=== design 1 ===
==> design_1/met1.png <==
Bar = 100 microns. Supply wires on this layer in grey.
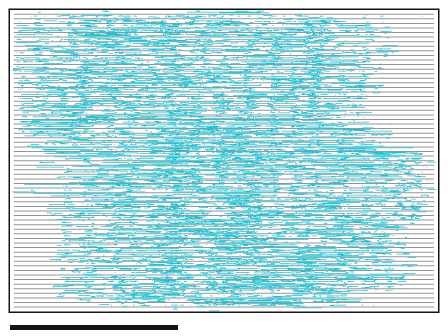
==> design_1/met2.png <==
Cells faint in the background.
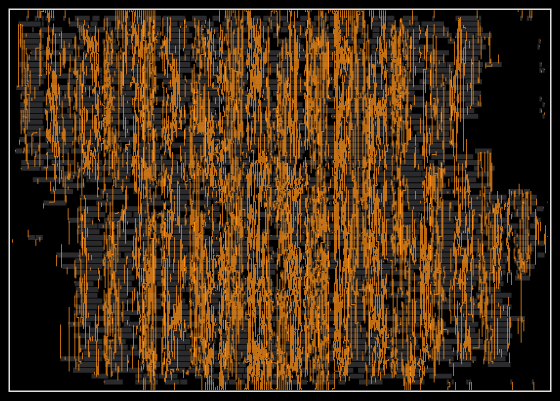
$ cat src/rtl/cache_direct_mapped.sv
// Direct-mapped, write-through, write-no-allocate word cache in front of a byte-wide SRAM port.
// Optional hit/miss counters are built only when CACHE_STATS_EN is defined.
module cache_direct_mapped #(
  parameter int AW     = 32,
  parameter int LINES  = 8,
  parameter int STAT_W = 16,
  localparam int IDXW  = $clog2(LINES)
) (
  input  logic              CLK,
  input  logic              RST,
  input  logic [AW-1:0]     ADDR,
  input  logic [31:0]       DIN,
  input  logic              WE,
  input  logic              RREQ,
  output logic [31:0]       DOUT,
  output logic              RDY,
  output logic              BUSY,
  output logic [AW-1:0]     MADDR,
  output logic [7:0]        MDO,
  input  logic [7:0]        MDI,
  output logic              MREQ,
  output logic              MWE,
  input  logic              MRDY,
  output logic [STAT_W-1:0] HITS,
  output logic [STAT_W-1:0] MISSES
);

  localparam int TAGW = AW - 2 - IDXW;

  typedef enum logic [2:0] {
    S_IDLE  = 3'd0,
    S_RHIT  = 3'd1,
    S_FILL  = 3'd2,
    S_WRITE = 3'd3,
    S_DONE  = 3'd4
  } state_t;

  state_t            state_r, state_nx_s;
  logic [LINES-1:0]  valid_r;
  logic [TAGW-1:0]   tag_mem_r  [LINES];
  logic [31:0]       data_mem_r [LINES];

  logic [IDXW-1:0]   idx_s, lidx_s;
  logic [TAGW-1:0]   tag_s, ltag_s;
  logic              hit_s;
  logic              beat_done_s, last_done_s;
  logic [7:0]        wbyte_s;

  logic [AW-3:0]     waddr_r;
  logic [31:0]       din_r;
  logic [23:0]       fill_r;
  logic              wr_hit_r;
  logic [1:0]        beat_r;
  logic              mreq_r, mwe_r, rdy_r, busy_r;
  logic [AW-1:0]     maddr_r;
  logic [7:0]        mdo_r;
  logic [31:0]       dout_r;

  logic              unused_s;
  assign unused_s = ^ADDR[1:0];

  assign lidx_s      = waddr_r[IDXW-1:0];
  assign ltag_s      = waddr_r[AW-3:IDXW];
  assign beat_done_s = mreq_r & MRDY;
  assign last_done_s = beat_done_s & (beat_r == 2'd3);

  assign DOUT  = dout_r;
  assign RDY   = rdy_r;
  assign BUSY  = busy_r;
  assign MADDR = maddr_r;
  assign MDO   = mdo_r;
  assign MREQ  = mreq_r;
  assign MWE   = mwe_r;

  // Combinational lookup from the live CPU address
  always_comb begin
    idx_s = ADDR[IDXW+1:2];
    tag_s = ADDR[AW-1:IDXW+2];
    hit_s = valid_r[idx_s] && (tag_mem_r[idx_s] == tag_s);
  end

  // Byte of the latched write data for the current beat
  always_comb begin
    wbyte_s = din_r[7:0];
    case (beat_r)
      2'd0:    wbyte_s = din_r[7:0];
      2'd1:    wbyte_s = din_r[15:8];
      2'd2:    wbyte_s = din_r[23:16];
      default: wbyte_s = din_r[31:24];
    endcase
  end

  // Next-state logic
  always_comb begin
    state_nx_s = state_r;
    case (state_r)
      S_IDLE: begin
        if (WE) begin
          state_nx_s = S_WRITE;
        end else if (RREQ) begin
          state_nx_s = hit_s ? S_RHIT : S_FILL;
        end else begin
          state_nx_s = S_IDLE;
        end
      end
      S_RHIT:  state_nx_s = S_IDLE;
      S_FILL, S_WRITE: begin
        if (last_done_s) begin
          state_nx_s = S_DONE;
        end else begin
          state_nx_s = state_r;
        end
      end
      S_DONE:  state_nx_s = S_IDLE;
      default: state_nx_s = S_IDLE;
    endcase
  end

  // State register, memory-port sequencing and registered outputs
  always_ff @(posedge CLK) begin
    if (RST) begin
      state_r  <= S_IDLE;
      valid_r  <= {LINES{1'b0}};
      rdy_r    <= 1'b0;
      busy_r   <= 1'b0;
      mreq_r   <= 1'b0;
      mwe_r    <= 1'b0;
      maddr_r  <= {AW{1'b0}};
      mdo_r    <= 8'h00;
      dout_r   <= 32'h0000_0000;
      beat_r   <= 2'd0;
      waddr_r  <= {(AW-2){1'b0}};
      din_r    <= 32'h0000_0000;
      fill_r   <= 24'h00_0000;
      wr_hit_r <= 1'b0;
    end else begin
      state_r <= state_nx_s;
      busy_r  <= (state_nx_s != S_IDLE);
      rdy_r   <= (state_nx_s == S_RHIT) || (state_nx_s == S_DONE);
      case (state_r)
        S_IDLE: begin
          if (WE) begin
            waddr_r  <= ADDR[AW-1:2];
            din_r    <= DIN;
            wr_hit_r <= hit_s;
            beat_r   <= 2'd0;
            mreq_r   <= 1'b1;
            mwe_r    <= 1'b1;
            maddr_r  <= {ADDR[AW-1:2], 2'b00};
            mdo_r    <= DIN[7:0];
          end else if (RREQ) begin
            waddr_r <= ADDR[AW-1:2];
            if (hit_s) begin
              dout_r <= data_mem_r[idx_s];
            end else begin
              beat_r  <= 2'd0;
              mreq_r  <= 1'b1;
              mwe_r   <= 1'b0;
              maddr_r <= {ADDR[AW-1:2], 2'b00};
            end
          end
        end
        S_FILL, S_WRITE: begin
          // A dropped MREQ gives the mandatory idle cycle between beats
          if (beat_done_s) begin
            mreq_r <= 1'b0;
            if (state_r == S_FILL) begin
              case (beat_r)
                2'd0:    fill_r[7:0]   <= MDI;
                2'd1:    fill_r[15:8]  <= MDI;
                2'd2:    fill_r[23:16] <= MDI;
                default: fill_r        <= fill_r;
              endcase
            end
            if (beat_r == 2'd3) begin
              if (state_r == S_FILL) begin
                valid_r[lidx_s] <= 1'b1;
                dout_r          <= {MDI, fill_r};
              end
            end else begin
              beat_r <= beat_r + 2'd1;
            end
          end else if (!mreq_r) begin
            mreq_r  <= 1'b1;
            maddr_r <= {waddr_r, beat_r};
            mdo_r   <= wbyte_s;
          end
        end
        S_DONE: begin
          mwe_r <= 1'b0;
        end
        default: begin
          mreq_r <= 1'b0;
        end
      endcase
    end
  end

  // Tag and data arrays; contents are meaningless while the valid bit is clear
  always_ff @(posedge CLK) begin
    if ((state_r == S_FILL) && last_done_s) begin
      tag_mem_r[lidx_s]  <= ltag_s;
      data_mem_r[lidx_s] <= {MDI, fill_r};
    end else if ((state_r == S_WRITE) && last_done_s && wr_hit_r) begin
      data_mem_r[lidx_s] <= din_r;
    end
  end

`ifdef CACHE_STATS_EN
  logic [STAT_W-1:0] hits_r, misses_r;

  // Saturating hit and read-miss counters, counted at request acceptance
  always_ff @(posedge CLK) begin
    if (RST) begin
      hits_r   <= {STAT_W{1'b0}};
      misses_r <= {STAT_W{1'b0}};
    end else if (state_r == S_IDLE) begin
      if ((WE || RREQ) && hit_s && (hits_r != {STAT_W{1'b1}})) begin
        hits_r <= hits_r + {{(STAT_W-1){1'b0}}, 1'b1};
      end
      if (!WE && RREQ && !hit_s && (misses_r != {STAT_W{1'b1}})) begin
        misses_r <= misses_r + {{(STAT_W-1){1'b0}}, 1'b1};
      end
    end
  end

  assign HITS   = hits_r;
  assign MISSES = misses_r;
`else
  assign HITS   = {STAT_W{1'b0}};
  assign MISSES = {STAT_W{1'b0}};
`endif

endmodule

$ cat config.mk
export PLATFORM = sky130hd
export DESIGN_NAME = cache_direct_mapped
export DESIGN_NICKNAME = d
export VERILOG_FILES = /design/src/rtl/cache_direct_mapped.sv
export SDC_FILE = /design/constraint.sdc
export NUM_CORES = 1
export LEC_CHECK = 0
export CAP_MARGIN = 20
export CORE_ASPECT_RATIO = 0.7
export CORE_MARGIN = 2
export CORE_UTILIZATION = 60
export CTS_CLUSTER_DIAMETER = 50
export CTS_CLUSTER_SIZE = 12
export DETAILED_ROUTE_END_ITERATION = 12
export PLACE_DENSITY = 0.81
export SLEW_MARGIN = 20
export SYNTH_ARGS = -nofsm -noshare
export SYNTH_HDL_FRONTEND = slang
export SYNTH_SLANG_ARGS = --single-unit
$ cat constraint.sdc
create_clock -name CLK -period 7.4 [get_ports CLK]
set_input_delay 1.11 -clock CLK [delete_from_list [all_inputs] [get_ports CLK]]
set_output_delay 1.11 -clock CLK [all_outputs]
set_load 0.05 [all_outputs]
==> flow_summary.yaml <==
# generated from flow reports
final_timing:
  fmax_mhz: 215
cells_and_area:
  num-fill-cells: 2813
  antenna_cells: 2
  syn2layout_area_growth_pct: 14.3
  final_core_util_pct: 69.2
  dominant_cells: "flip-flops and latches"
  sh_comb_area_pct: 26.8
synth:
  post_synth.cell_area_avg_sq_um: 14.5
  ys_ff: 648
  common_cells: "edfxtp_1 (472), nand2_1 (307), dfxtp_1 (176), a21oi_1 (127), mux4_2 (109)"
routing:
  drt_first_iter_violations: 1898
floorplanning:
  fp-row-count: 64
  chipArea_sq_mm: 0.0456
power_and_ir_drop:
  power.internal_w: 0.00575
  power_w: 0.00754
placed_design:
  place_ws_ps: 1930
outcome:
  status: "finished clean"
hold_path:
  hold_path_depth: 1
clock_network:
  clock_path_buffers: 3
worst_setup_path:
  cp_max_fo: 64
  r2r-end: "tag_mem_r[1][20]"
About design_1/met1.png:
longest straight run	56.1 microns
share of all routed wire	39%
main direction	horizontal
Post-Route WL: 64.8 mm
met1 GRT Util: 39.1%
routed vias: 16271

About design_1/met2.png:
share of all routed wire	48%
wire length on this layer	31.2 mm
nets with wire on the layer	1761
M2 GR Usage: 46.4%

-- layer usage --
metal  up-vias  GRT usage, %
li1       7043             -
met3       166          5.17
met1      8195          39.1
met2       867          46.4
met5         -             0
met4         0          12.2
-- flip-flops by register name, summed over array words and instances, names as in the netlist --
register,count
tag_mem_r,216
din_r,32
DOUT,32
MWE,1
beat_r,2
MDO,8
wr_hit_r,1
RDY,1
data_mem_r,256
BUSY,1
fill_r,24
valid_r,8
state_r,3
MREQ,1
waddr_r,30
MADDR,32

=== design 2 ===
### config.mk
export PLATFORM = sky130hd
export DESIGN_NAME = sdram_port_arbiter
export DESIGN_NICKNAME = d
export VERILOG_FILES = /design/src/rtl/sdram_port_arbiter.sv
export SDC_FILE = /design/constraint.sdc
export NUM_CORES = 1
export LEC_CHECK = 0
export ABC_AREA = 1
export CAP_MARGIN = 20
export CORE_MARGIN = 5
export CORE_UTILIZATION = 44
export DETAILED_ROUTE_END_ITERATION = 8
export GPL_TIMING_DRIVEN = 0
export PLACE_DENSITY_LB_ADDON = 0.3
export SLEW_MARGIN = 20
export SYNTH_ARGS = -nofsm -noshare
export SYNTH_HDL_FRONTEND = slang
export SYNTH_SLANG_ARGS = --single-unit
### constraint.sdc
create_clock -name clk -period 2.4 [get_ports clk]
set_input_delay 0.48 -clock clk [delete_from_list [all_inputs] [get_ports clk]]
set_output_delay 0.48 -clock clk [all_outputs]
set_load 0.01 [all_outputs]
### src/rtl/sdram_port_arbiter.sv
// sdram_port_arbiter: shares one SDRAM controller between VGA, CPU and aux masters.
// VGA has priority with a starvation limit; CPU and aux alternate round-robin.
module sdram_port_arbiter #(
  parameter int ADDR_WIDTH = 24,
  parameter int VGA_MAX    = 4
) (
  input  logic                  clk,
  input  logic                  reset_n,
  input  logic                  vga_req,
  input  logic [ADDR_WIDTH-1:0] vga_addr,
  output logic                  vga_ack,
  input  logic                  cpu_req,
  input  logic                  cpu_wr,
  input  logic [ADDR_WIDTH-1:0] cpu_addr,
  input  logic [15:0]           cpu_wdata,
  input  logic [1:0]            cpu_bytesel,
  output logic                  cpu_ack,
  input  logic                  aux_req,
  input  logic                  aux_wr,
  input  logic [ADDR_WIDTH-1:0] aux_addr,
  input  logic [15:0]           aux_wdata,
  input  logic [1:0]            aux_bytesel,
  output logic                  aux_ack,
  output logic [15:0]           q,
  output logic                  sdr_req,
  output logic                  sdr_wr,
  output logic [ADDR_WIDTH-1:0] sdr_addr,
  output logic [15:0]           sdr_wdata,
  output logic [1:0]            sdr_bytesel,
  input  logic                  sdr_ack,
  input  logic [15:0]           sdr_q,
  output logic [1:0]            owner
);
  typedef enum logic [1:0] {IDLE, BUSY, ACK} state_t;
  state_t                state_q, state_d;
  logic [3:0]            vga_run_q, vga_run_d;
  logic                  rr_last_q, rr_last_d;
  logic                  sdr_req_q, sdr_req_d;
  logic                  sdr_wr_q, sdr_wr_d;
  logic [ADDR_WIDTH-1:0] sdr_addr_q, sdr_addr_d;
  logic [15:0]           sdr_wdata_q, sdr_wdata_d;
  logic [1:0]            sdr_bytesel_q, sdr_bytesel_d;
  logic [15:0]           q_q, q_d;
  logic [1:0]            owner_q, owner_d;
  logic                  vga_ack_q, vga_ack_d, cpu_ack_q, cpu_ack_d, aux_ack_q, aux_ack_d;
  logic                  other, vga_win, cpu_win;
  assign other   = cpu_req | aux_req;
  assign vga_win = vga_req && !(vga_run_q == 4'(VGA_MAX) && other);
  // rr_last=1 means aux was served last, so the CPU takes the tie
  assign cpu_win = !vga_win && cpu_req && (!aux_req || rr_last_q);
  always_comb begin
    state_d       = state_q;
    vga_run_d     = vga_run_q;
    rr_last_d     = rr_last_q;
    sdr_req_d     = sdr_req_q;
    sdr_wr_d      = sdr_wr_q;
    sdr_addr_d    = sdr_addr_q;
    sdr_wdata_d   = sdr_wdata_q;
    sdr_bytesel_d = sdr_bytesel_q;
    q_d           = q_q;
    owner_d       = owner_q;
    vga_ack_d     = 1'b0;
    cpu_ack_d     = 1'b0;
    aux_ack_d     = 1'b0;
    if (state_q == IDLE) begin
      if (vga_req | other) begin
        state_d       = BUSY;
        sdr_req_d     = 1'b1;
        owner_d       = vga_win ? 2'd1 : cpu_win ? 2'd2 : 2'd3;
        sdr_wr_d      = vga_win ? 1'b0 : cpu_win ? cpu_wr : aux_wr;
        sdr_addr_d    = vga_win ? vga_addr : cpu_win ? cpu_addr : aux_addr;
        sdr_wdata_d   = vga_win ? sdr_wdata_q : cpu_win ? cpu_wdata : aux_wdata;
        sdr_bytesel_d = vga_win ? 2'b11 : cpu_win ? cpu_bytesel : aux_bytesel;
        vga_run_d     = (vga_win && other) ? ((vga_run_q == 4'(VGA_MAX)) ? vga_run_q : vga_run_q + 4'd1) : 4'd0;
        rr_last_d     = vga_win ? rr_last_q : !cpu_win;
      end
    end else if (state_q == BUSY) begin
      if (sdr_ack) begin
        state_d   = ACK;
        sdr_req_d = 1'b0;
        q_d       = sdr_q;
        vga_ack_d = owner_q == 2'd1;
        cpu_ack_d = owner_q == 2'd2;
        aux_ack_d = owner_q == 2'd3;
      end
    end else begin
      state_d = IDLE;
      owner_d = 2'd0;
    end
  end
  always_ff @(posedge clk or negedge reset_n) begin
    if (!reset_n) begin
      state_q       <= IDLE;
      vga_run_q     <= 4'd0;
      rr_last_q     <= 1'b1;
      sdr_req_q     <= 1'b0;
      sdr_wr_q      <= 1'b0;
      sdr_addr_q    <= '0;
      sdr_wdata_q   <= 16'd0;
      sdr_bytesel_q <= 2'd0;
      q_q           <= 16'd0;
      owner_q       <= 2'd0;
      vga_ack_q     <= 1'b0;
      cpu_ack_q     <= 1'b0;
      aux_ack_q     <= 1'b0;
    end else begin
      state_q       <= state_d;
      vga_run_q     <= vga_run_d;
      rr_last_q     <= rr_last_d;
      sdr_req_q     <= sdr_req_d;
      sdr_wr_q      <= sdr_wr_d;
      sdr_addr_q    <= sdr_addr_d;
      sdr_wdata_q   <= sdr_wdata_d;
      sdr_bytesel_q <= sdr_bytesel_d;
      q_q           <= q_d;
      owner_q       <= owner_d;
      vga_ack_q     <= vga_ack_d;
      cpu_ack_q     <= cpu_ack_d;
      aux_ack_q     <= aux_ack_d;
    end
  end
  assign vga_ack     = vga_ack_q;
  assign cpu_ack     = cpu_ack_q;
  assign aux_ack     = aux_ack_q;
  assign q           = q_q;
  assign sdr_req     = sdr_req_q;
  assign sdr_wr      = sdr_wr_q;
  assign sdr_addr    = sdr_addr_q;
  assign sdr_wdata   = sdr_wdata_q;
  assign sdr_bytesel = sdr_bytesel_q;
  assign owner       = owner_q;
endmodule

==> design_2/met1.png <==
Bar = 20 microns. Supply wires on this layer in grey.
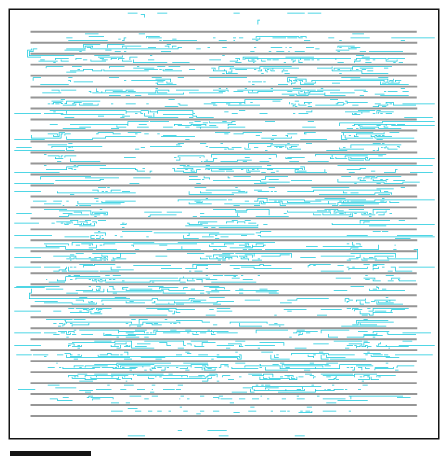
nets with wire on the layer	825
wire length on this layer	5060 microns
main direction	horizontal
met1 GRT Util: 26.8%
routed vias: 4237
Post-Route WL: 12.3 mm

## routing by layer
metal / wire length [microns] / GRT usage [%] / part of all wire (%)
met2: 6290 / 38.1 / 51
met3: 808 / 4.31 / 6.6
met4: 157 / 6.57 / 1.3
met1: 5060 / 26.8 / 41
met5: 0 / 0 / 0
## area by class of cell
cell class	count	area share, %
Timing Repair Buffer	196	31.1
Sequential cell	72	28.4
Clock inverter	7	0.925
Multi-Input combinational cell	414	29.1
Buffer	29	3.03
Tap cell	111	2.19
Clock buffer	9	1.95
Inverter	55	3.29
==> flow_summary.yaml <==
# generated from flow reports
global_route:
  grt_pass1_wl_mm: 19.7
synth:
  mux_area_share_pct: 0
  ys_area_sq_mm: 0.00406
  ys_seq_share_pct: 44.4
  synth_nets: 704
  synth-adder-area-share_pct: 0.617
  edf_count: 0
final_timing:
  worst_slack_ps: 551
  rsz0062_at_grt: "no"
clock_network:
  cts_buffers: 9
  ctsResizeCount: 0
  ctsHoldBuffers: 0
  root_buffer: "clkbuf_8"
worst_setup_path:
  criticalPathCategory: "input pin to flip-flop"
  cp.required_ps: 2620
  max_stage_delay_ps: 450
  path_buffers: 3
  cp.arrival_ps: 2070
routing:
  drc: 0
cells_and_area:
  num-fill-cells: 749
  largest_reg_flops: 24
  fin_cells: 893
floorplanning:
  die_h_microns: 106
  chipArea_sq_mm: 0.0112
  die_w_microns: 106
power_and_ir_drop:
  seq_power_share_pct: 33.7
  powerDensity_mw_per_mm2: 975
outcome:
  status: "finished clean"
hold_path:
  hold_class: "input pin to asynchronous set/reset pin"

=== design 3 ===
## config.mk

```make
export PLATFORM = sky130hd
export DESIGN_NAME = mem_arbiter
export DESIGN_NICKNAME = d
export VERILOG_FILES = /design/src/rtl/mem_arb_pkg.sv /design/src/rtl/arb_starve_ctr.sv /design/src/rtl/mem_arbiter.sv
export SDC_FILE = /design/constraint.sdc
export NUM_CORES = 1
export LEC_CHECK = 0
export CAP_MARGIN = 10
export CORE_ASPECT_RATIO = 1.1
export CORE_MARGIN = 3
export CORE_UTILIZATION = 24
export CTS_CLUSTER_DIAMETER = 80
export CTS_CLUSTER_SIZE = 30
export DETAILED_ROUTE_END_ITERATION = 10
export GPL_TIMING_DRIVEN = 0
export SLEW_MARGIN = 10
export SYNTH_ARGS = -nofsm -noshare
export SYNTH_HDL_FRONTEND = slang
export SYNTH_SLANG_ARGS = --single-unit
```

## constraint.sdc

```tcl
create_clock -name clk -period 7.1 [get_ports clk]
set_input_delay 0.71 -clock clk [delete_from_list [all_inputs] [get_ports clk]]
set_output_delay 0.71 -clock clk [all_outputs]
set_load 0.01 [all_outputs]
```

## src/rtl/mem_arb_pkg.sv

```systemverilog
// mem_arb_pkg: shared types and defaults for the unified-memory arbiter
package mem_arb_pkg;
  typedef enum logic [1:0] {IDLE, BUSY_I, BUSY_D, RESP} arb_state_t;
  typedef enum logic [1:0] {GNT_NONE, GNT_I, GNT_D} arb_grant_t;
  localparam int STARVE_MAX_DEF = 4;
endpackage

```

## src/rtl/arb_starve_ctr.sv

```systemverilog
// arb_starve_ctr: saturating count of data grants made while fetch is waiting
module arb_starve_ctr #(
  parameter int MAX = 4
) (
  input  logic clk,
  input  logic reset,
  input  logic clr,
  input  logic inc,
  output logic at_max
);
  localparam int W = $clog2(MAX + 2);
  logic [W-1:0] cnt_q, cnt_d;
  assign at_max = cnt_q == W'(MAX);
  // clear wins over increment; hold once saturated
  always_comb cnt_d = clr ? '0 : (inc && !at_max) ? cnt_q + 1'b1 : cnt_q;
  // counter register
  always_ff @(posedge clk or posedge reset)
    if (reset) cnt_q <= '0;
    else cnt_q <= cnt_d;
endmodule

```

## src/rtl/mem_arbiter.sv

```systemverilog
// mem_arbiter: shares one memory port between fetch and data; data has
// priority unless MEM_ARB_STARVE_GUARD_EN enables the fetch starvation guard
module mem_arbiter
  import mem_arb_pkg::*;
#(
  parameter int ADDR_W     = 32,
  parameter int DATA_W     = 32,
  parameter int STARVE_MAX = STARVE_MAX_DEF
) (
  input  logic              clk,
  input  logic              reset,
  input  logic              i_req,
  input  logic [ADDR_W-1:0] i_addr,
  output logic [DATA_W-1:0] i_rdata,
  output logic              i_ready,
  input  logic              d_req,
  input  logic              d_we,
  input  logic [ADDR_W-1:0] d_addr,
  input  logic [DATA_W-1:0] d_wdata,
  output logic [DATA_W-1:0] d_rdata,
  output logic              d_ready,
  output logic              mem_req,
  output logic              mem_we,
  output logic [ADDR_W-1:0] mem_addr,
  output logic [DATA_W-1:0] mem_wdata,
  input  logic [DATA_W-1:0] mem_rdata,
  input  logic              mem_ready,
  output logic              stall_f,
  output logic              stall_m
);
  arb_state_t state_q, state_d;
  arb_grant_t gnt, gnt_q;
  logic              we_q, busy, force_i;
  logic [ADDR_W-1:0] addr_q;
  logic [DATA_W-1:0] wdata_q, i_rdata_q, d_rdata_q;

`ifdef MEM_ARB_STARVE_GUARD_EN
  logic at_max;
  arb_starve_ctr #(.MAX(STARVE_MAX)) u_ctr (
    .clk   (clk),
    .reset (reset),
    .clr   (state_q == IDLE && (gnt == GNT_I || !i_req)),
    .inc   (state_q == IDLE && gnt == GNT_D && i_req),
    .at_max(at_max)
  );
  assign force_i = at_max & i_req;
`else
  assign force_i = STARVE_MAX < 0;
`endif

  // state register
  always_ff @(posedge clk or posedge reset)
    if (reset) state_q <= IDLE;
    else state_q <= state_d;

  // arbitration and next state; gnt only matters while in IDLE
  always_comb begin
    gnt = (d_req && !force_i) ? GNT_D : i_req ? GNT_I : GNT_NONE;
    state_d = state_q;
    case (state_q)
      IDLE:           state_d = gnt == GNT_D ? BUSY_D : gnt == GNT_I ? BUSY_I : IDLE;
      BUSY_I, BUSY_D: state_d = mem_ready ? RESP : state_q;
      default:        state_d = IDLE;
    endcase
  end

  // latch the granted request's operands and capture returned read data
  always_ff @(posedge clk or posedge reset)
    if (reset) begin
      gnt_q     <= GNT_NONE;
      we_q      <= 1'b0;
      addr_q    <= '0;
      wdata_q   <= '0;
      i_rdata_q <= '0;
      d_rdata_q <= '0;
    end else begin
      if (state_q == IDLE && gnt != GNT_NONE) begin
        gnt_q  <= gnt;
        we_q   <= gnt == GNT_D && d_we;
        addr_q <= gnt == GNT_D ? d_addr : i_addr;
        if (gnt == GNT_D) wdata_q <= d_wdata;
      end
      if (state_q == BUSY_I && mem_ready) i_rdata_q <= mem_rdata;
      if (state_q == BUSY_D && mem_ready) d_rdata_q <= mem_rdata;
    end

  // outputs decoded from registered state; only the stalls see live requests
  always_comb begin
    busy      = state_q == BUSY_I || state_q == BUSY_D;
    mem_req   = busy;
    mem_we    = busy & we_q;
    mem_addr  = addr_q;
    mem_wdata = wdata_q;
    i_ready   = state_q == RESP && gnt_q == GNT_I;
    d_ready   = state_q == RESP && gnt_q == GNT_D;
    i_rdata   = i_rdata_q;
    d_rdata   = d_rdata_q;
    stall_f   = i_req & ~i_ready;
    stall_m   = d_req & ~d_ready;
  end
endmodule
```

==> design_3/met1.png <==
Bar = 50 microns. Supply wires on this layer in grey.
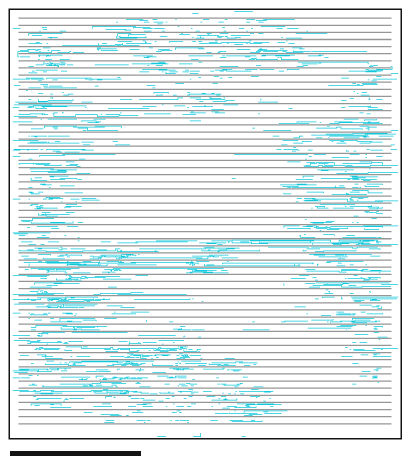
longest straight run	42.3 microns
share of all routed wire	40%
wire length on this layer	6180 microns
main direction	horizontal
nets with wire on the layer	692
met1 GRT Util: 15.0%
routed vias: 4008
Post-Route WL: 15.4 mm

==> design_3/met2.png <==
Cells faint in the background.
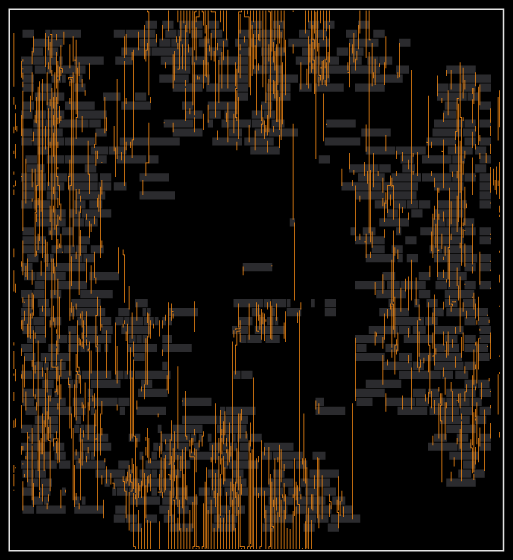
nets with wire on the layer	718
longest straight run	54.7 microns
main direction	vertical
wire length on this layer	7560 microns
share of all routed wire	49%
M2 GR Usage: 21.7%

-- state kept, by name (all words and copies together) (netlist names) --
name       cells
d_rdata       32
gnt_q          2
i_rdata       32
mem_addr      32
mem_wdata     32
state_q        2
we_q           1
-- cells by family (layout without fill, tap and decap cells) --
group / Yosys count / count (layout) / synth area share [%]
AOI/OAI and AO/OA: 40 / 40 / 3.90
adders and majority gates: 5 / 5 / 1.15
buffers and inverters: 23 / 321 / 2.52
DFF: 133 / 133 / 61.4
muxes: 128 / 128 / 27.2
and+or+nand+nor: 47 / 47 / 3.76
==> flow_summary.yaml <==
# generated from flow reports
cells_and_area:
  ff_latch_area_sq_mm: 0.00333
  fin_cells: 969
clock_network:
  clock_path_buffers: 2
  clk_pin_slew_worst_paths_ps: 60
global_route:
  top_usage_layer: "met2"
  grt_pass1_wl_mm: 24.3
  grt_start_max_net_pins: 87
power_and_ir_drop:
  pg_seq_w: 0.00135
placed_design:
  dp.cells: 939
  portBuffers: 267
  routabilityCongestion: 0.787
  placed_area_sq_mm: 0.00849
  hpwl_mm: 11.9
hold_path:
  hold_class: "flip-flop to flip-flop"
  hold_end: "mem_addr[19]"
synth:
  ys_ff: 133
  ys.flop_type: "dfrtp_1"
worst_setup_path:
  path_depth: 5
  critPathTopFamily: "buffers and inverters"
  worstSetupStartpointType: "input pin"
  startpoint: "d_req"
  ff2ff_path_depth: 7
  timing.rr.start: "state_q[1]"
routing:
  wl_met2_mm: 7.56
  wl_met1_mm: 6.18
outcome:
  status: "finished clean"
floorplanning:
  chipArea_sq_mm: 0.0244

=== design 4 ===
==> design_4/met1.png <==
Bar = 20 microns. Supply wires on this layer in grey.
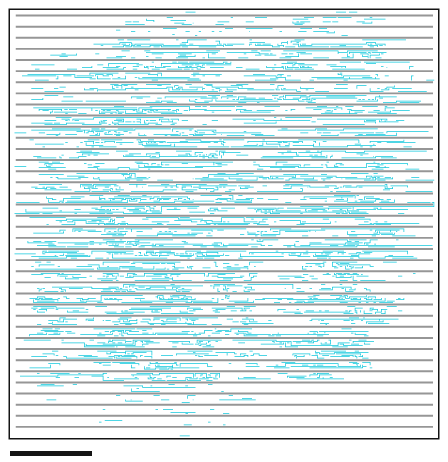
==> design_4/met2.png <==
Cells faint in the background.
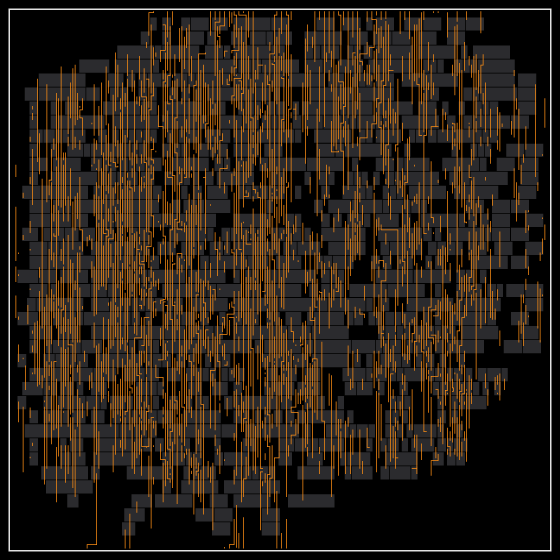
==> design_4/met3.png <==
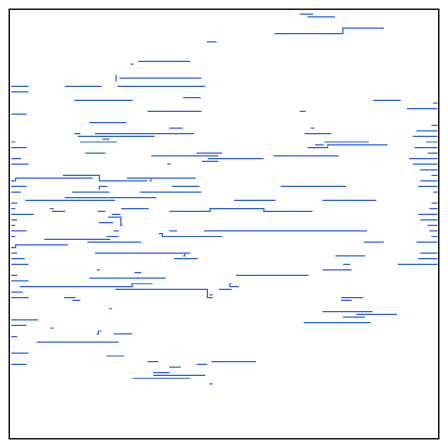
`src/rtl/dll_trunc_ctrl_pkg.sv`:
```
// Shared definitions for the DLL accumulator truncation controller:
// default widths, truncation index bounds and the FSM state encoding.
package dll_trunc_ctrl_pkg;
  localparam int DEF_ACC_WIDTH   = 19;
  localparam int DEF_OUT_WIDTH   = 11;
  localparam int DEF_INDEX_WIDTH = 5;
  localparam int DEF_WINDOW      = 16;

  // Index bounds for the default widths: [OUT_WIDTH-1, ACC_WIDTH-1]
  localparam int IDX_MIN = DEF_OUT_WIDTH - 1;
  localparam int IDX_MAX = DEF_ACC_WIDTH - 1;

  typedef enum logic [1:0] {
    IDLE    = 2'd0,
    TRUNC_E = 2'd1,
    TRUNC_L = 2'd2,
    OUT     = 2'd3
  } state_t;
endpackage

```
`src/rtl/dll_trunc_ctrl_msb.sv`:
```
// Leading-one detector: position of the highest set bit, 0 for a zero input.
module dll_msb_detect
  import dll_trunc_ctrl_pkg::*;
#(
  parameter int ACC_WIDTH   = DEF_ACC_WIDTH,
  parameter int INDEX_WIDTH = DEF_INDEX_WIDTH
) (
  input  logic [ACC_WIDTH-1:0]   i_acc,
  output logic [INDEX_WIDTH-1:0] o_pos
);
  always_comb begin
    o_pos = '0;
    for (int i = 0; i < ACC_WIDTH; i++)
      if (i_acc[i]) o_pos = INDEX_WIDTH'(i);
  end
endmodule

```
`src/rtl/dll_trunc_ctrl.sv`:
```
// Sequences early/late magnitudes through a shared external truncator and
// adapts the truncation index from the peak leading-one seen per window.
module dll_trunc_ctrl
  import dll_trunc_ctrl_pkg::*;
#(
  parameter int ACC_WIDTH   = DEF_ACC_WIDTH,
  parameter int OUT_WIDTH   = DEF_OUT_WIDTH,
  parameter int INDEX_WIDTH = DEF_INDEX_WIDTH,
  parameter int WINDOW      = DEF_WINDOW
) (
  input  logic                   clk,
  input  logic                   reset,
  input  logic                   dump_valid,
  input  logic [ACC_WIDTH-1:0]   early_acc,
  input  logic [ACC_WIDTH-1:0]   late_acc,
  input  logic                   index_freeze,
  output logic                   ready,
  output logic [INDEX_WIDTH-1:0] trunc_index,
  output logic [ACC_WIDTH-1:0]   trunc_in,
  input  logic [OUT_WIDTH-1:0]   trunc_out,
  output logic [OUT_WIDTH-1:0]   early_out,
  output logic [OUT_WIDTH-1:0]   late_out,
  output logic [INDEX_WIDTH-1:0] out_index,
  output logic                   out_valid,
  output logic                   overrun
);
  localparam int CW = $clog2(WINDOW);
  localparam logic [INDEX_WIDTH-1:0] IDX_LO = INDEX_WIDTH'(OUT_WIDTH - 1);
  localparam logic [INDEX_WIDTH-1:0] IDX_HI = INDEX_WIDTH'(ACC_WIDTH - 1);

  state_t                 r_state, w_next;
  logic [ACC_WIDTH-1:0]   r_early, r_late, w_max_acc;
  logic [INDEX_WIDTH-1:0] r_cur, r_idx, r_peak, r_oidx, w_msb, w_step, w_new_idx;
  logic [OUT_WIDTH-1:0]   r_eout, r_lout;
  logic [CW-1:0]          r_cnt;
  logic                   r_last, r_overrun;
  logic                   w_accept, w_update;

  assign w_accept  = dump_valid && (r_state == IDLE);
  assign w_update  = (r_state == OUT) && r_last;
  assign w_max_acc = (early_acc >= late_acc) ? early_acc : late_acc;

  dll_msb_detect #(.ACC_WIDTH(ACC_WIDTH), .INDEX_WIDTH(INDEX_WIDTH)) u_msb (
    .i_acc (w_max_acc),
    .o_pos (w_msb)
  );

  always_ff @(posedge clk) begin
    if (reset) r_state <= IDLE;
    else       r_state <= w_next;
  end

  always_comb begin
    w_next = r_state;
    case (r_state)
      IDLE:    if (dump_valid) w_next = TRUNC_E;
      TRUNC_E: w_next = TRUNC_L;
      TRUNC_L: w_next = OUT;
      OUT:     w_next = IDLE;
      default: w_next = IDLE;
    endcase
  end

  // In IDLE the truncator sees the live index so it tracks updates immediately
  always_comb begin
    ready       = 1'b0;
    out_valid   = 1'b0;
    trunc_in    = '0;
    trunc_index = r_idx;
    case (r_state)
      IDLE: begin
        ready       = 1'b1;
        trunc_index = r_cur;
      end
      TRUNC_E: trunc_in  = r_early;
      TRUNC_L: trunc_in  = r_late;
      OUT:     out_valid = 1'b1;
      default: ;
    endcase
  end

  always_comb begin
    w_step = r_cur;
    if (r_peak > r_cur)      w_step = r_peak;
    else if (r_peak < r_cur) w_step = r_cur - 1'b1;
    w_new_idx = w_step;
    if (w_step < IDX_LO)      w_new_idx = IDX_LO;
    else if (w_step > IDX_HI) w_new_idx = IDX_HI;
  end

  always_ff @(posedge clk) begin
    if (reset) begin
      r_early   <= '0;
      r_late    <= '0;
      r_cur     <= IDX_HI;
      r_idx     <= IDX_HI;
      r_peak    <= '0;
      r_oidx    <= IDX_HI;
      r_eout    <= '0;
      r_lout    <= '0;
      r_cnt     <= '0;
      r_last    <= 1'b0;
      r_overrun <= 1'b0;
    end else begin
      if (w_accept) begin
        r_early <= early_acc;
        r_late  <= late_acc;
        r_idx   <= r_cur;
        r_cnt   <= r_cnt + 1'b1;
        r_last  <= (r_cnt == CW'(WINDOW - 1));
        if (w_msb > r_peak) r_peak <= w_msb;
      end
      if (dump_valid && (r_state != IDLE)) r_overrun <= 1'b1;
      if (r_state == TRUNC_E) begin
        r_eout <= trunc_out;
        r_oidx <= r_idx;
      end
      if (r_state == TRUNC_L) r_lout <= trunc_out;
      // No dump can be accepted in OUT, so this never collides with the peak update above
      if (w_update) begin
        r_peak <= '0;
        if (!index_freeze) r_cur <= w_new_idx;
      end
    end
  end

  assign early_out = r_eout;
  assign late_out  = r_lout;
  assign out_index = r_oidx;
  assign overrun   = r_overrun;
endmodule

```
`config.mk`:
```
export PLATFORM = sky130hd
export DESIGN_NAME = dll_trunc_ctrl
export DESIGN_NICKNAME = d
export VERILOG_FILES = /design/src/rtl/dll_trunc_ctrl_pkg.sv /design/src/rtl/dll_trunc_ctrl_msb.sv /design/src/rtl/dll_trunc_ctrl.sv
export SDC_FILE = /design/constraint.sdc
export NUM_CORES = 1
export LEC_CHECK = 0
export ABC_AREA = 1
export CAP_MARGIN = 25
export CORE_UTILIZATION = 46
export CTS_CLUSTER_DIAMETER = 40
export DETAILED_ROUTE_END_ITERATION = 7
export GPL_TIMING_DRIVEN = 0
export HOLD_SLACK_MARGIN = 0.1
export PLACE_DENSITY = 0.83
export SYNTH_ARGS = -nofsm -noshare
export SYNTH_HDL_FRONTEND = slang
export SYNTH_HIERARCHICAL = 1
export SYNTH_SLANG_ARGS = --single-unit
```
`constraint.sdc`:
```
create_clock -name clk -period 3.72 [get_ports clk]
set_clock_uncertainty 0.1 [all_clocks]
set_input_delay 0.744 -clock clk [delete_from_list [all_inputs] [get_ports clk]]
set_output_delay 0.744 -clock clk [all_outputs]
set_load 0.005 [all_outputs]
```
==> flow_summary.yaml <==
# generated from flow reports
outcome:
  status: "finished, violations left"
  violations: "negative setup slack"
cells_and_area:
  fin_cells: 1005
final_timing:
  worst_slack_ps: -458
  slew_headroom_pct: 60.7
  whs_ps: 382
  finalSetupViolCount: 5
clock_network:
  clock_path_buffers: 2
  ctsResizeCount: 116
routing:
  drc: 0
worst_setup_path:
  criticalPathCategory: "input pin to flip-flop"
global_route:
  overflow: 0
floorplanning:
  die_w_microns: 105
synth:
  yosys_warnings: 6
power_and_ir_drop:
  switching_share_pct: 42.0
  power.internal_w: 0.00235
## Picture notes: design_4/met1.png
main direction	horizontal
share of all routed wire	40%
nets with wire on the layer	867
routed vias: 5402
met1 GRT Util: 32.5%
Post-Route WL: 15.3 mm

## Picture notes: design_4/met2.png
share of all routed wire	51%
longest straight run	52.5 microns
wire length on this layer	7800 microns
M2 GR Usage: 48.7%

## Picture notes: design_4/met3.png
main direction	horizontal
share of all routed wire	7.2%
longest straight run	39.6 microns
nets with wire on the layer	130
GR Util met3: 3.87%

[flip-flops by register name (all words and copies together) (netlist names), 2 cells and up]
| name | cells |
|---|---|
| r_idx | 5 |
| r_state | 2 |
| early_out | 11 |
| r_peak | 5 |
| r_late | 19 |
| out_index | 5 |
| r_cur | 5 |
| r_early | 19 |
| r_cnt | 4 |
| late_out | 11 |
[worst max-delay path: cells and delay by family]
| family | cells | cell delay, ps |
|---|---|---|
| buffers and inverters | 8 | 880 |
| adders and majority gates | 2 | 510 |
| and+or+nand+nor | 17 | 990 |
| AOI/OAI and AO/OA | 8 | 1240 |

=== design 5 ===
==> design_5/met4.png <==
Supply wires on this layer in grey.
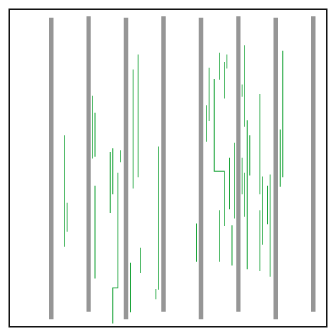
==> design_5/met3.png <==
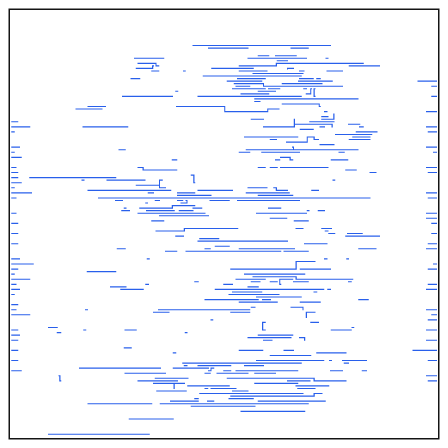
==> design_5/met2.png <==
Cells faint in the background.
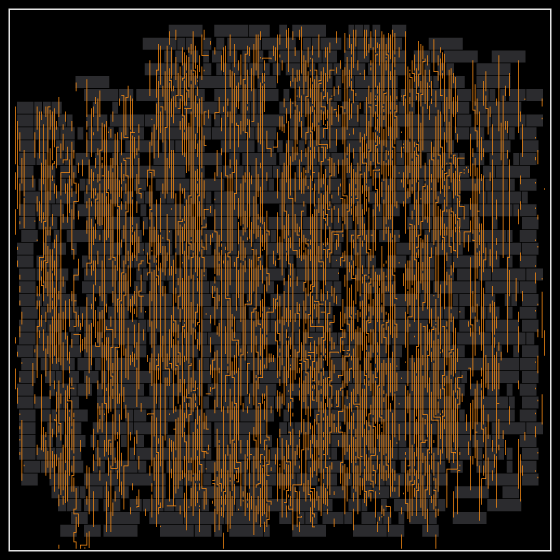
<file path="config.mk">
export PLATFORM = sky130hd
export DESIGN_NAME = peasant_mult_seq_flat
export DESIGN_NICKNAME = d
export VERILOG_FILES = /design/src/rtl/peasant_mult_seq_if.sv /design/src/rtl/peasant_mult_seq.sv /design/src/flat_wrapper.sv
export SDC_FILE = /design/constraint.sdc
export NUM_CORES = 1
export LEC_CHECK = 0
export ABC_CLOCK_PERIOD_IN_PS = 8800
export CORE_UTILIZATION = 63
export CTS_CLUSTER_SIZE = 20
export DETAILED_ROUTE_END_ITERATION = 8
export GPL_TIMING_DRIVEN = 0
export PLACE_DENSITY = 0.93
export SYNTH_ARGS = -nofsm -noshare
export SYNTH_HDL_FRONTEND = slang
export SYNTH_SLANG_ARGS = --single-unit
</file>
<file path="constraint.sdc">
create_clock -name clk_i -period 8.8 [get_ports clk_i]
set_input_delay 2.64 -clock clk_i [delete_from_list [all_inputs] [get_ports clk_i]]
set_output_delay 2.64 -clock clk_i [all_outputs]
set_load 0.01 [all_outputs]
</file>
<file path="src/rtl/peasant_mult_seq_if.sv">
// Operand/result bundle for peasant_mult_seq; slave is the multiplier, master the requester.
// Defining PEASANT_MAC_EN adds mac_i (accumulate into the previous result).
interface peasant_mult_seq_if #(
  parameter int N = 16,
  parameter int M = 16
);
  logic             start_i;
  logic             sign_i;
  logic [M-1:0]     data0_i;
  logic [N-1:0]     data1_i;
  logic             res_ready_i;
`ifdef PEASANT_MAC_EN
  logic             mac_i;
`endif
  logic             ready_o;
  logic             busy_o;
  logic             valid_o;
  logic [N+M-1:0]   y_o;

  modport master (
`ifdef PEASANT_MAC_EN
    output mac_i,
`endif
    output start_i, sign_i, data0_i, data1_i, res_ready_i,
    input  ready_o, busy_o, valid_o, y_o
  );

  modport slave (
`ifdef PEASANT_MAC_EN
    input  mac_i,
`endif
    input  start_i, sign_i, data0_i, data1_i, res_ready_i,
    output ready_o, busy_o, valid_o, y_o
  );
endinterface

</file>
<file path="src/rtl/peasant_mult_seq.sv">
// Shift-add multiplier, one multiplier bit per cycle with early exit; 1..M cycles after accept; result held until res_ready_i.
// Start accepted only while ready_o; PEASANT_MAC_EN makes mac_i=1 accumulate into y_o instead of replacing it.
module peasant_mult_seq #(
  parameter int N = 16,
  parameter int M = 16
) (
  input  logic               clk_i,
  input  logic               rst_i,
  peasant_mult_seq_if.slave  bus
);
  localparam int W = N + M;

  typedef enum logic [1:0] {IDLE, RUN, DONE} state_t;

  state_t         state_q;
  logic [M-1:0]   a_q;
  logic [W-1:0]   b_q;
  logic [W-1:0]   acc_q;
  logic [W-1:0]   y_q;
  logic           neg_q;
  logic           ready_q;
  logic           busy_q;
  logic           valid_q;
`ifdef PEASANT_MAC_EN
  logic           mac_q;
`endif

  logic [M-1:0]   mag0_d;
  logic [N-1:0]   mag1_d;
  logic           neg_d;
  logic [W-1:0]   acc_d;
  logic [W-1:0]   prod_d;
  logic [W-1:0]   y_d;
  logic           last_d;

  always_comb begin
    mag0_d = (bus.sign_i && bus.data0_i[M-1]) ? -bus.data0_i : bus.data0_i;
    mag1_d = (bus.sign_i && bus.data1_i[N-1]) ? -bus.data1_i : bus.data1_i;
    neg_d  = bus.sign_i & (bus.data0_i[M-1] ^ bus.data1_i[N-1]);
    acc_d  = acc_q + (a_q[0] ? b_q : '0);
    prod_d = neg_q ? -acc_d : acc_d;
    // Also covers a zero multiplier on the first RUN cycle.
    last_d = ((a_q >> 1) == '0);
`ifdef PEASANT_MAC_EN
    y_d    = mac_q ? (y_q + prod_d) : prod_d;
`else
    y_d    = prod_d;
`endif
  end

  always_ff @(posedge clk_i) begin
    if (rst_i) begin
      state_q <= IDLE;
      ready_q <= 1'b1;
      busy_q  <= 1'b0;
      valid_q <= 1'b0;
      y_q     <= '0;
      a_q     <= '0;
      b_q     <= '0;
      acc_q   <= '0;
      neg_q   <= 1'b0;
`ifdef PEASANT_MAC_EN
      mac_q   <= 1'b0;
`endif
    end else begin
      case (state_q)
        IDLE: begin
          if (bus.start_i) begin
            a_q     <= mag0_d;
            b_q     <= {{M{1'b0}}, mag1_d};
            acc_q   <= '0;
            neg_q   <= neg_d;
`ifdef PEASANT_MAC_EN
            mac_q   <= bus.mac_i;
`endif
            state_q <= RUN;
            ready_q <= 1'b0;
            busy_q  <= 1'b1;
          end
        end
        RUN: begin
          a_q   <= a_q >> 1;
          b_q   <= b_q << 1;
          acc_q <= acc_d;
          if (last_d) begin
            state_q <= DONE;
            busy_q  <= 1'b0;
            valid_q <= 1'b1;
            y_q     <= y_d;
          end
        end
        DONE: begin
          if (bus.res_ready_i) begin
            state_q <= IDLE;
            valid_q <= 1'b0;
            ready_q <= 1'b1;
          end
        end
        default: state_q <= IDLE;
      endcase
    end
  end

  assign bus.ready_o = ready_q;
  assign bus.busy_o  = busy_q;
  assign bus.valid_o = valid_q;
  assign bus.y_o     = y_q;

  a_flags_exclusive: assert property (@(posedge clk_i) disable iff (rst_i)
    !(busy_q && valid_q) && !(ready_q && (busy_q || valid_q)));
  a_ready_is_idle: assert property (@(posedge clk_i) disable iff (rst_i)
    ready_q == (state_q == IDLE));
endmodule

</file>
<file path="src/flat_wrapper.sv">
// flat-port wrapper written by rule: the top's interface ports become plain ports
module peasant_mult_seq_flat 
#(
  parameter int N = 16,
  parameter int M = 16
)
  (clk_i, rst_i, bus_start_i, bus_sign_i, bus_data0_i, bus_data1_i, bus_res_ready_i, bus_ready_o, bus_busy_o, bus_valid_o, bus_y_o);
  peasant_mult_seq_if #(.N(N), .M(M)) bus_i ();
  input  logic clk_i;
  input  logic rst_i;
  input wire logic [$bits(bus_i.start_i)-1:0] bus_start_i;
  input wire logic [$bits(bus_i.sign_i)-1:0] bus_sign_i;
  input wire logic [$bits(bus_i.data0_i)-1:0] bus_data0_i;
  input wire logic [$bits(bus_i.data1_i)-1:0] bus_data1_i;
  input wire logic [$bits(bus_i.res_ready_i)-1:0] bus_res_ready_i;
  output wire logic [$bits(bus_i.ready_o)-1:0] bus_ready_o;
  output wire logic [$bits(bus_i.busy_o)-1:0] bus_busy_o;
  output wire logic [$bits(bus_i.valid_o)-1:0] bus_valid_o;
  output wire logic [$bits(bus_i.y_o)-1:0] bus_y_o;
  assign bus_i.start_i = bus_start_i;
  assign bus_i.sign_i = bus_sign_i;
  assign bus_i.data0_i = bus_data0_i;
  assign bus_i.data1_i = bus_data1_i;
  assign bus_i.res_ready_i = bus_res_ready_i;
  assign bus_ready_o = bus_i.ready_o;
  assign bus_busy_o = bus_i.busy_o;
  assign bus_valid_o = bus_i.valid_o;
  assign bus_y_o = bus_i.y_o;
  peasant_mult_seq #(.N(N), .M(M)) u_core (.clk_i(clk_i), .rst_i(rst_i), .bus(bus_i));
endmodule
</file>
==> flow_summary.yaml <==
# generated from flow reports
synth:
  synthAoiAreaFrac_pct: 26.6
  yosys_warnings: 0
  synth_cell_types: 80
  synth-adder-area-share_pct: 5.58
  mux_area_share_pct: 0.627
  async_flop_share_pct: 0
worst_setup_path:
  timing.rr.start: "u_core.a_q[0]"
  worstSetupStartpointType: "input pin"
  worst_path_max_delay_cell: "o41ai_1"
  path_depth: 9
  ff2ff_path_depth: 14
  cp.required_ps: 9090
  crit_chain: "clkdlybuf4s50_1 > inv_1 > ha_1 > nand2_1 > or4_1 > o41ai_1 > a21oi_1 > o21ai_0 > a21oi_1"
power_and_ir_drop:
  peakVddDrop_mv: 0.142
  power.internal_w: 0.00113
  pwr-share-clk_pct: 46.4
  p_sw_w: 0.000450
  seq_power_share_pct: 36.9
clock_network:
  root_buffer: "clkbuf_16"
  ctsHoldBuffers: 0
  insertion_delay_ps: 420
cells_and_area:
  final_area_sq_mm: 0.00951
  antenna_cells: 0
  signal_buffers: 142
  syn2layout_area_growth_pct: 19.1
final_timing:
  fmax_mhz: 218
  slew_headroom_pct: 51.1
  worst_slack_ps: 4210
floorplanning:
  die_w_microns: 115
  fp-row-count: 40
  die_h_microns: 115
routing:
  drc: 0
  dr.pass1.iters: 6
  wl_met2_mm: 10.7
hold_path:
  hold_end: "u_core.bus.y_o[28]"
  hold_path_depth: 2
global_route:
  overflow: 0
placed_design:
  portBuffers: 70
outcome:
  status: "finished clean"
## Picture notes: design_5/met4.png
nets with wire on the layer	30
longest straight run	53.7 microns
Post-Route WL: 22.8 mm
routed vias: 8441

## Picture notes: design_5/met3.png
wire length on this layer	2070 microns
longest straight run	72.7 microns
nets with wire on the layer	231
share of all routed wire	9.1%
GR Util met3: 6.88%

## Picture notes: design_5/met2.png
main direction	vertical
nets with wire on the layer	1026
M2 GR Usage: 61.4%

power groups by stage:
stage	Sequential (W)	Clock [W]	Combinational (W)
2_1_floorplan	0.000592	0	0.000160
3_3_place_gp	0.000591	0	0.000251
3_5_place_dp	0.000592	0	0.000257
4_1_cts	0.000581	0.000728	0.000260
5_1_grt	0.000584	0.000752	0.000288
6_report	0.000581	0.000731	0.000264
registers in the layout, indices dropped and copies added (netlist names), 2 cells and up:
register,cells
u_core.acc_q,32
u_core.state_q,2
u_core.b_q,32
u_core.a_q,16
u_core.bus.y_o,32

=== design 6 ===
--- src/rtl/exmem_stage_buf.sv ---
// ---------------------------------------------------------------------------
// exmem_stage_buf
//
// EX/MEM pipeline stage buffer for the MIPS core. It carries EX results and
// MEM/WB controls to the MEM stage. With SKID=1 it holds up to two entries:
// a head and a skid. Its in_ready is registered, so there is no combinational
// path from out_ready to in_ready. With SKID=0 it holds one entry, and
// in_ready passes out_ready through combinationally.
// All state changes on the falling edge of clock.
//
// Handshake: an input transfer happens on an edge where in_valid & in_ready.
// An output transfer happens on an edge where out_valid & out_ready. Once
// valid is raised, the producer keeps its payload stable until the transfer.
// flush overrides both transfers at its edge and empties the stage.
//
// Ports
//   clock, reset_n        falling-edge clock, async active-low reset
//   flush                 squash every entry at the next edge
//   in_valid / in_ready   EX side handshake
//   in_ctl                {mem_to_reg, reg_write, mem_read, mem_write}
//   in_jsel, in_addr, in_wdata, in_dst, in_instr   payload from EX
//   out_valid / out_ready MEM side handshake
//   out_ctl               head controls, zero whenever out_valid = 0
//   out_jsel, out_addr, out_wdata, out_dst, out_instr  head payload
//   load_busy, load_dst   a valid entry is a load / dst of youngest load
//   count                 number of valid entries
//   fsm_state             occupancy state (0 EMPTY, 1 ONE, 2 FULL)
// ---------------------------------------------------------------------------
module exmem_stage_buf #(
    parameter int DATA_W = 32,
    parameter int REG_W  = 5,
    parameter int SKID   = 1
) (
    input  logic              clock,
    input  logic              reset_n,
    input  logic              flush,
    input  logic              in_valid,
    output logic              in_ready,
    input  logic [3:0]        in_ctl,
    input  logic [DATA_W-1:0] in_jsel,
    input  logic [DATA_W-1:0] in_addr,
    input  logic [DATA_W-1:0] in_wdata,
    input  logic [REG_W-1:0]  in_dst,
    input  logic [DATA_W-1:0] in_instr,
    output logic              out_valid,
    input  logic              out_ready,
    output logic [3:0]        out_ctl,
    output logic [DATA_W-1:0] out_jsel,
    output logic [DATA_W-1:0] out_addr,
    output logic [DATA_W-1:0] out_wdata,
    output logic [REG_W-1:0]  out_dst,
    output logic [DATA_W-1:0] out_instr,
    output logic              load_busy,
    output logic [REG_W-1:0]  load_dst,
    output logic [1:0]        count,
    output logic [1:0]        fsm_state
);

    localparam bit HAS_SKID = (SKID != 0);

    typedef enum logic [1:0] {
        EMPTY = 2'd0,
        ONE   = 2'd1,
        FULL  = 2'd2
    } state_t;

    typedef struct packed {
        logic [3:0]        ctl;
        logic [DATA_W-1:0] jsel;
        logic [DATA_W-1:0] addr;
        logic [DATA_W-1:0] wdata;
        logic [REG_W-1:0]  dst;
        logic [DATA_W-1:0] instr;
    } entry_t;

    state_t state_q, state_d;
    entry_t head_q, head_d;
    entry_t skid_q, skid_d;
    entry_t in_entry;
    logic   in_ready_q;
    logic   push, pop;
    logic   head_load, skid_load;

    assign in_entry  = {in_ctl, in_jsel, in_addr, in_wdata, in_dst, in_instr};
    assign out_valid = (state_q != EMPTY);

    // SKID=1 uses the registered ready. SKID=0 may accept in the same edge the
    // head leaves, so its ready looks at out_ready directly.
    assign in_ready = HAS_SKID ? in_ready_q : (out_ready | ~out_valid);

    // flush wins over both transfers on its edge.
    assign push = in_valid & in_ready & ~flush;
    assign pop  = out_valid & out_ready & ~flush;

    always_comb begin
        state_d = state_q;
        head_d  = head_q;
        skid_d  = skid_q;
        if (flush) begin
            state_d = EMPTY;
        end else begin
            case (state_q)
                EMPTY: begin
                    if (push) begin
                        head_d  = in_entry;
                        state_d = ONE;
                    end
                end
                ONE: begin
                    if (push && pop) begin
                        head_d = in_entry;
                    end else if (push && HAS_SKID) begin
                        skid_d  = in_entry;
                        state_d = FULL;
                    end else if (pop) begin
                        state_d = EMPTY;
                    end
                end
                FULL: begin
                    // in_ready is low here, so only a pop can happen.
                    if (pop) begin
                        head_d  = skid_q;
                        state_d = ONE;
                    end
                end
                default: state_d = EMPTY;
            endcase
        end
    end

    always_ff @(negedge clock or negedge reset_n) begin
        if (!reset_n) begin
            state_q    <= EMPTY;
            head_q     <= '0;
            skid_q     <= '0;
            in_ready_q <= 1'b1;
        end else begin
            state_q    <= state_d;
            head_q     <= head_d;
            skid_q     <= skid_d;
            in_ready_q <= (state_d != FULL);
        end
    end

    // Payload registers keep stale data after pop/flush. Only the strobes are
    // gated, so a bubble can never write memory or the register file.
    assign out_ctl   = out_valid ? head_q.ctl : 4'b0;
    assign out_jsel  = head_q.jsel;
    assign out_addr  = head_q.addr;
    assign out_wdata = head_q.wdata;
    assign out_dst   = head_q.dst;
    assign out_instr = head_q.instr;

    // mem_read is ctl[1]. The skid entry is younger, so it takes priority.
    assign head_load = out_valid & head_q.ctl[1];
    assign skid_load = (state_q == FULL) & skid_q.ctl[1];
    assign load_busy = head_load | skid_load;
    assign load_dst  = skid_load ? skid_q.dst :
                       head_load ? head_q.dst : '0;

    assign count     = state_q;
    assign fsm_state = state_q;

endmodule

--- config.mk ---
export PLATFORM = sky130hd
export DESIGN_NAME = exmem_stage_buf
export DESIGN_NICKNAME = d
export VERILOG_FILES = /design/src/rtl/exmem_stage_buf.sv
export SDC_FILE = /design/constraint.sdc
export NUM_CORES = 1
export LEC_CHECK = 0
export CORE_ASPECT_RATIO = 0.5
export CORE_MARGIN = 2
export CORE_UTILIZATION = 47
export DETAILED_ROUTE_END_ITERATION = 16
export PLACE_DENSITY = 0.87
export RECOVER_POWER = 100
export SYNTH_ARGS = -nofsm -noshare
export SYNTH_HDL_FRONTEND = slang
export SYNTH_SLANG_ARGS = --single-unit
--- constraint.sdc ---
create_clock -name clock -period 2.8 [get_ports clock]
set_input_delay 0.56 -clock clock [delete_from_list [all_inputs] [get_ports clock]]
set_output_delay 0.56 -clock clock [all_outputs]
set_load 0.005 [all_outputs]
==> flow_summary.yaml <==
# generated from flow reports
outcome:
  status: "finished, violations left"
  violations: "negative setup slack"
worst_setup_path:
  ff2ff_path_depth: 11
  critPathTopFamily: "flip-flops"
  timing.rr.start: "count[0]"
  path_buffers: 2
final_timing:
  worst_slack_ps: -890
  tightest_slew_ps: 1220
  maxSlewViolCount: 0
  setup_tns_ps: -79620
  finalSetupViolCount: 416
hold_path:
  hold_class: "flip-flop to flip-flop"
  hold_end: "out_instr[21]"
cells_and_area:
  fin_cells: 1762
  dominant_cells: "flip-flops and latches"
  num-fill-cells: 1858
  final-comb-area_sq_mm: 0.00452
  final_core_util_pct: 64.5
  comb_cells: 585
  sh_comb_area_pct: 26.5
floorplanning:
  pin_count: 291
  coreArea_sq_mm: 0.0264
  fp-utilization_pct: 47.7
clock_network:
  cts_tree: "done"
  cts.sinks: 277
  cts_buffers: 26
synth:
  yosysTopAreaCell: "dfrtn_1"
  ys_top_logic_family: "multiplexers"
  mux_area_share_pct: 23.1
  post_synth.cell_area_avg_sq_um: 11.9
  synth-simple-area-share_pct: 5.14
  synth_nets: 1206
  synthAoiAreaFrac_pct: 6.02
  synth_cells: 1064
power_and_ir_drop:
  switching_share_pct: 27.7
  pg_seq_w: 0.00569
  seq_power_share_pct: 46.6
  power.internal_w: 0.00881
routing:
  wl_met2_mm: 18.4
  drc: 0
  antenna_left: 0
  via_per_inst: 5.39
global_route:
  track_usage_pct: 23.8
  grt_pass1_wl_mm: 53.2
placed_design:
  dp.cells: 1599
## synthesized netlist by cell type (all sizes together)
master and count:
o21ai 137, o41a 1, nand4bb 1, dfrtn 276, nand2b 1, mux2i 137
o22a 1, dfstp 1, nor2 3, buf 182, clkbuf 16, a21oi 6
mux2 137, o21a 1, inv 4, nand3 5, nand2 145, nor2b 7
a21o 1, o31a 1, nand4 1
## what timing repair did
item / 4_1_cts / 5_1_grt
cloned: 9 / 8
setup buffers: 45 / 58
hold buffers: 0 / 0
resized: 652 / 40
setup endpoints to repair: 423 / 410
pin swaps: 3 / 4
==> design_6/met2.png <==
Cells faint in the background.
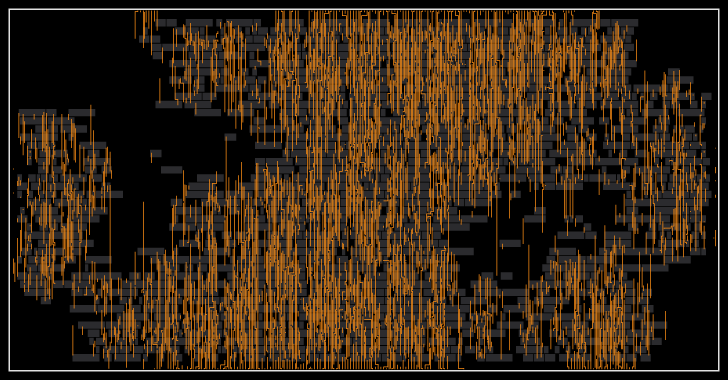
share of all routed wire	49%
wire length on this layer	18400 microns
routed vias: 9493
Post-Route WL: 37.4 mm
M2 GR Usage: 42.1%

==> design_6/final_congestion.png <==
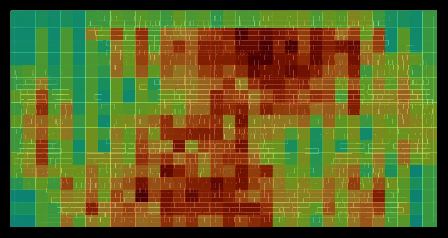
GR Util met3: 3.96%
WL per Instance: 21.2 microns


=== design 7 ===
==> design_7/met1.png <==
Bar = 100 microns. Supply wires on this layer in grey.
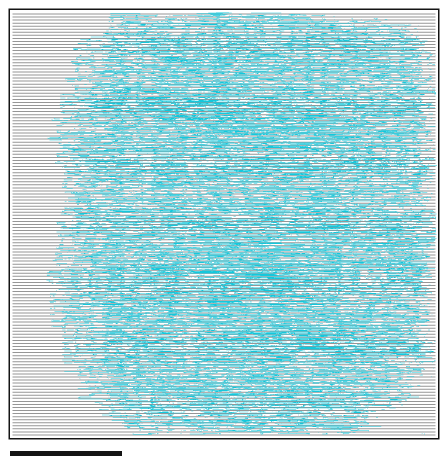
==> config.mk <==
export PLATFORM = sky130hd
export DESIGN_NAME = data_memory_2p
export DESIGN_NICKNAME = d
export VERILOG_FILES = /design/src/rtl/data_memory_2p.sv
export SDC_FILE = /design/constraint.sdc
export NUM_CORES = 2
export LEC_CHECK = 0
export ABC_CLOCK_PERIOD_IN_PS = 5250
export CAP_MARGIN = 20
export CORE_MARGIN = 2
export CORE_UTILIZATION = 57
export DETAILED_ROUTE_END_ITERATION = 10
export GPL_TIMING_DRIVEN = 0
export MAX_ROUTING_LAYER = met4
export PLACE_DENSITY = 0.76
export SYNTH_ARGS = -nofsm -noshare
export SYNTH_HDL_FRONTEND = slang
export SYNTH_SLANG_ARGS = --single-unit
==> constraint.sdc <==
create_clock -name clk -period 5.25 [get_ports clk]
set_input_delay 0.525 -clock clk [delete_from_list [all_inputs] [get_ports clk]]
set_output_delay 0.525 -clock clk [all_outputs]
set_load 0.01 [all_outputs]
==> src/rtl/data_memory_2p.sv <==
// Two-port data memory: one write port, one registered read port, one clock.
// Optional post-reset clear sweep (busy while it runs) and out-of-range detect.
// Ports: clk, reset (sync, active-high), wen/waddr/write_data (write port),
//   ren/raddr (read request), read_data/read_valid (registered read result),
//   busy (clear sweep running), addr_err (previous access out of range).
// Macro DMEM_FWD_EN: same-address read/write returns write_data
//   (write-forward); undefined gives read-first (old data).
module data_memory_2p #(
  parameter int DATA_W     = 8,
  parameter int ADDR_W     = 8,
  parameter int DEPTH      = 1 << ADDR_W,
  parameter int CLR_ON_RST = 1
) (
  input  logic              clk,
  input  logic              reset,
  input  logic              wen,
  input  logic [ADDR_W-1:0] waddr,
  input  logic [DATA_W-1:0] write_data,
  input  logic              ren,
  input  logic [ADDR_W-1:0] raddr,
  output logic [DATA_W-1:0] read_data,
  output logic              read_valid,
  output logic              busy,
  output logic              addr_err
);

  localparam int IW = (DEPTH > 1) ? $clog2(DEPTH) : 1;
  localparam logic [ADDR_W:0] LAST = (ADDR_W+1)'(DEPTH - 1);

`ifdef DMEM_FWD_EN
  localparam bit FWD = 1'b1;
`else
  localparam bit FWD = 1'b0;
`endif

  typedef enum logic {
    S_CLEAR,
    S_IDLE
  } state_t;

  state_t state;

  // One bit wider than the address so a full-depth sweep can reach LAST.
  logic [ADDR_W:0] cnt;

  logic [DATA_W-1:0] mem [DEPTH];

  logic w_bad;
  logic r_bad;
  logic w_ok;
  logic r_ok;
  logic hit;

  // A full-depth memory has no unreachable addresses.
  generate
    if (DEPTH < (1 << ADDR_W)) begin : g_range
      localparam logic [ADDR_W:0] DEP_C = (ADDR_W+1)'(DEPTH);
      assign w_bad = wen && ({1'b0, waddr} >= DEP_C);
      assign r_bad = ren && ({1'b0, raddr} >= DEP_C);
    end else begin : g_full
      assign w_bad = 1'b0;
      assign r_bad = 1'b0;
    end
  endgenerate

  assign w_ok = wen && !w_bad;
  assign r_ok = ren && !r_bad;
  assign hit  = FWD && w_ok && (waddr == raddr);

  always_ff @(posedge clk) begin
    if (reset) begin
      state      <= (CLR_ON_RST != 0) ? S_CLEAR : S_IDLE;
      cnt        <= '0;
      busy       <= (CLR_ON_RST != 0);
      read_data  <= '0;
      read_valid <= 1'b0;
      addr_err   <= 1'b0;
    end else begin
      read_valid <= 1'b0;
      addr_err   <= 1'b0;
      unique case (state)
        S_CLEAR: begin
          cnt <= cnt + 1'b1;
          if (cnt == LAST) begin
            state <= S_IDLE;
            busy  <= 1'b0;
          end
        end
        S_IDLE: begin
          addr_err <= w_bad || r_bad;
          if (ren) begin
            read_valid <= 1'b1;
            if (!r_ok)
              read_data <= '0;
            else if (hit)
              read_data <= write_data;
            else
              read_data <= mem[raddr[IW-1:0]];
          end
        end
        default: state <= S_IDLE;
      endcase
    end
  end

  // Array kept free of reset so it maps onto block RAM.
  always_ff @(posedge clk) begin
    if (!reset) begin
      if (state == S_CLEAR)
        mem[cnt[IW-1:0]] <= '0;
      else if (w_ok)
        mem[waddr[IW-1:0]] <= write_data;
    end
  end

endmodule

==> flow_summary.yaml <==
# generated from flow reports
synth:
  synth-adder-area-share_pct: 0.0308
  edf_count: 2048
  synth.cell_area_sq_mm: 0.0813
  mux_area_share_pct: 13.9
  ys.flop_type: "edfxtp_1"
  synthAoiAreaFrac_pct: 4.55
  synth_nets: 4196
  ys_sh_xor_pct: 0.0754
  async_flop_share_pct: 0
  synth.top_cell.area_share_pct: 75.6
power_and_ir_drop:
  seq_power_share_pct: 53.8
  powerDensity_mw_per_mm2: 364
  p_sw_w: 0.00743
  p_comb_w: 0.00170
outcome:
  status: "finished, violations left"
  violations: "negative setup slack"
cells_and_area:
  ff_latch_area_sq_mm: 0.0619
  sh_comb_area_pct: 19.3
  layout-drive-gt1-share_pct: 17.4
  comb_cells: 1840
  final-comb-area_sq_mm: 0.0176
  nets: 4481
  final_core_util_pct: 64.4
floorplanning:
  chipArea_sq_mm: 0.146
  coreArea_sq_mm: 0.142
  fp-utilization_pct: 57.4
  fp-row-count: 138
final_timing:
  min_period_over_period_pct: 107
  worst_slack_ps: -381
  finalSetupViolCount: 4
global_route:
  grt_use_met2_pct: 55.2
placed_design:
  dp.cells: 6138
worst_setup_path:
  r2r-end: "mem[113][1]"
  worst_setup_path_end_kind: "flip-flop"
  cp-endpoint: "read_data[3]"
  timing.reg2reg.setup_slack_ps: 480
clock_network:
  insertion_delay_ps: 860
  ctsHoldBuffers: 0
## Picture notes: design_7/met1.png
wire length on this layer	92.1 mm
main direction	horizontal
nets with wire on the layer	4393
longest straight run	120 microns
share of all routed wire	32%
Post-Route WL: 290 mm
met1 GRT Util: 49.8%
routed vias: 48301

-- state kept, by name, indices dropped and copies added, names as in the netlist --
| signal | cells |
|---|---|
| busy | 1 |
| cnt | 9 |
| mem | 2048 |
| read_data | 8 |
| read_valid | 1 |
| state | 1 |
-- timing repair --
action / 4_1_cts / 5_1_grt
setup buffers: 0 / 0
endpoints found under the setup margin: 0 / 1
resized: 0 / 1
-- worst register-to-register path, stage by stage (launching register included) --
cell and delay (ps):
dfxtp_1 410, nand2_1 90, nor2_1 480, buf_2 350, nand3b_1 100, nand2_1 480, nand3_1 740, clkbuf_2 730
nor2_1 1000

=== design 8 ===
[config.mk]
export PLATFORM = sky130hd
export DESIGN_NAME = nx_ctrl_bridge
export DESIGN_NICKNAME = d
export VERILOG_FILES = /design/src/rtl/nx_ctrl_bridge.sv
export SDC_FILE = /design/constraint.sdc
export NUM_CORES = 1
export LEC_CHECK = 0
export CELL_PAD_IN_SITES_DETAIL_PLACEMENT = 0
export CELL_PAD_IN_SITES_GLOBAL_PLACEMENT = 1
export CORE_MARGIN = 5
export CORE_UTILIZATION = 37
export CTS_CLUSTER_DIAMETER = 50
export CTS_CLUSTER_SIZE = 24
export DETAILED_ROUTE_END_ITERATION = 16
export PLACE_DENSITY = 0.81
export SYNTH_ARGS = -nofsm -noshare
export SYNTH_HDL_FRONTEND = slang
export SYNTH_SLANG_ARGS = --single-unit
[constraint.sdc]
create_clock -name clk_i -period 2.6 [get_ports clk_i]
set_input_delay 0.26 -clock clk_i [delete_from_list [all_inputs] [get_ports clk_i]]
set_output_delay 0.26 -clock clk_i [all_outputs]
set_load 0.05 [all_outputs]
[src/rtl/nx_ctrl_bridge.sv]
// Byte-stream to word bridge between a host byte link and a controller word port.
// Inbound bytes assemble MSB-first into words; outbound response words serialise MSB-first.
module nx_ctrl_bridge #(
    parameter int MESSAGE_WIDTH = 32,
    parameter int TIMEOUT       = 1024
) (
    input  logic                     clk_i,
    input  logic                     rst_i,
    input  logic [7:0]               rx_data_i,
    input  logic                     rx_valid_i,
    output logic                     rx_ready_o,
    output logic [MESSAGE_WIDTH-1:0] ctrl_data_o,
    output logic                     ctrl_valid_o,
    input  logic                     ctrl_ready_i,
    input  logic [MESSAGE_WIDTH-1:0] resp_data_i,
    input  logic                     resp_valid_i,
    output logic                     resp_ready_o,
    output logic [7:0]               tx_data_o,
    output logic                     tx_valid_o,
    input  logic                     tx_ready_i,
    output logic [7:0]               timeout_count_o,
    output logic                     dbg_tx_state_o
);

    localparam int BYTES = MESSAGE_WIDTH / 8;
    localparam int IDX_W = (BYTES > 1) ? $clog2(BYTES) : 1;
    localparam int CNT_W = $clog2(TIMEOUT);
    localparam logic [IDX_W-1:0] LAST_IDX = IDX_W'(BYTES - 1);
    localparam logic [CNT_W-1:0] TO_LAST  = CNT_W'(TIMEOUT - 1);

    // Every handshake transfers only when valid and ready are both high in the same cycle;
    // the source holds valid and data stable until that cycle.

    // ---------------- inbound assembly ----------------
    logic [MESSAGE_WIDTH-1:0] r_word;
    logic [MESSAGE_WIDTH-1:0] r_ctrl_data;
    logic                     r_ctrl_valid;
    logic [IDX_W-1:0]         r_byte_idx;
    logic [CNT_W-1:0]         r_idle_cnt;
    logic [7:0]               r_timeout_cnt;

    logic                     w_rx_accept;
    logic                     w_rx_last;
    logic                     w_timeout;
    logic [MESSAGE_WIDTH-1:0] w_word_next;

    assign w_rx_accept = rx_valid_i && !r_ctrl_valid;
    assign w_rx_last   = (r_byte_idx == LAST_IDX);
    assign w_word_next = {r_word[MESSAGE_WIDTH-9:0], rx_data_i};
    // An accepted byte wins over an expiring idle counter.
    assign w_timeout   = (r_byte_idx != '0) && (r_idle_cnt == TO_LAST) && !w_rx_accept;

    always_ff @(posedge clk_i) begin
        if (rst_i) begin
            r_word        <= '0;
            r_ctrl_data   <= '0;
            r_ctrl_valid  <= 1'b0;
            r_byte_idx    <= '0;
            r_idle_cnt    <= '0;
            r_timeout_cnt <= '0;
        end else begin
            if (r_ctrl_valid && ctrl_ready_i) begin
                r_ctrl_valid <= 1'b0;
            end
            if (w_rx_accept) begin
                r_idle_cnt <= '0;
                if (w_rx_last) begin
                    r_word       <= '0;
                    r_ctrl_data  <= w_word_next;
                    r_ctrl_valid <= 1'b1;
                    r_byte_idx   <= '0;
                end else begin
                    r_word     <= w_word_next;
                    r_byte_idx <= r_byte_idx + IDX_W'(1);
                end
            end else if (w_timeout) begin
                r_word     <= '0;
                r_byte_idx <= '0;
                r_idle_cnt <= '0;
                if (r_timeout_cnt != 8'hFF) begin
                    r_timeout_cnt <= r_timeout_cnt + 8'd1;
                end
            end else if (r_byte_idx == '0) begin
                r_idle_cnt <= '0;
            end else begin
                r_idle_cnt <= r_idle_cnt + CNT_W'(1);
            end
        end
    end

    assign rx_ready_o      = rst_i || !r_ctrl_valid;
    assign ctrl_data_o     = r_ctrl_data;
    assign ctrl_valid_o    = r_ctrl_valid;
    assign timeout_count_o = r_timeout_cnt;

    // ---------------- outbound serialiser ----------------
    typedef enum logic {
        TX_IDLE = 1'b0,
        TX_SEND = 1'b1
    } tx_state_t;

    tx_state_t                r_tx_state;
    tx_state_t                w_tx_state_next;
    logic [MESSAGE_WIDTH-1:0] r_shift;
    logic [IDX_W-1:0]         r_tx_idx;
    logic                     w_load;
    logic                     w_shift;
    logic                     w_resp_ready;
    logic                     w_tx_valid;

    always_ff @(posedge clk_i) begin
        if (rst_i) begin
            r_tx_state <= TX_IDLE;
            r_shift    <= '0;
            r_tx_idx   <= '0;
        end else begin
            r_tx_state <= w_tx_state_next;
            if (w_load) begin
                r_shift  <= resp_data_i;
                r_tx_idx <= '0;
            end else if (w_shift) begin
                r_shift  <= {r_shift[MESSAGE_WIDTH-9:0], 8'h00};
                r_tx_idx <= (r_tx_idx == LAST_IDX) ? '0 : r_tx_idx + IDX_W'(1);
            end
        end
    end

    always_comb begin
        w_tx_state_next = r_tx_state;
        w_load          = 1'b0;
        w_shift         = 1'b0;
        w_resp_ready    = 1'b0;
        w_tx_valid      = 1'b0;
        case (r_tx_state)
            TX_IDLE: begin
                w_resp_ready = 1'b1;
                if (resp_valid_i) begin
                    w_load          = 1'b1;
                    w_tx_state_next = TX_SEND;
                end
            end
            TX_SEND: begin
                w_tx_valid = 1'b1;
                if (tx_ready_i) begin
                    w_shift = 1'b1;
                    if (r_tx_idx == LAST_IDX) begin
                        w_tx_state_next = TX_IDLE;
                    end
                end
            end
            default: w_tx_state_next = TX_IDLE;
        endcase
    end

    assign resp_ready_o   = rst_i || w_resp_ready;
    assign tx_valid_o     = w_tx_valid;
    assign tx_data_o      = r_shift[MESSAGE_WIDTH-1 -: 8];
    assign dbg_tx_state_o = r_tx_state;

endmodule

==> design_8/met1.png <==
Bar = 20 microns. Supply wires on this layer in grey.
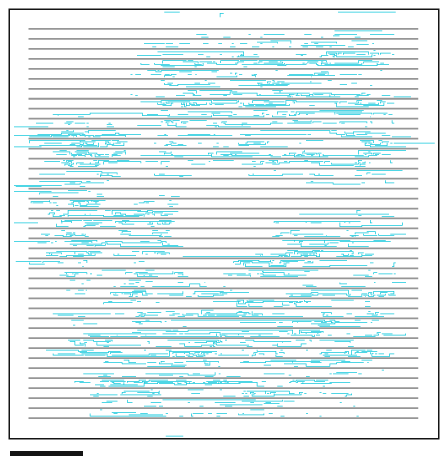
main direction	horizontal
wire length on this layer	4650 microns
longest straight run	41.9 microns
share of all routed wire	46%
Post-Route WL: 10.1 mm
met1 GRT Util: 20.3%
routed vias: 3524

==> design_8/met2.png <==
Cells faint in the background.
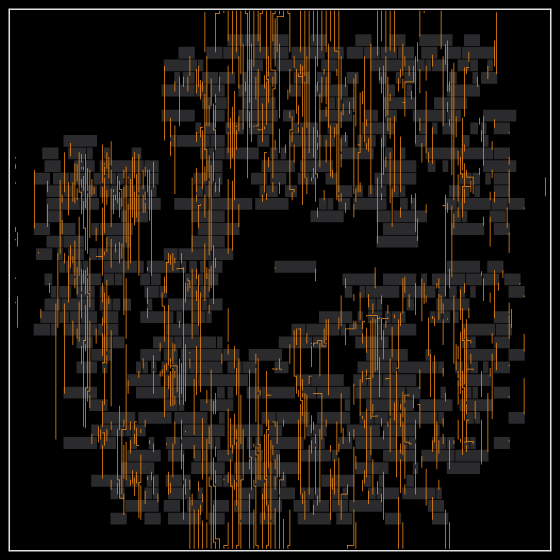
main direction	vertical
share of all routed wire	48%
nets with wire on the layer	484
longest straight run	40.3 microns
M2 GR Usage: 23.8%

==> flow_summary.yaml <==
# generated from flow reports
final_timing:
  finalSetupViolCount: 0
  maxSlewViolCount: 0
  fin_skew_ps: 7.95
  finalHoldViolations: 0
  final.min_clock_period_ps: 2040
worst_setup_path:
  criticalPathCategory: "flip-flop to flip-flop"
  timing.reg2reg.setup_slack_ps: 560
  critPathTopFamily: "simple AND/OR/NAND/NOR gates"
  path_buffers: 0
  worstSetupStartpointType: "flip-flop"
  startpoint: "r_idle_cnt[0]"
  cp.arrival_ps: 2270
  timing.rr.start: "r_idle_cnt[0]"
floorplanning:
  die_h_microns: 117
placed_design:
  portBuffers: 98
  dp.cells: 677
clock_network:
  ctsHoldBuffers: 0
  cts.sinks: 112
  ctsResizeCount: 0
synth:
  ys_top_logic_family: "AND-OR/OR-AND gates"
  synth_cells: 470
  synth_cell_types: 38
  mux_area_share_pct: 1.81
  async_flop_share_pct: 0
  yosysTopAreaCell: "dfxtp_1"
power_and_ir_drop:
  pwr-share-clk_pct: 41.0
  powerDensity_mw_per_mm2: 648
  top_power_group: "registers"
  power_w: 0.00360
  seq_power_share_pct: 50.1
  p_comb_w: 0.000320
global_route:
  track_usage_pct: 14.9
  gr-usage-met3_pct: 3.32
  overflow: 0
outcome:
  status: "finished clean"
cells_and_area:
  syn2layout_area_growth_pct: 31.9
  lay_top_count: "dfxtp_1"
routing:
  met3_length_microns: 482
## layout make-up
class / count / area share, %
flip-flops and latches: 112 / 40.4
clock inverters: 6 / 1.64
well taps: 143 / 3.22
repair buffers: 105 / 18.5
multi-input cells: 313 / 31.9
inverters: 4 / 0.270
clock buffers: 10 / 4.12
## registers in the layout (all words and copies together) (netlist names)
signal,cells
dbg_tx_state_o,1
ctrl_valid_o,1
timeout_count_o,8
r_tx_idx,2
r_idle_cnt,10
r_byte_idx,2
ctrl_data_o,32
r_shift,32
r_word,24
## tightest hold or removal path, stage by stage
cell,delay (ps)
buf_2,80
inv_1,90
nand2_1,80
mux2i_1,60

=== design 9 ===
`src/rtl/apb_mem_slave.sv`:
```
// APB4-style memory slave: DEPTH x DATA_WIDTH word array behind a SETUP/ACCESS
// handshake, with programmable wait states, byte strobes, base-address decode
// and error reporting for misaligned or out-of-range accesses.
module apb_mem_slave #(
  parameter int                    ADDR_WIDTH  = 32,
  parameter int                    DATA_WIDTH  = 32,
  parameter int                    DEPTH       = 16,
  parameter logic [ADDR_WIDTH-1:0] BASE_ADDR   = '0,
  parameter int                    WAIT_STATES = 0
) (
  input  logic                      pclk,
  input  logic                      presetn,
  input  logic                      psel,
  input  logic                      penable,
  input  logic                      pwrite,
  input  logic [ADDR_WIDTH-1:0]     paddr,
  input  logic [DATA_WIDTH-1:0]     pwdata,
  input  logic [DATA_WIDTH/8-1:0]   pstrb,
  output logic [DATA_WIDTH-1:0]     prdata,
  output logic                      pready,
  output logic                      pslverr
);

  localparam int BW  = DATA_WIDTH / 8;
  localparam int LSB = $clog2(BW);
  localparam int IW  = $clog2(DEPTH);

  typedef enum logic {
    IDLE   = 1'b0,
    ACCESS = 1'b1
  } state_t;

  state_t                  state_q, state_d;
  logic [3:0]              cnt_q, cnt_d;
  logic [IW-1:0]           idx_q, idx_d;
  logic                    err_q, err_d;
  logic                    write_q, write_d;
  logic [DATA_WIDTH-1:0]   prdata_q, prdata_d;
  logic [DATA_WIDTH-1:0]   mem_q [DEPTH];
  logic [DATA_WIDTH-1:0]   mem_d [DEPTH];

  // Address decode, evaluated on the live bus; only used during setup.
  logic [ADDR_WIDTH-1:0]   off;
  logic [ADDR_WIDTH-1:0]   word_full;
  logic [IW-1:0]           dec_idx;
  logic                    dec_err;
  logic                    commit;

  assign off       = paddr - BASE_ADDR;
  assign word_full = off >> LSB;
  assign dec_idx   = word_full[IW-1:0];
  assign dec_err   = ((off & ADDR_WIDTH'(BW - 1)) != '0) ||
                     (word_full >= ADDR_WIDTH'(DEPTH));

  // Completion is gated by psel so that a dropped select (abort) never
  // reports a finished transfer.
  assign pready  = (state_q == ACCESS) && (cnt_q == 4'd0) && psel;
  assign pslverr = err_q && pready;
  assign prdata  = prdata_q;
  assign commit  = pready && penable && write_q && !err_q;

  // Next-state logic: setup latching, wait countdown, completion and abort.
  always_comb begin
    state_d  = state_q;
    cnt_d    = cnt_q;
    idx_d    = idx_q;
    err_d    = err_q;
    write_d  = write_q;
    prdata_d = prdata_q;
    case (state_q)
      IDLE: begin
        if (psel) begin
          state_d = ACCESS;
          idx_d   = dec_idx;
          err_d   = dec_err;
          write_d = pwrite;
          cnt_d   = 4'(WAIT_STATES);
          if (!pwrite) begin
            prdata_d = dec_err ? '0 : mem_q[dec_idx];
          end
        end
      end
      ACCESS: begin
        if (!psel) begin
          state_d = IDLE;
        end else begin
          if (cnt_q != 4'd0) begin
            cnt_d = cnt_q - 4'd1;
          end
          if (penable && pready) begin
            state_d = IDLE;
          end
        end
      end
      default: state_d = IDLE;
    endcase
  end

  // Byte-lane merge of write data into the addressed word on completion.
  always_comb begin
    mem_d = mem_q;
    if (commit) begin
      for (int b = 0; b < BW; b++) begin
        if (pstrb[b]) begin
          mem_d[idx_q][8*b +: 8] = pwdata[8*b +: 8];
        end
      end
    end
  end

  // Control and read-data registers.
  always_ff @(posedge pclk or negedge presetn) begin
    if (!presetn) begin
      state_q  <= IDLE;
      cnt_q    <= 4'd0;
      idx_q    <= '0;
      err_q    <= 1'b0;
      write_q  <= 1'b0;
      prdata_q <= '0;
    end else begin
      state_q  <= state_d;
      cnt_q    <= cnt_d;
      idx_q    <= idx_d;
      err_q    <= err_d;
      write_q  <= write_d;
      prdata_q <= prdata_d;
    end
  end

  // Memory array; cleared by reset so every word reads back zero afterwards.
  always_ff @(posedge pclk or negedge presetn) begin
    if (!presetn) begin
      for (int i = 0; i < DEPTH; i++) begin
        mem_q[i] <= '0;
      end
    end else begin
      mem_q <= mem_d;
    end
  end

endmodule
```
`config.mk`:
```
export PLATFORM = sky130hd
export DESIGN_NAME = apb_mem_slave
export DESIGN_NICKNAME = d
export VERILOG_FILES = /design/src/rtl/apb_mem_slave.sv
export SDC_FILE = /design/constraint.sdc
export NUM_CORES = 1
export LEC_CHECK = 0
export CAP_MARGIN = 25
export CORE_ASPECT_RATIO = 0.6
export CORE_MARGIN = 10
export CORE_UTILIZATION = 35
export CTS_CLUSTER_SIZE = 24
export DETAILED_ROUTE_END_ITERATION = 12
export HOLD_SLACK_MARGIN = 0.03
export MAX_ROUTING_LAYER = met4
export SKIP_LAST_GASP = 1
export SYNTH_ARGS = -nofsm -noshare
export SYNTH_HDL_FRONTEND = slang
export SYNTH_SLANG_ARGS = --single-unit
```
`constraint.sdc`:
```
create_clock -name pclk -period 2.45 [get_ports pclk]
set_input_delay 0.49 -clock pclk [delete_from_list [all_inputs] [get_ports pclk]]
set_output_delay 0.49 -clock pclk [all_outputs]
set_load 0.01 [all_outputs]
```
==> design_9/met1.png <==
Bar = 100 microns. Supply wires on this layer in grey.
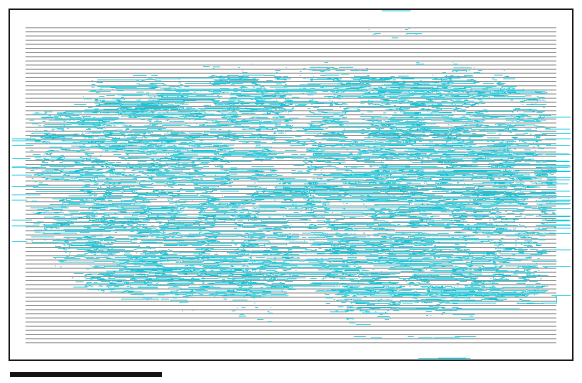
share of all routed wire	51%
longest straight run	74.1 microns
main direction	horizontal
Post-Route WL: 70.9 mm
routed vias: 16905
met1 GRT Util: 24.7%

==> design_9/met2.png <==
Cells faint in the background.
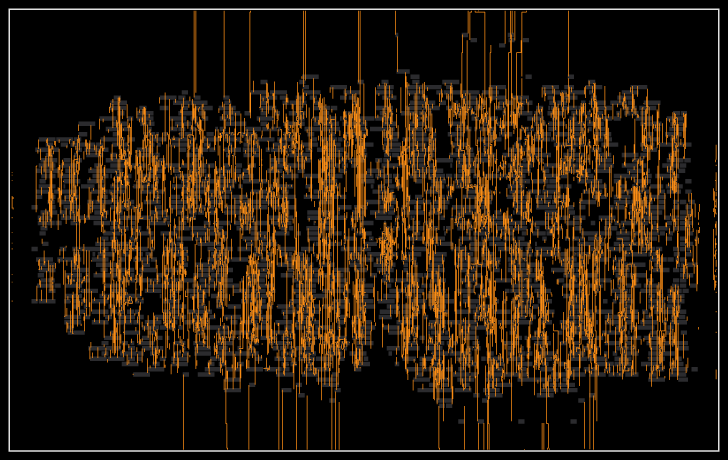
main direction	vertical
longest straight run	81.3 microns
wire length on this layer	30.2 mm
nets with wire on the layer	1967
share of all routed wire	43%
M2 GR Usage: 24.1%

==> flow_summary.yaml <==
# generated from flow reports
outcome:
  status: "finished clean"
routing:
  post_drt_wl_per_cell_microns: 22.6
  top_layer_used: "met4"
  via_per_inst: 5.39
  wl_met1_mm: 36.0
power_and_ir_drop:
  power_clock_w: 0.00852
  p_comb_w: 0.00212
  top_power_group: "registers"
  power_w: 0.0204
  powerDensity_mw_per_mm2: 653
  pg_seq_w: 0.00979
  p_comb_share_pct: 10.4
cells_and_area:
  final_area_sq_mm: 0.0313
  antenna_cells: 0
  buf_share_pct: 10.2
  inv_count: 7
  layout_top_cells: "dfrtp_1 (555), mux2_2 (496), mux2i_1 (253), clkdlybuf4s50_1 (100), buf_4 (78)"
worst_setup_path:
  r2r-end: "mem_q[368]"
  path_buffers: 2
  crit_chain: "inv_2 > ha_4 > nand4bb_4 > nor2_4 > and2_4 > clkdlybuf4s15_2"
final_timing:
  final.min_clock_period_ps: 2350
  finalSetupViolCount: 0
clock_network:
  clock_path_buffers: 3
  clk_pin_slew_worst_paths_ps: 70
  cts_buffers: 51
global_route:
  track_usage_pct: 16.8
  grt_pass1_wl_mm: 108
floorplanning:
  coreArea_sq_mm: 0.0720
==> cell families after synthesis <==
group | after synthesis | share of synthesized area, %
AOI/OAI and AO/OA | 225 | 5.63
xor gates and xnor gates | 2 | 0.0686
adders and majority gates | 1 | 0.0490
buffers and inverters | 128 | 1.98
DFF | 555 | 54.4
muxes | 772 | 33.0
and+or+nand+nor | 246 | 4.93
==> registers in the layout, indices dropped and copies added (netlist names) <==
signal and count:
cnt_q 4, err_q 1, idx_q 4, mem_q 512
prdata 32, state_q 1, write_q 1

=== design 10 ===
==> design_10/final_congestion.png <==
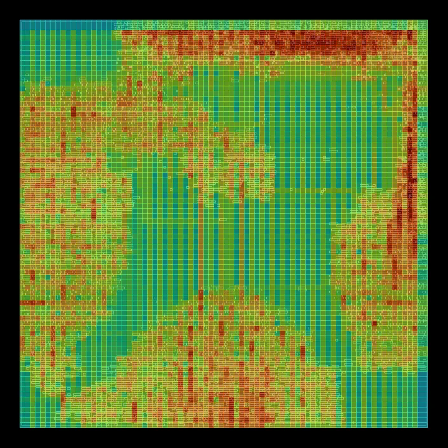
<file path="config.mk">
export PLATFORM = sky130hd
export DESIGN_NAME = mig_app_master
export DESIGN_NICKNAME = d
export VERILOG_FILES = /design/src/rtl/mig_app_master.sv
export SDC_FILE = /design/constraint.sdc
export NUM_CORES = 2
export LEC_CHECK = 0
export CORE_MARGIN = 2
export CORE_UTILIZATION = 30
export DETAILED_ROUTE_END_ITERATION = 10
export SLEW_MARGIN = 20
export SYNTH_ARGS = -nofsm -noshare
export SYNTH_HDL_FRONTEND = slang
export SYNTH_SLANG_ARGS = --single-unit
</file>
<file path="constraint.sdc">
create_clock -name ui_clk -period 29.1 [get_ports ui_clk]
set_clock_uncertainty 0.05 [all_clocks]
set_input_delay 5.82 -clock ui_clk [delete_from_list [all_inputs] [get_ports ui_clk]]
set_output_delay 5.82 -clock ui_clk [all_outputs]
set_load 0.01 [all_outputs]
</file>
<file path="src/rtl/mig_app_master.sv">
// mig_app_master: drives the MIG 7-series app interface from a simple
// valid/ready request stream (one BL8 burst per request) and buffers read
// returns in a credit-protected FWFT FIFO, since MIG cannot be stalled on
// app_rd_data_valid.
module mig_app_master #(
  parameter int ADDR_WIDTH    = 29,
  parameter int DATA_WIDTH    = 256,
  parameter int MASK_WIDTH    = 32,
  parameter int RD_FIFO_DEPTH = 8
) (
  input  logic                  ui_clk,
  input  logic                  wire_rst_n,
  input  logic                  init_calib_complete,
  // request stream
  input  logic                  req_valid,
  output logic                  req_ready,
  input  logic                  req_wr,
  input  logic [ADDR_WIDTH-1:0] req_addr,
  input  logic [DATA_WIDTH-1:0] req_wdata,
  input  logic [MASK_WIDTH-1:0] req_wmask,
  // read response stream
  output logic                  rsp_valid,
  input  logic                  rsp_ready,
  output logic [DATA_WIDTH-1:0] rsp_rdata,
  output logic                  err,
  // MIG command channel
  output logic                  app_en,
  output logic [2:0]            app_cmd,
  output logic [ADDR_WIDTH-1:0] app_addr,
  input  logic                  app_rdy,
  // MIG write-data channel
  output logic                  app_wdf_wren,
  output logic                  app_wdf_end,
  output logic [DATA_WIDTH-1:0] app_wdf_data,
  output logic [MASK_WIDTH-1:0] app_wdf_mask,
  input  logic                  app_wdf_rdy,
  // MIG read-return channel
  input  logic [DATA_WIDTH-1:0] app_rd_data,
  input  logic                  app_rd_data_valid,
  input  logic                  app_rd_data_end
);

  localparam int PW = $clog2(RD_FIFO_DEPTH);
  localparam int CW = PW + 1;
  localparam logic [CW-1:0] DEPTH_C = CW'(RD_FIFO_DEPTH);
  localparam logic [2:0] CMD_WR = 3'b000;
  localparam logic [2:0] CMD_RD = 3'b001;

  typedef enum logic [1:0] {IDLE, WRITE, READ} state_t;

  state_t                state_q, state_d;
  logic                  app_en_q, app_en_d;
  logic [2:0]            app_cmd_q, app_cmd_d;
  logic [ADDR_WIDTH-1:0] app_addr_q, app_addr_d;
  logic                  app_wdf_wren_q, app_wdf_wren_d;
  logic [DATA_WIDTH-1:0] app_wdf_data_q, app_wdf_data_d;
  logic [MASK_WIDTH-1:0] app_wdf_mask_q, app_wdf_mask_d;
  logic                  cmd_done_q, cmd_done_d;
  logic                  dat_done_q, dat_done_d;
  logic                  rst_done_q, rst_done_d;
  logic [CW-1:0]         rd_cnt_q, rd_cnt_d;
  logic [CW-1:0]         fifo_cnt_q, fifo_cnt_d;
  logic [PW-1:0]         wr_ptr_q, wr_ptr_d;
  logic [PW-1:0]         rd_ptr_q, rd_ptr_d;
  logic                  err_q, err_d;
  logic [DATA_WIDTH-1:0] mem_q [RD_FIFO_DEPTH];

  logic accept, cmd_fire, dat_fire, rd_issue;
  logic pop, push, fifo_full, rd_data_stray;

  // app_rd_data_end carries no information for BL8 in 4:1 mode and the low
  // address bits are forced to a burst boundary.
  logic unused_ok;
  assign unused_ok = &{1'b0, app_rd_data_end, req_addr[2:0]};

  // rst_done_q keeps req_ready low while reset is held and for the first
  // edge after release, so nothing is accepted out of a half-reset state.
  assign req_ready = rst_done_q && (state_q == IDLE) && init_calib_complete &&
                     (req_wr || (rd_cnt_q < DEPTH_C));
  assign accept    = req_valid && req_ready;
  assign cmd_fire  = app_en_q && app_rdy;
  assign dat_fire  = app_wdf_wren_q && app_wdf_rdy;

  assign rsp_valid     = (fifo_cnt_q != '0);
  assign rsp_rdata     = mem_q[rd_ptr_q];
  assign fifo_full     = (fifo_cnt_q == DEPTH_C);
  assign pop           = rsp_valid && rsp_ready;
  // Data with no outstanding read is flagged and dropped so the credit
  // counter can never be driven below zero by its pop.
  assign rd_data_stray = app_rd_data_valid && (rd_cnt_q == '0);
  assign push          = app_rd_data_valid && !rd_data_stray && (!fifo_full || pop);

  assign app_en       = app_en_q;
  assign app_cmd      = app_cmd_q;
  assign app_addr     = app_addr_q;
  assign app_wdf_wren = app_wdf_wren_q;
  assign app_wdf_end  = app_wdf_wren_q;
  assign app_wdf_data = app_wdf_data_q;
  assign app_wdf_mask = app_wdf_mask_q;
  assign err          = err_q;

  // Request FSM: latches the request and runs the command / write-data
  // handshakes; the two write halves retire independently.
  always_comb begin
    state_d        = state_q;
    app_en_d       = app_en_q;
    app_cmd_d      = app_cmd_q;
    app_addr_d     = app_addr_q;
    app_wdf_wren_d = app_wdf_wren_q;
    app_wdf_data_d = app_wdf_data_q;
    app_wdf_mask_d = app_wdf_mask_q;
    cmd_done_d     = cmd_done_q;
    dat_done_d     = dat_done_q;
    rd_issue       = 1'b0;
    case (state_q)
      IDLE: begin
        if (accept) begin
          app_addr_d = {req_addr[ADDR_WIDTH-1:3], 3'b000};
          app_en_d   = 1'b1;
          if (req_wr) begin
            state_d        = WRITE;
            app_cmd_d      = CMD_WR;
            app_wdf_wren_d = 1'b1;
            app_wdf_data_d = req_wdata;
            app_wdf_mask_d = req_wmask;
            cmd_done_d     = 1'b0;
            dat_done_d     = 1'b0;
          end else begin
            state_d   = READ;
            app_cmd_d = CMD_RD;
          end
        end
      end
      WRITE: begin
        if (cmd_fire) begin
          app_en_d   = 1'b0;
          cmd_done_d = 1'b1;
        end
        if (dat_fire) begin
          app_wdf_wren_d = 1'b0;
          dat_done_d     = 1'b1;
        end
        if ((cmd_done_q || cmd_fire) && (dat_done_q || dat_fire))
          state_d = IDLE;
      end
      READ: begin
        if (app_rdy) begin
          app_en_d = 1'b0;
          rd_issue = 1'b1;
          state_d  = IDLE;
        end
      end
      default: state_d = IDLE;
    endcase
  end

  // Read credits, FIFO pointers/occupancy and the sticky error flag.
  always_comb begin
    rd_cnt_d   = rd_cnt_q;
    fifo_cnt_d = fifo_cnt_q;
    wr_ptr_d   = wr_ptr_q;
    rd_ptr_d   = rd_ptr_q;
    rst_done_d = 1'b1;
    case ({rd_issue, pop})
      2'b10:   rd_cnt_d = rd_cnt_q + 1'b1;
      2'b01:   rd_cnt_d = rd_cnt_q - 1'b1;
      default: rd_cnt_d = rd_cnt_q;
    endcase
    case ({push, pop})
      2'b10:   fifo_cnt_d = fifo_cnt_q + 1'b1;
      2'b01:   fifo_cnt_d = fifo_cnt_q - 1'b1;
      default: fifo_cnt_d = fifo_cnt_q;
    endcase
    if (push) wr_ptr_d = wr_ptr_q + 1'b1;
    if (pop)  rd_ptr_d = rd_ptr_q + 1'b1;
    err_d = err_q || rd_data_stray || (app_rd_data_valid && fifo_full && !pop);
  end

  // State and control registers; reset clears in-flight work immediately.
  always_ff @(posedge ui_clk or negedge wire_rst_n) begin
    if (!wire_rst_n) begin
      state_q        <= IDLE;
      app_en_q       <= 1'b0;
      app_cmd_q      <= '0;
      app_addr_q     <= '0;
      app_wdf_wren_q <= 1'b0;
      app_wdf_data_q <= '0;
      app_wdf_mask_q <= '0;
      cmd_done_q     <= 1'b0;
      dat_done_q     <= 1'b0;
      rst_done_q     <= 1'b0;
      rd_cnt_q       <= '0;
      fifo_cnt_q     <= '0;
      wr_ptr_q       <= '0;
      rd_ptr_q       <= '0;
      err_q          <= 1'b0;
    end else begin
      state_q        <= state_d;
      app_en_q       <= app_en_d;
      app_cmd_q      <= app_cmd_d;
      app_addr_q     <= app_addr_d;
      app_wdf_wren_q <= app_wdf_wren_d;
      app_wdf_data_q <= app_wdf_data_d;
      app_wdf_mask_q <= app_wdf_mask_d;
      cmd_done_q     <= cmd_done_d;
      dat_done_q     <= dat_done_d;
      rst_done_q     <= rst_done_d;
      rd_cnt_q       <= rd_cnt_d;
      fifo_cnt_q     <= fifo_cnt_d;
      wr_ptr_q       <= wr_ptr_d;
      rd_ptr_q       <= rd_ptr_d;
      err_q          <= err_d;
    end
  end

  // FIFO storage; contents are don't-care while the occupancy count is zero.
  always_ff @(posedge ui_clk) begin
    if (push) mem_q[wr_ptr_q] <= app_rd_data;
  end

endmodule

</file>
==> flow_summary.yaml <==
# generated from flow reports
synth:
  ys_cells: 4375
  mux_area_share_pct: 16.4
  synth.most_common_cell: "edfxtp_1"
  ys_sh_xor_pct: 0.117
  synthAoiAreaFrac_pct: 0.210
  yosysTopAreaCell: "edfxtp_1"
  synth.cell_area_sq_mm: 0.0900
  common_cells: "edfxtp_1 (2048), nand2_1 (879), mux4_2 (512), dfrtp_1 (337), mux2_2 (284)"
  edf_count: 2048
  synth.area.top_cells: "edfxtp_1 (68%), mux4_2 (13%), dfrtp_1 (9.4%)"
power_and_ir_drop:
  p_comb_share_pct: 34.4
  pg_seq_w: 0.00465
  seq_power_share_pct: 38.5
cells_and_area:
  sh_seq_area_pct: 61.1
  ff_latch_area_sq_mm: 0.0699
  dominant_cells: "flip-flops and latches"
  signal_buffers: 1227
  num-fill-cells: 27082
  layout.sequential_cells: 2385
  largest_reg_flops: 2048
routing:
  drc: 0
  drt_first_iter_violations: 4100
  wl_met2_mm: 122
placed_design:
  hpwl_mm: 180
  placed_area_sq_mm: 0.106
worst_setup_path:
  worst_setup_path_end_kind: "primary output"
  timing.rr.start: "fifo_cnt_q[0]"
  timing.reg2reg.setup_slack_ps: 24430
  worstSetupStartpointType: "input pin"
  startpoint: "req_wr"
clock_network:
  clk_pin_slew_worst_paths_ps: 50
  cts.sinks: 2385
  cts_tree: "done"
  clock_path_buffers: 4
outcome:
  status: "finished clean"
floorplanning:
  fp-utilization_pct: 30.1
  die_h_microns: 552
  coreArea_sq_mm: 0.299
flow_run:
  warnings: 55
final_timing:
  fmax_mhz: 74.8
  tightest_slew_ps: 1090
  rsz0062_at_grt: "no"
hold_path:
  hold_path_depth: 2
Notes on design_10/final_congestion.png above:
GR Util All Layers: 17.3%
Top Usage Layer GRT: met2
WL per Instance: 27.7 microns

[stage by stage]
stage / util [%] / cells / total power, W / worst slack, ps / hold WS, ps
CTS: 38.2 / 9816 / 0.0123 / 15760 / 426
global route: 38.3 / 9840 / 0.0126 / 15650 / 439
global placement: 35.4 / 9348 / 0.00891 / 15740 / 410
finish: 38.3 / 9855 / 0.0121 / 15740 / 422
floorplan: - / 4379 / 0.00702 / 4120 / 428
detailed placement: 35.4 / 9348 / 0.00895 / 15770 / 411
[critical path, stage by stage]
cell	delay [ps]
clkdlybuf4s50_1	600
nor2b_1	150
nor3b_1	290
clkdlybuf4s50_1	640

=== design 11 ===
==> design_11/met2.png <==
Cells faint in the background.
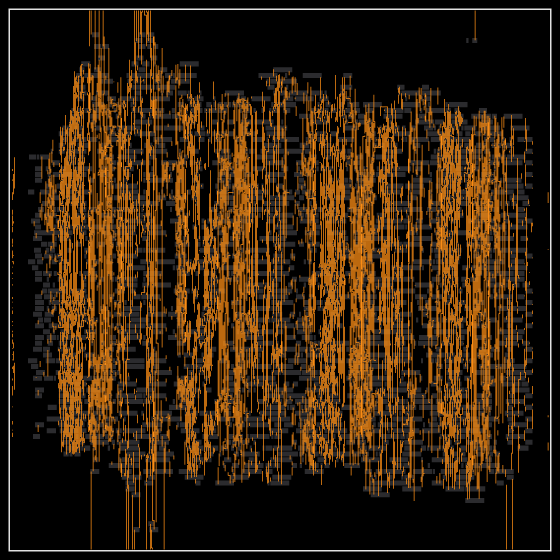
==> design_11/final_congestion.png <==
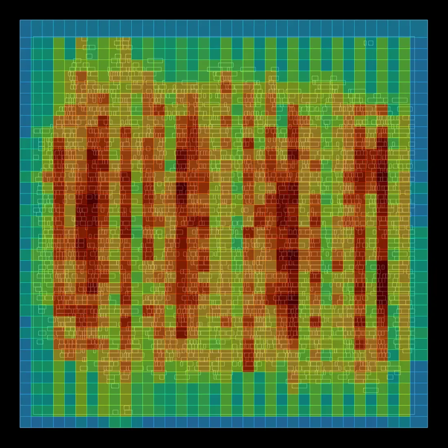
`src/rtl/mod_scaler_pkg.sv`:
```
// ----------------------------------------------------------------------------
// mod_scaler_pkg
// Shared types and helpers for the pipelined modular power-of-two scaler.
//   SCALER_BITWIDTH  : operand / modulus width
//   SCALER_MAX_SHIFT : pipeline depth, i.e. the largest number of doublings
//   SHW              : width of the shift field
//   stage_t          : contents of one pipeline stage {valid, data, mod, shift}
//   mod_double()     : one modular doubling, (2*data) mod mod, for data < mod
// The stage struct widths come from this package, so operand width and depth
// are configured here; the top-level parameters default to these values.
// ----------------------------------------------------------------------------
package mod_scaler_pkg;

  localparam int SCALER_BITWIDTH  = 32;
  localparam int SCALER_MAX_SHIFT = 4;
  localparam int SHW              = $clog2(SCALER_MAX_SHIFT + 1);

  typedef struct packed {
    logic                       valid;
    logic [SCALER_BITWIDTH-1:0] data;
    logic [SCALER_BITWIDTH-1:0] mod;
    logic [SHW-1:0]             shift;
  } stage_t;

  // Doubling is done one bit wider so 2*data never overflows; with data < mod
  // a single conditional subtract brings the result back below mod.
  function automatic logic [SCALER_BITWIDTH-1:0] mod_double(
    input logic [SCALER_BITWIDTH-1:0] data,
    input logic [SCALER_BITWIDTH-1:0] mod
  );
    logic [SCALER_BITWIDTH:0] t;
    logic [SCALER_BITWIDTH:0] m;
    logic [SCALER_BITWIDTH:0] d;
    t = {data, 1'b0};
    m = {1'b0, mod};
    d = t - m;
    if (t >= m) begin
      return d[SCALER_BITWIDTH-1:0];
    end
    return t[SCALER_BITWIDTH-1:0];
  endfunction

endpackage

```
`src/rtl/mod_double_stage.sv`:
```
// ----------------------------------------------------------------------------
// mod_double_stage
// One registered stage of the scaler pipe. Stage STAGE_IDX doubles the data
// (mod the carried modulus) when STAGE_IDX < shift, otherwise passes it on.
// Valid, modulus and shift are carried along unchanged.
// Ports:
//   i_clk    : clock, rising edge
//   i_rst_n  : asynchronous active-low reset
//   i_en     : 1 = load new stage contents, 0 = hold
//   i_clr    : synchronous clear of the stage, wins over i_en
//   i_stage  : contents from the previous stage (or the inputs for stage 0)
//   o_stage  : registered contents of this stage
// ----------------------------------------------------------------------------
module mod_double_stage
  import mod_scaler_pkg::*;
#(
  parameter int STAGE_IDX = 0
) (
  input  logic   i_clk,
  input  logic   i_rst_n,
  input  logic   i_en,
  input  logic   i_clr,
  input  stage_t i_stage,
  output stage_t o_stage
);

  localparam logic [SHW-1:0] STAGE_K = SHW'(STAGE_IDX);

  stage_t                     r_stage;
  logic                       w_doDouble;
  logic [SCALER_BITWIDTH-1:0] w_data;

  // Data of invalid samples is don't-care, so the op is not gated by valid.
  always_comb begin
    w_doDouble = (STAGE_K < i_stage.shift);
    w_data     = w_doDouble ? mod_double(i_stage.data, i_stage.mod) : i_stage.data;
  end

  always_ff @(posedge i_clk or negedge i_rst_n) begin
    if (!i_rst_n) begin
      r_stage <= '0;
    end else if (i_clr) begin
      r_stage <= '0;
    end else if (i_en) begin
      r_stage.valid <= i_stage.valid;
      r_stage.data  <= w_data;
      r_stage.mod   <= i_stage.mod;
      r_stage.shift <= i_stage.shift;
    end
  end

  assign o_stage = r_stage;

endmodule

```
`src/rtl/mod_pow2_scaler_pipe.sv`:
```
// ----------------------------------------------------------------------------
// mod_pow2_scaler_pipe
// Pipelined modular power-of-two scaler: oData = (iData * 2^iShift) mod iMod.
// One modular doubling per stage, fixed latency of MAX_SHIFT enabled cycles
// regardless of iShift, one sample per enabled cycle.
// Optional feature macro: MOD_SCALER_RANGE_CHECK_EN
//   defined     : sticky oErr flags accepted samples with iData >= iMod or iMod < 2
//   not defined : oErr tied to 0
// Ports:
//   iClk    : clock, rising edge
//   iRstN   : asynchronous active-low reset
//   iEn     : 1 = pipeline advances, 0 = every register holds
//   iClr    : synchronous clear of all pipeline state (wins over iEn)
//   iValid  : input sample valid
//   iData   : operand, expected < iMod
//   iMod    : modulus, carried with the sample
//   iShift  : number of doublings; values above MAX_SHIFT saturate
//   oValid  : oData valid
//   oData   : scaled result
//   oErr    : sticky range error
// ----------------------------------------------------------------------------
module mod_pow2_scaler_pipe
  import mod_scaler_pkg::*;
#(
  parameter int BITWIDTH  = SCALER_BITWIDTH,
  parameter int MAX_SHIFT = SCALER_MAX_SHIFT
) (
  input  logic                iClk,
  input  logic                iRstN,
  input  logic                iEn,
  input  logic                iClr,
  input  logic                iValid,
  input  logic [BITWIDTH-1:0] iData,
  input  logic [BITWIDTH-1:0] iMod,
  input  logic [SHW-1:0]      iShift,
  output logic                oValid,
  output logic [BITWIDTH-1:0] oData,
  output logic                oErr
);

  localparam logic [SHW-1:0] SHIFT_MAX = SHW'(MAX_SHIFT);

  // Index 0 is the input side, index k+1 is the output of stage k.
  stage_t         w_stage [0:MAX_SHIFT];
  logic [SHW-1:0] w_shiftSat;

  // Saturating the shift at entry keeps every stage's compare in range.
  always_comb begin
    w_shiftSat       = (iShift > SHIFT_MAX) ? SHIFT_MAX : iShift;
    w_stage[0].valid = iValid;
    w_stage[0].data  = iData;
    w_stage[0].mod   = iMod;
    w_stage[0].shift = w_shiftSat;
  end

  for (genvar k = 0; k < MAX_SHIFT; k++) begin : g_stage
    mod_double_stage #(
      .STAGE_IDX (k)
    ) u_stage (
      .i_clk   (iClk),
      .i_rst_n (iRstN),
      .i_en    (iEn),
      .i_clr   (iClr),
      .i_stage (w_stage[k]),
      .o_stage (w_stage[k+1])
    );
  end

  assign oValid = w_stage[MAX_SHIFT].valid;
  assign oData  = w_stage[MAX_SHIFT].data;

`ifdef MOD_SCALER_RANGE_CHECK_EN
  logic r_err;
  logic w_rangeBad;

  // Only samples actually accepted into stage 0 can raise the flag.
  always_comb begin
    w_rangeBad = iValid && iEn && ((iData >= iMod) || (iMod < BITWIDTH'(2)));
  end

  always_ff @(posedge iClk or negedge iRstN) begin
    if (!iRstN) begin
      r_err <= 1'b0;
    end else if (iClr) begin
      r_err <= 1'b0;
    end else if (w_rangeBad) begin
      r_err <= 1'b1;
    end
  end

  assign oErr = r_err;
`else
  assign oErr = 1'b0;
`endif

endmodule

```
`config.mk`:
```
export PLATFORM = sky130hd
export DESIGN_NAME = mod_pow2_scaler_pipe
export DESIGN_NICKNAME = d
export VERILOG_FILES = /design/src/rtl/mod_scaler_pkg.sv /design/src/rtl/mod_double_stage.sv /design/src/rtl/mod_pow2_scaler_pipe.sv
export SDC_FILE = /design/constraint.sdc
export NUM_CORES = 1
export LEC_CHECK = 0
export ABC_CLOCK_PERIOD_IN_PS = 3000
export CORE_MARGIN = 8
export CORE_UTILIZATION = 35
export CTS_BUF_LIST = sky130_fd_sc_hd__clkbuf_4 sky130_fd_sc_hd__clkbuf_8 sky130_fd_sc_hd__clkbuf_16
export DETAILED_ROUTE_END_ITERATION = 7
export GPL_TIMING_DRIVEN = 0
export MAX_ROUTING_LAYER = met4
export SYNTH_ARGS = -nofsm -noshare
export SYNTH_HDL_FRONTEND = slang
export SYNTH_HIERARCHICAL = 1
export SYNTH_SLANG_ARGS = --single-unit
```
`constraint.sdc`:
```
create_clock -name iClk -period 3 [get_ports iClk]
set_input_delay 0.45 -clock iClk [delete_from_list [all_inputs] [get_ports iClk]]
set_output_delay 0.45 -clock iClk [all_outputs]
set_load 0.01 [all_outputs]
```
==> flow_summary.yaml <==
# generated from flow reports
outcome:
  status: "finished, violations left"
  violations: "negative setup slack"
global_route:
  grt_use_met1_pct: 25.4
  grt_pass1_wl_mm: 108
  grt_pass1_vias: 19124
routing:
  dr.pass1.iters: 6
  met3_length_mm: 2.42
final_timing:
  fmax_mhz: 317
  finalSetupViolCount: 46
  worst_slack_ps: -153
  tightest_slew_ps: 932
placed_design:
  hpwl_mm: 55.8
  place_ws_ps: -1050
cells_and_area:
  nets: 2808
  layout_top_cells: "nor2_1 (249), dfrtp_1 (214), nand2_1 (166), inv_1 (159), o21ai_0 (151)"
  sh_comb_area_pct: 54.6
  inv_count: 165
  layout-drive-gt1-share_pct: 18.3
worst_setup_path:
  ff2ff_path_depth: 13
  cp-endpoint: "g_stage[3].u_stage/o_stage[55]"
clock_network:
  cts.sinks: 235
floorplanning:
  coreArea_sq_mm: 0.0552
  taps: 748
  chipArea_sq_mm: 0.0637
power_and_ir_drop:
  power_w: 0.0137
Notes on design_11/met2.png above:
share of all routed wire	49%
wire length on this layer	34.8 mm
nets with wire on the layer	2246
main direction	vertical
longest straight run	121 microns
Post-Route WL: 71.6 mm
M2 GR Usage: 38.3%
routed vias: 18748

Notes on design_11/final_congestion.png above:
GR Util All Layers: 22.1%
WL per Instance: 21.2 microns
GR Util met3: 1.71%
Top Usage Layer GRT: met2
final core area utilization: 46.0%

==> power by group <==
part           internal, W  total [W]  leakage [nW]  switching [W]
Combinational      0.00295    0.00660          7.77        0.00364
Clock              0.00206    0.00345         0.464        0.00138
Sequential         0.00335    0.00361          3.16       0.000268
Total              0.00836     0.0137          11.4        0.00530
==> worst max-delay path: stages, from the launching register on <==
cell      delay [ps]
dfrtp_1          400
ha_1             300
clkbuf_8         160
nand4_1          150
nor2_1           150
nand4_1          270
o41a_1           430
o31ai_4          300
a41oi_4           70
buf_12           190
buf_12           150
buf_12           150
a211o_1          250
nor2_1           100

=== design 12 ===
==> src/rtl/pa_spsram_1024x4_ctrl.sv <==
// Initiator for a 1024x4 single-port SRAM. After reset (or an init request) it
// clears every word, then serves one request at a time: writes go straight to
// the array, reads return sram_q two cycles after acceptance.
module pa_spsram_1024x4_ctrl (
  input  logic       forever_cpuclk,
  input  logic       cpurst_b,
  input  logic       init_req,
  input  logic       req_vld,
  output logic       req_rdy,
  input  logic       req_wr,
  input  logic [9:0] req_addr,
  input  logic [3:0] req_wdata,
  input  logic [3:0] req_wmask,
  output logic       rsp_vld,
  input  logic       rsp_rdy,
  output logic [3:0] rsp_rdata,
  output logic       init_done,
  output logic [9:0] sram_a,
  output logic       sram_cen,
  output logic       sram_gwen,
  output logic [3:0] sram_wen,
  output logic [3:0] sram_d,
  input  logic [3:0] sram_q
);

  localparam logic [9:0] LastAddr = 10'h3FF;

  typedef enum logic [0:0] {StInit, StIdle} state_e;

  state_e     state_q, state_d;
  logic [9:0] init_cnt_q, init_cnt_d;
  logic       init_done_q, init_done_d;
  logic       rd_pend_q, rd_pend_d;
  logic       rsp_vld_q, rsp_vld_d;
  logic [3:0] rsp_rdata_q, rsp_rdata_d;

  logic req_acc;
  logic init_go;

  // init_done_q is only ever set in StIdle, so it also gates request acceptance.
  assign req_rdy   = init_done_q & ~rd_pend_q & ~rsp_vld_q & ~init_req;
  assign req_acc   = req_vld & req_rdy;
  // A re-clear is only honoured when no read is in flight; otherwise it is dropped.
  assign init_go   = init_req & init_done_q & ~rd_pend_q & ~rsp_vld_q;
  assign rsp_vld   = rsp_vld_q;
  assign rsp_rdata = rsp_rdata_q;
  assign init_done = init_done_q;

  // Next-state: clear sequencing, read tracking and response hold.
  always_comb begin
    state_d     = state_q;
    init_cnt_d  = init_cnt_q;
    init_done_d = init_done_q;
    rd_pend_d   = rd_pend_q;
    rsp_vld_d   = rsp_vld_q;
    rsp_rdata_d = rsp_rdata_q;

    unique case (state_q)
      StInit: begin
        // Counter wraps to 0 on the final clearing write.
        init_cnt_d = init_cnt_q + 10'd1;
        if (init_cnt_q == LastAddr) begin
          state_d     = StIdle;
          init_done_d = 1'b1;
        end
      end
      StIdle: begin
        if (init_go) begin
          state_d     = StInit;
          init_done_d = 1'b0;
          init_cnt_d  = '0;
        end
      end
      default: state_d = StInit;
    endcase

    if (req_acc && !req_wr) begin
      rd_pend_d = 1'b1;
    end

    // rd_pend and rsp_vld are never both set, so these branches are exclusive.
    if (rd_pend_q) begin
      rsp_rdata_d = sram_q;
      rd_pend_d   = 1'b0;
      rsp_vld_d   = 1'b1;
    end else if (rsp_vld_q && rsp_rdy) begin
      rsp_vld_d = 1'b0;
    end
  end

  // SRAM pins: clearing write in StInit, pass-through of accepted requests otherwise.
  always_comb begin
    sram_cen  = 1'b1;
    sram_gwen = 1'b1;
    sram_wen  = 4'hF;
    sram_a    = '0;
    sram_d    = '0;
    if (state_q == StInit) begin
      sram_cen  = 1'b0;
      sram_gwen = 1'b0;
      sram_wen  = 4'h0;
      sram_a    = init_cnt_q;
    end else if (req_acc) begin
      sram_cen = 1'b0;
      sram_a   = req_addr;
      if (req_wr) begin
        sram_gwen = 1'b0;
        sram_wen  = ~req_wmask;
        sram_d    = req_wdata;
      end
    end
  end

  // State registers.
  always_ff @(posedge forever_cpuclk or negedge cpurst_b) begin
    if (!cpurst_b) begin
      state_q     <= StInit;
      init_cnt_q  <= '0;
      init_done_q <= 1'b0;
      rd_pend_q   <= 1'b0;
      rsp_vld_q   <= 1'b0;
      rsp_rdata_q <= 4'h0;
    end else begin
      state_q     <= state_d;
      init_cnt_q  <= init_cnt_d;
      init_done_q <= init_done_d;
      rd_pend_q   <= rd_pend_d;
      rsp_vld_q   <= rsp_vld_d;
      rsp_rdata_q <= rsp_rdata_d;
    end
  end

endmodule
==> config.mk <==
export PLATFORM = sky130hd
export DESIGN_NAME = pa_spsram_1024x4_ctrl
export DESIGN_NICKNAME = d
export VERILOG_FILES = /design/src/rtl/pa_spsram_1024x4_ctrl.sv
export SDC_FILE = /design/constraint.sdc
export NUM_CORES = 1
export LEC_CHECK = 0
export CELL_PAD_IN_SITES_DETAIL_PLACEMENT = 0
export CELL_PAD_IN_SITES_GLOBAL_PLACEMENT = 1
export CORE_MARGIN = 5
export CORE_UTILIZATION = 28
export DETAILED_ROUTE_END_ITERATION = 16
export PLACE_DENSITY_LB_ADDON = 0.12
export SYNTH_ARGS = -nofsm -noshare
export SYNTH_HDL_FRONTEND = slang
export SYNTH_SLANG_ARGS = --single-unit
==> constraint.sdc <==
create_clock -name forever_cpuclk -period 2 [get_ports forever_cpuclk]
set_clock_uncertainty 0.05 [all_clocks]
set_input_delay 0.4 -clock forever_cpuclk [delete_from_list [all_inputs] [get_ports forever_cpuclk]]
set_output_delay 0.4 -clock forever_cpuclk [all_outputs]
set_load 0.1 [all_outputs]
==> design_12/met1.png <==
Bar = 20 microns. Supply wires on this layer in grey.
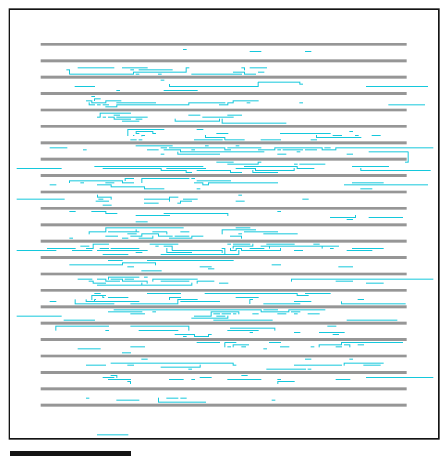
nets with wire on the layer	167
wire length on this layer	1340 microns
met1 GRT Util: 16.6%
routed vias: 1059

==> flow_summary.yaml <==
# generated from flow reports
synth:
  synth.top_cell.area_share_pct: 43.3
  ys_top_logic_family: "simple AND/OR/NAND/NOR gates"
  synth_cells: 101
  synth_cell_types: 32
routing:
  post_drt_wl_per_cell_microns: 15.1
  drc: 0
  via_per_inst: 4.86
outcome:
  status: "finished, violations left"
  violations: "negative setup slack"
floorplanning:
  chipArea_sq_mm: 0.00504
final_timing:
  slew_headroom_pct: 78.7
  maxSlewViolCount: 0
  final.min_clock_period_ps: 2060
  whs_ps: 432
  finalSetupViolCount: 18
  finalHoldViolations: 0
  setup_tns_ps: -826
  worst_slack_ps: -63.7
cells_and_area:
  clock_cell_area_share_pct: 2.48
  layout-drive-gt1-share_pct: 45.9
  nets: 200
  signal_buffers: 69
  num-fill-cells: 308
  sh_seq_area_pct: 20.7
  inv_count: 4
  comb_cells: 75
  final_area_sq_mm: 0.00222
clock_network:
  cts_max_level: 1
  cts_buffers: 3
worst_setup_path:
  worst_setup_path_end_kind: "primary output"
  ff2ff_path_depth: 4
  r2r-end: "init_cnt_q[8]"
  timing.rr.start: "rsp_vld"
  max_stage_delay_ps: 480
  timing.reg2reg.setup_slack_ps: 410
  worst_path_max_delay_cell: "dfrtp_4"
global_route:
  gr-usage-met3_pct: 3.55
flow_run:
  warnings: 29
placed_design:
  routabilityCongestion: 0.759
power_and_ir_drop:
  p_leak_nw: 0.940
==> design_12/met2.png <==
Cells faint in the background.
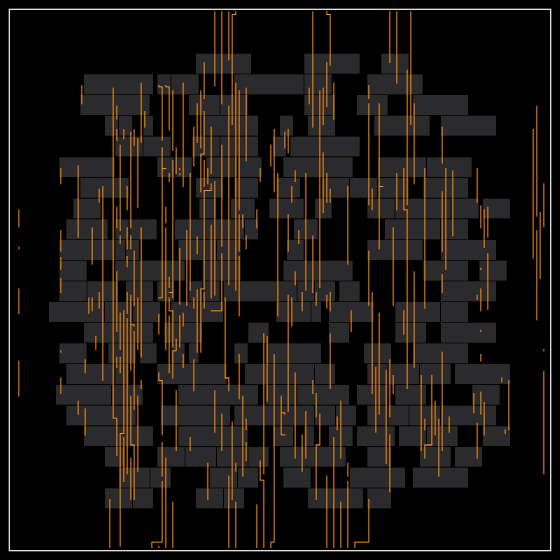
nets with wire on the layer	184
main direction	vertical
wire length on this layer	1730 microns
Post-Route WL: 3.29 mm
M2 GR Usage: 24.5%

-- where the power goes --
group	switching, W	internal [W]
Sequential	0.000133	0.000500
Combinational	0.00135	0.000806
Clock	0.000124	0.000175
-- flip-flops by register name, indices dropped and copies added, names as in the netlist --
register and cells:
rsp_rdata 4, state_q 1, init_cnt_q 10, init_done 1, rd_pend_q 1, rsp_vld 1
-- critical path, delay by kind of cell, from the launching register on --
family	cells	cell delay [ps]
buffers and inverters	2	270
and+or+nand+nor	3	610
DFF	1	480


==> notes/layouts.md <==
Pictures saved along the way, in no particular order.

Met4 routing.
Supply wires on this layer in grey.
picture 1
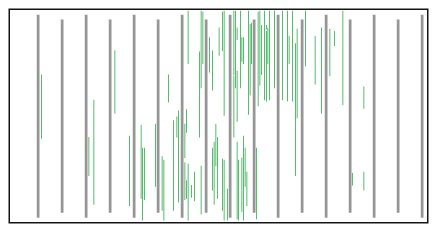
picture 2
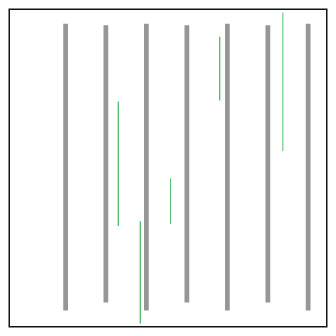
picture 3
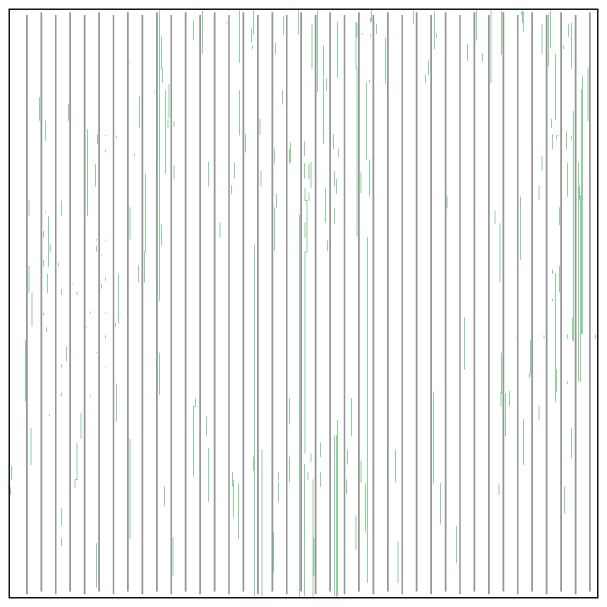
picture 4
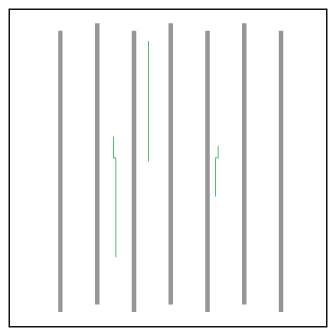
picture 5
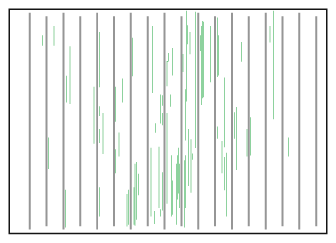
picture 6
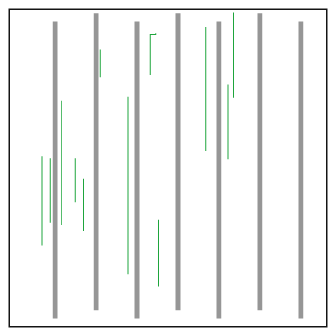
Picture 5 is design 1.
Picture 1 is design 6.
Picture 6 is design 4.
Picture 2 is design 2.
Picture 4 is design 8.
Picture 3 is design 10.


==> notes/layouts.md <==
Pictures saved along the way, in no particular order.

Routing congestion.
panel A
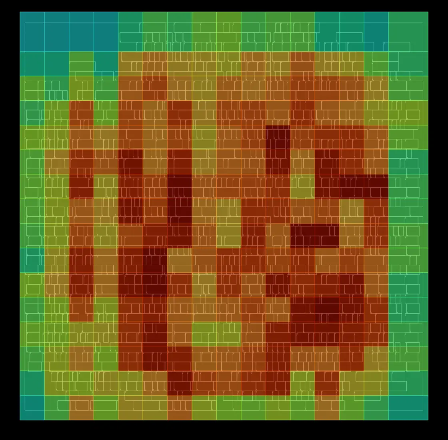
panel B
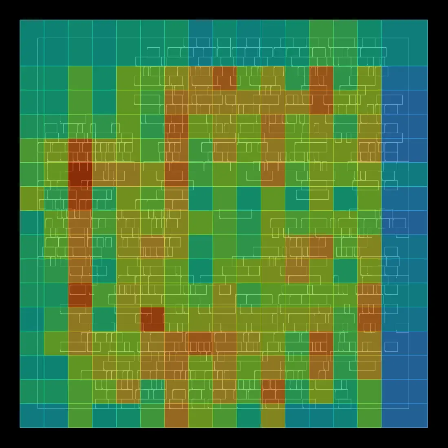
panel C
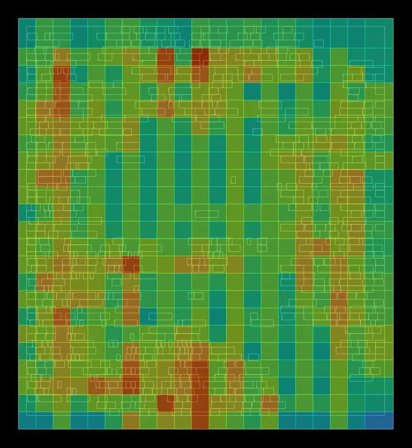
panel D
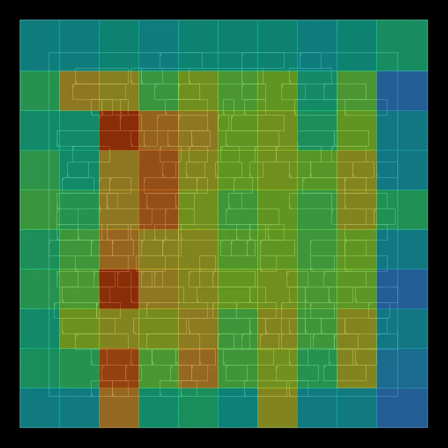
panel E
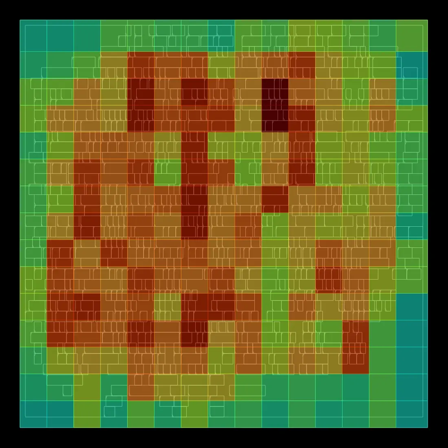
panel F
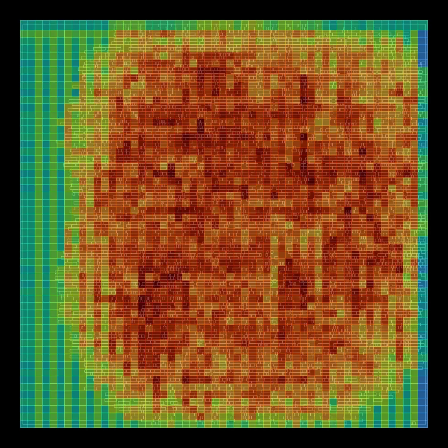
Panel D is design 12.
Panel F is design 7.
Panel B is design 8.
Panel E is design 4.
Panel C is design 3.
Panel A is design 5.
Of these, lowest utilization: panel C
Of these, most wire per cell: panel F

No activity file was given, so power comes from the tool's default toggle rates.
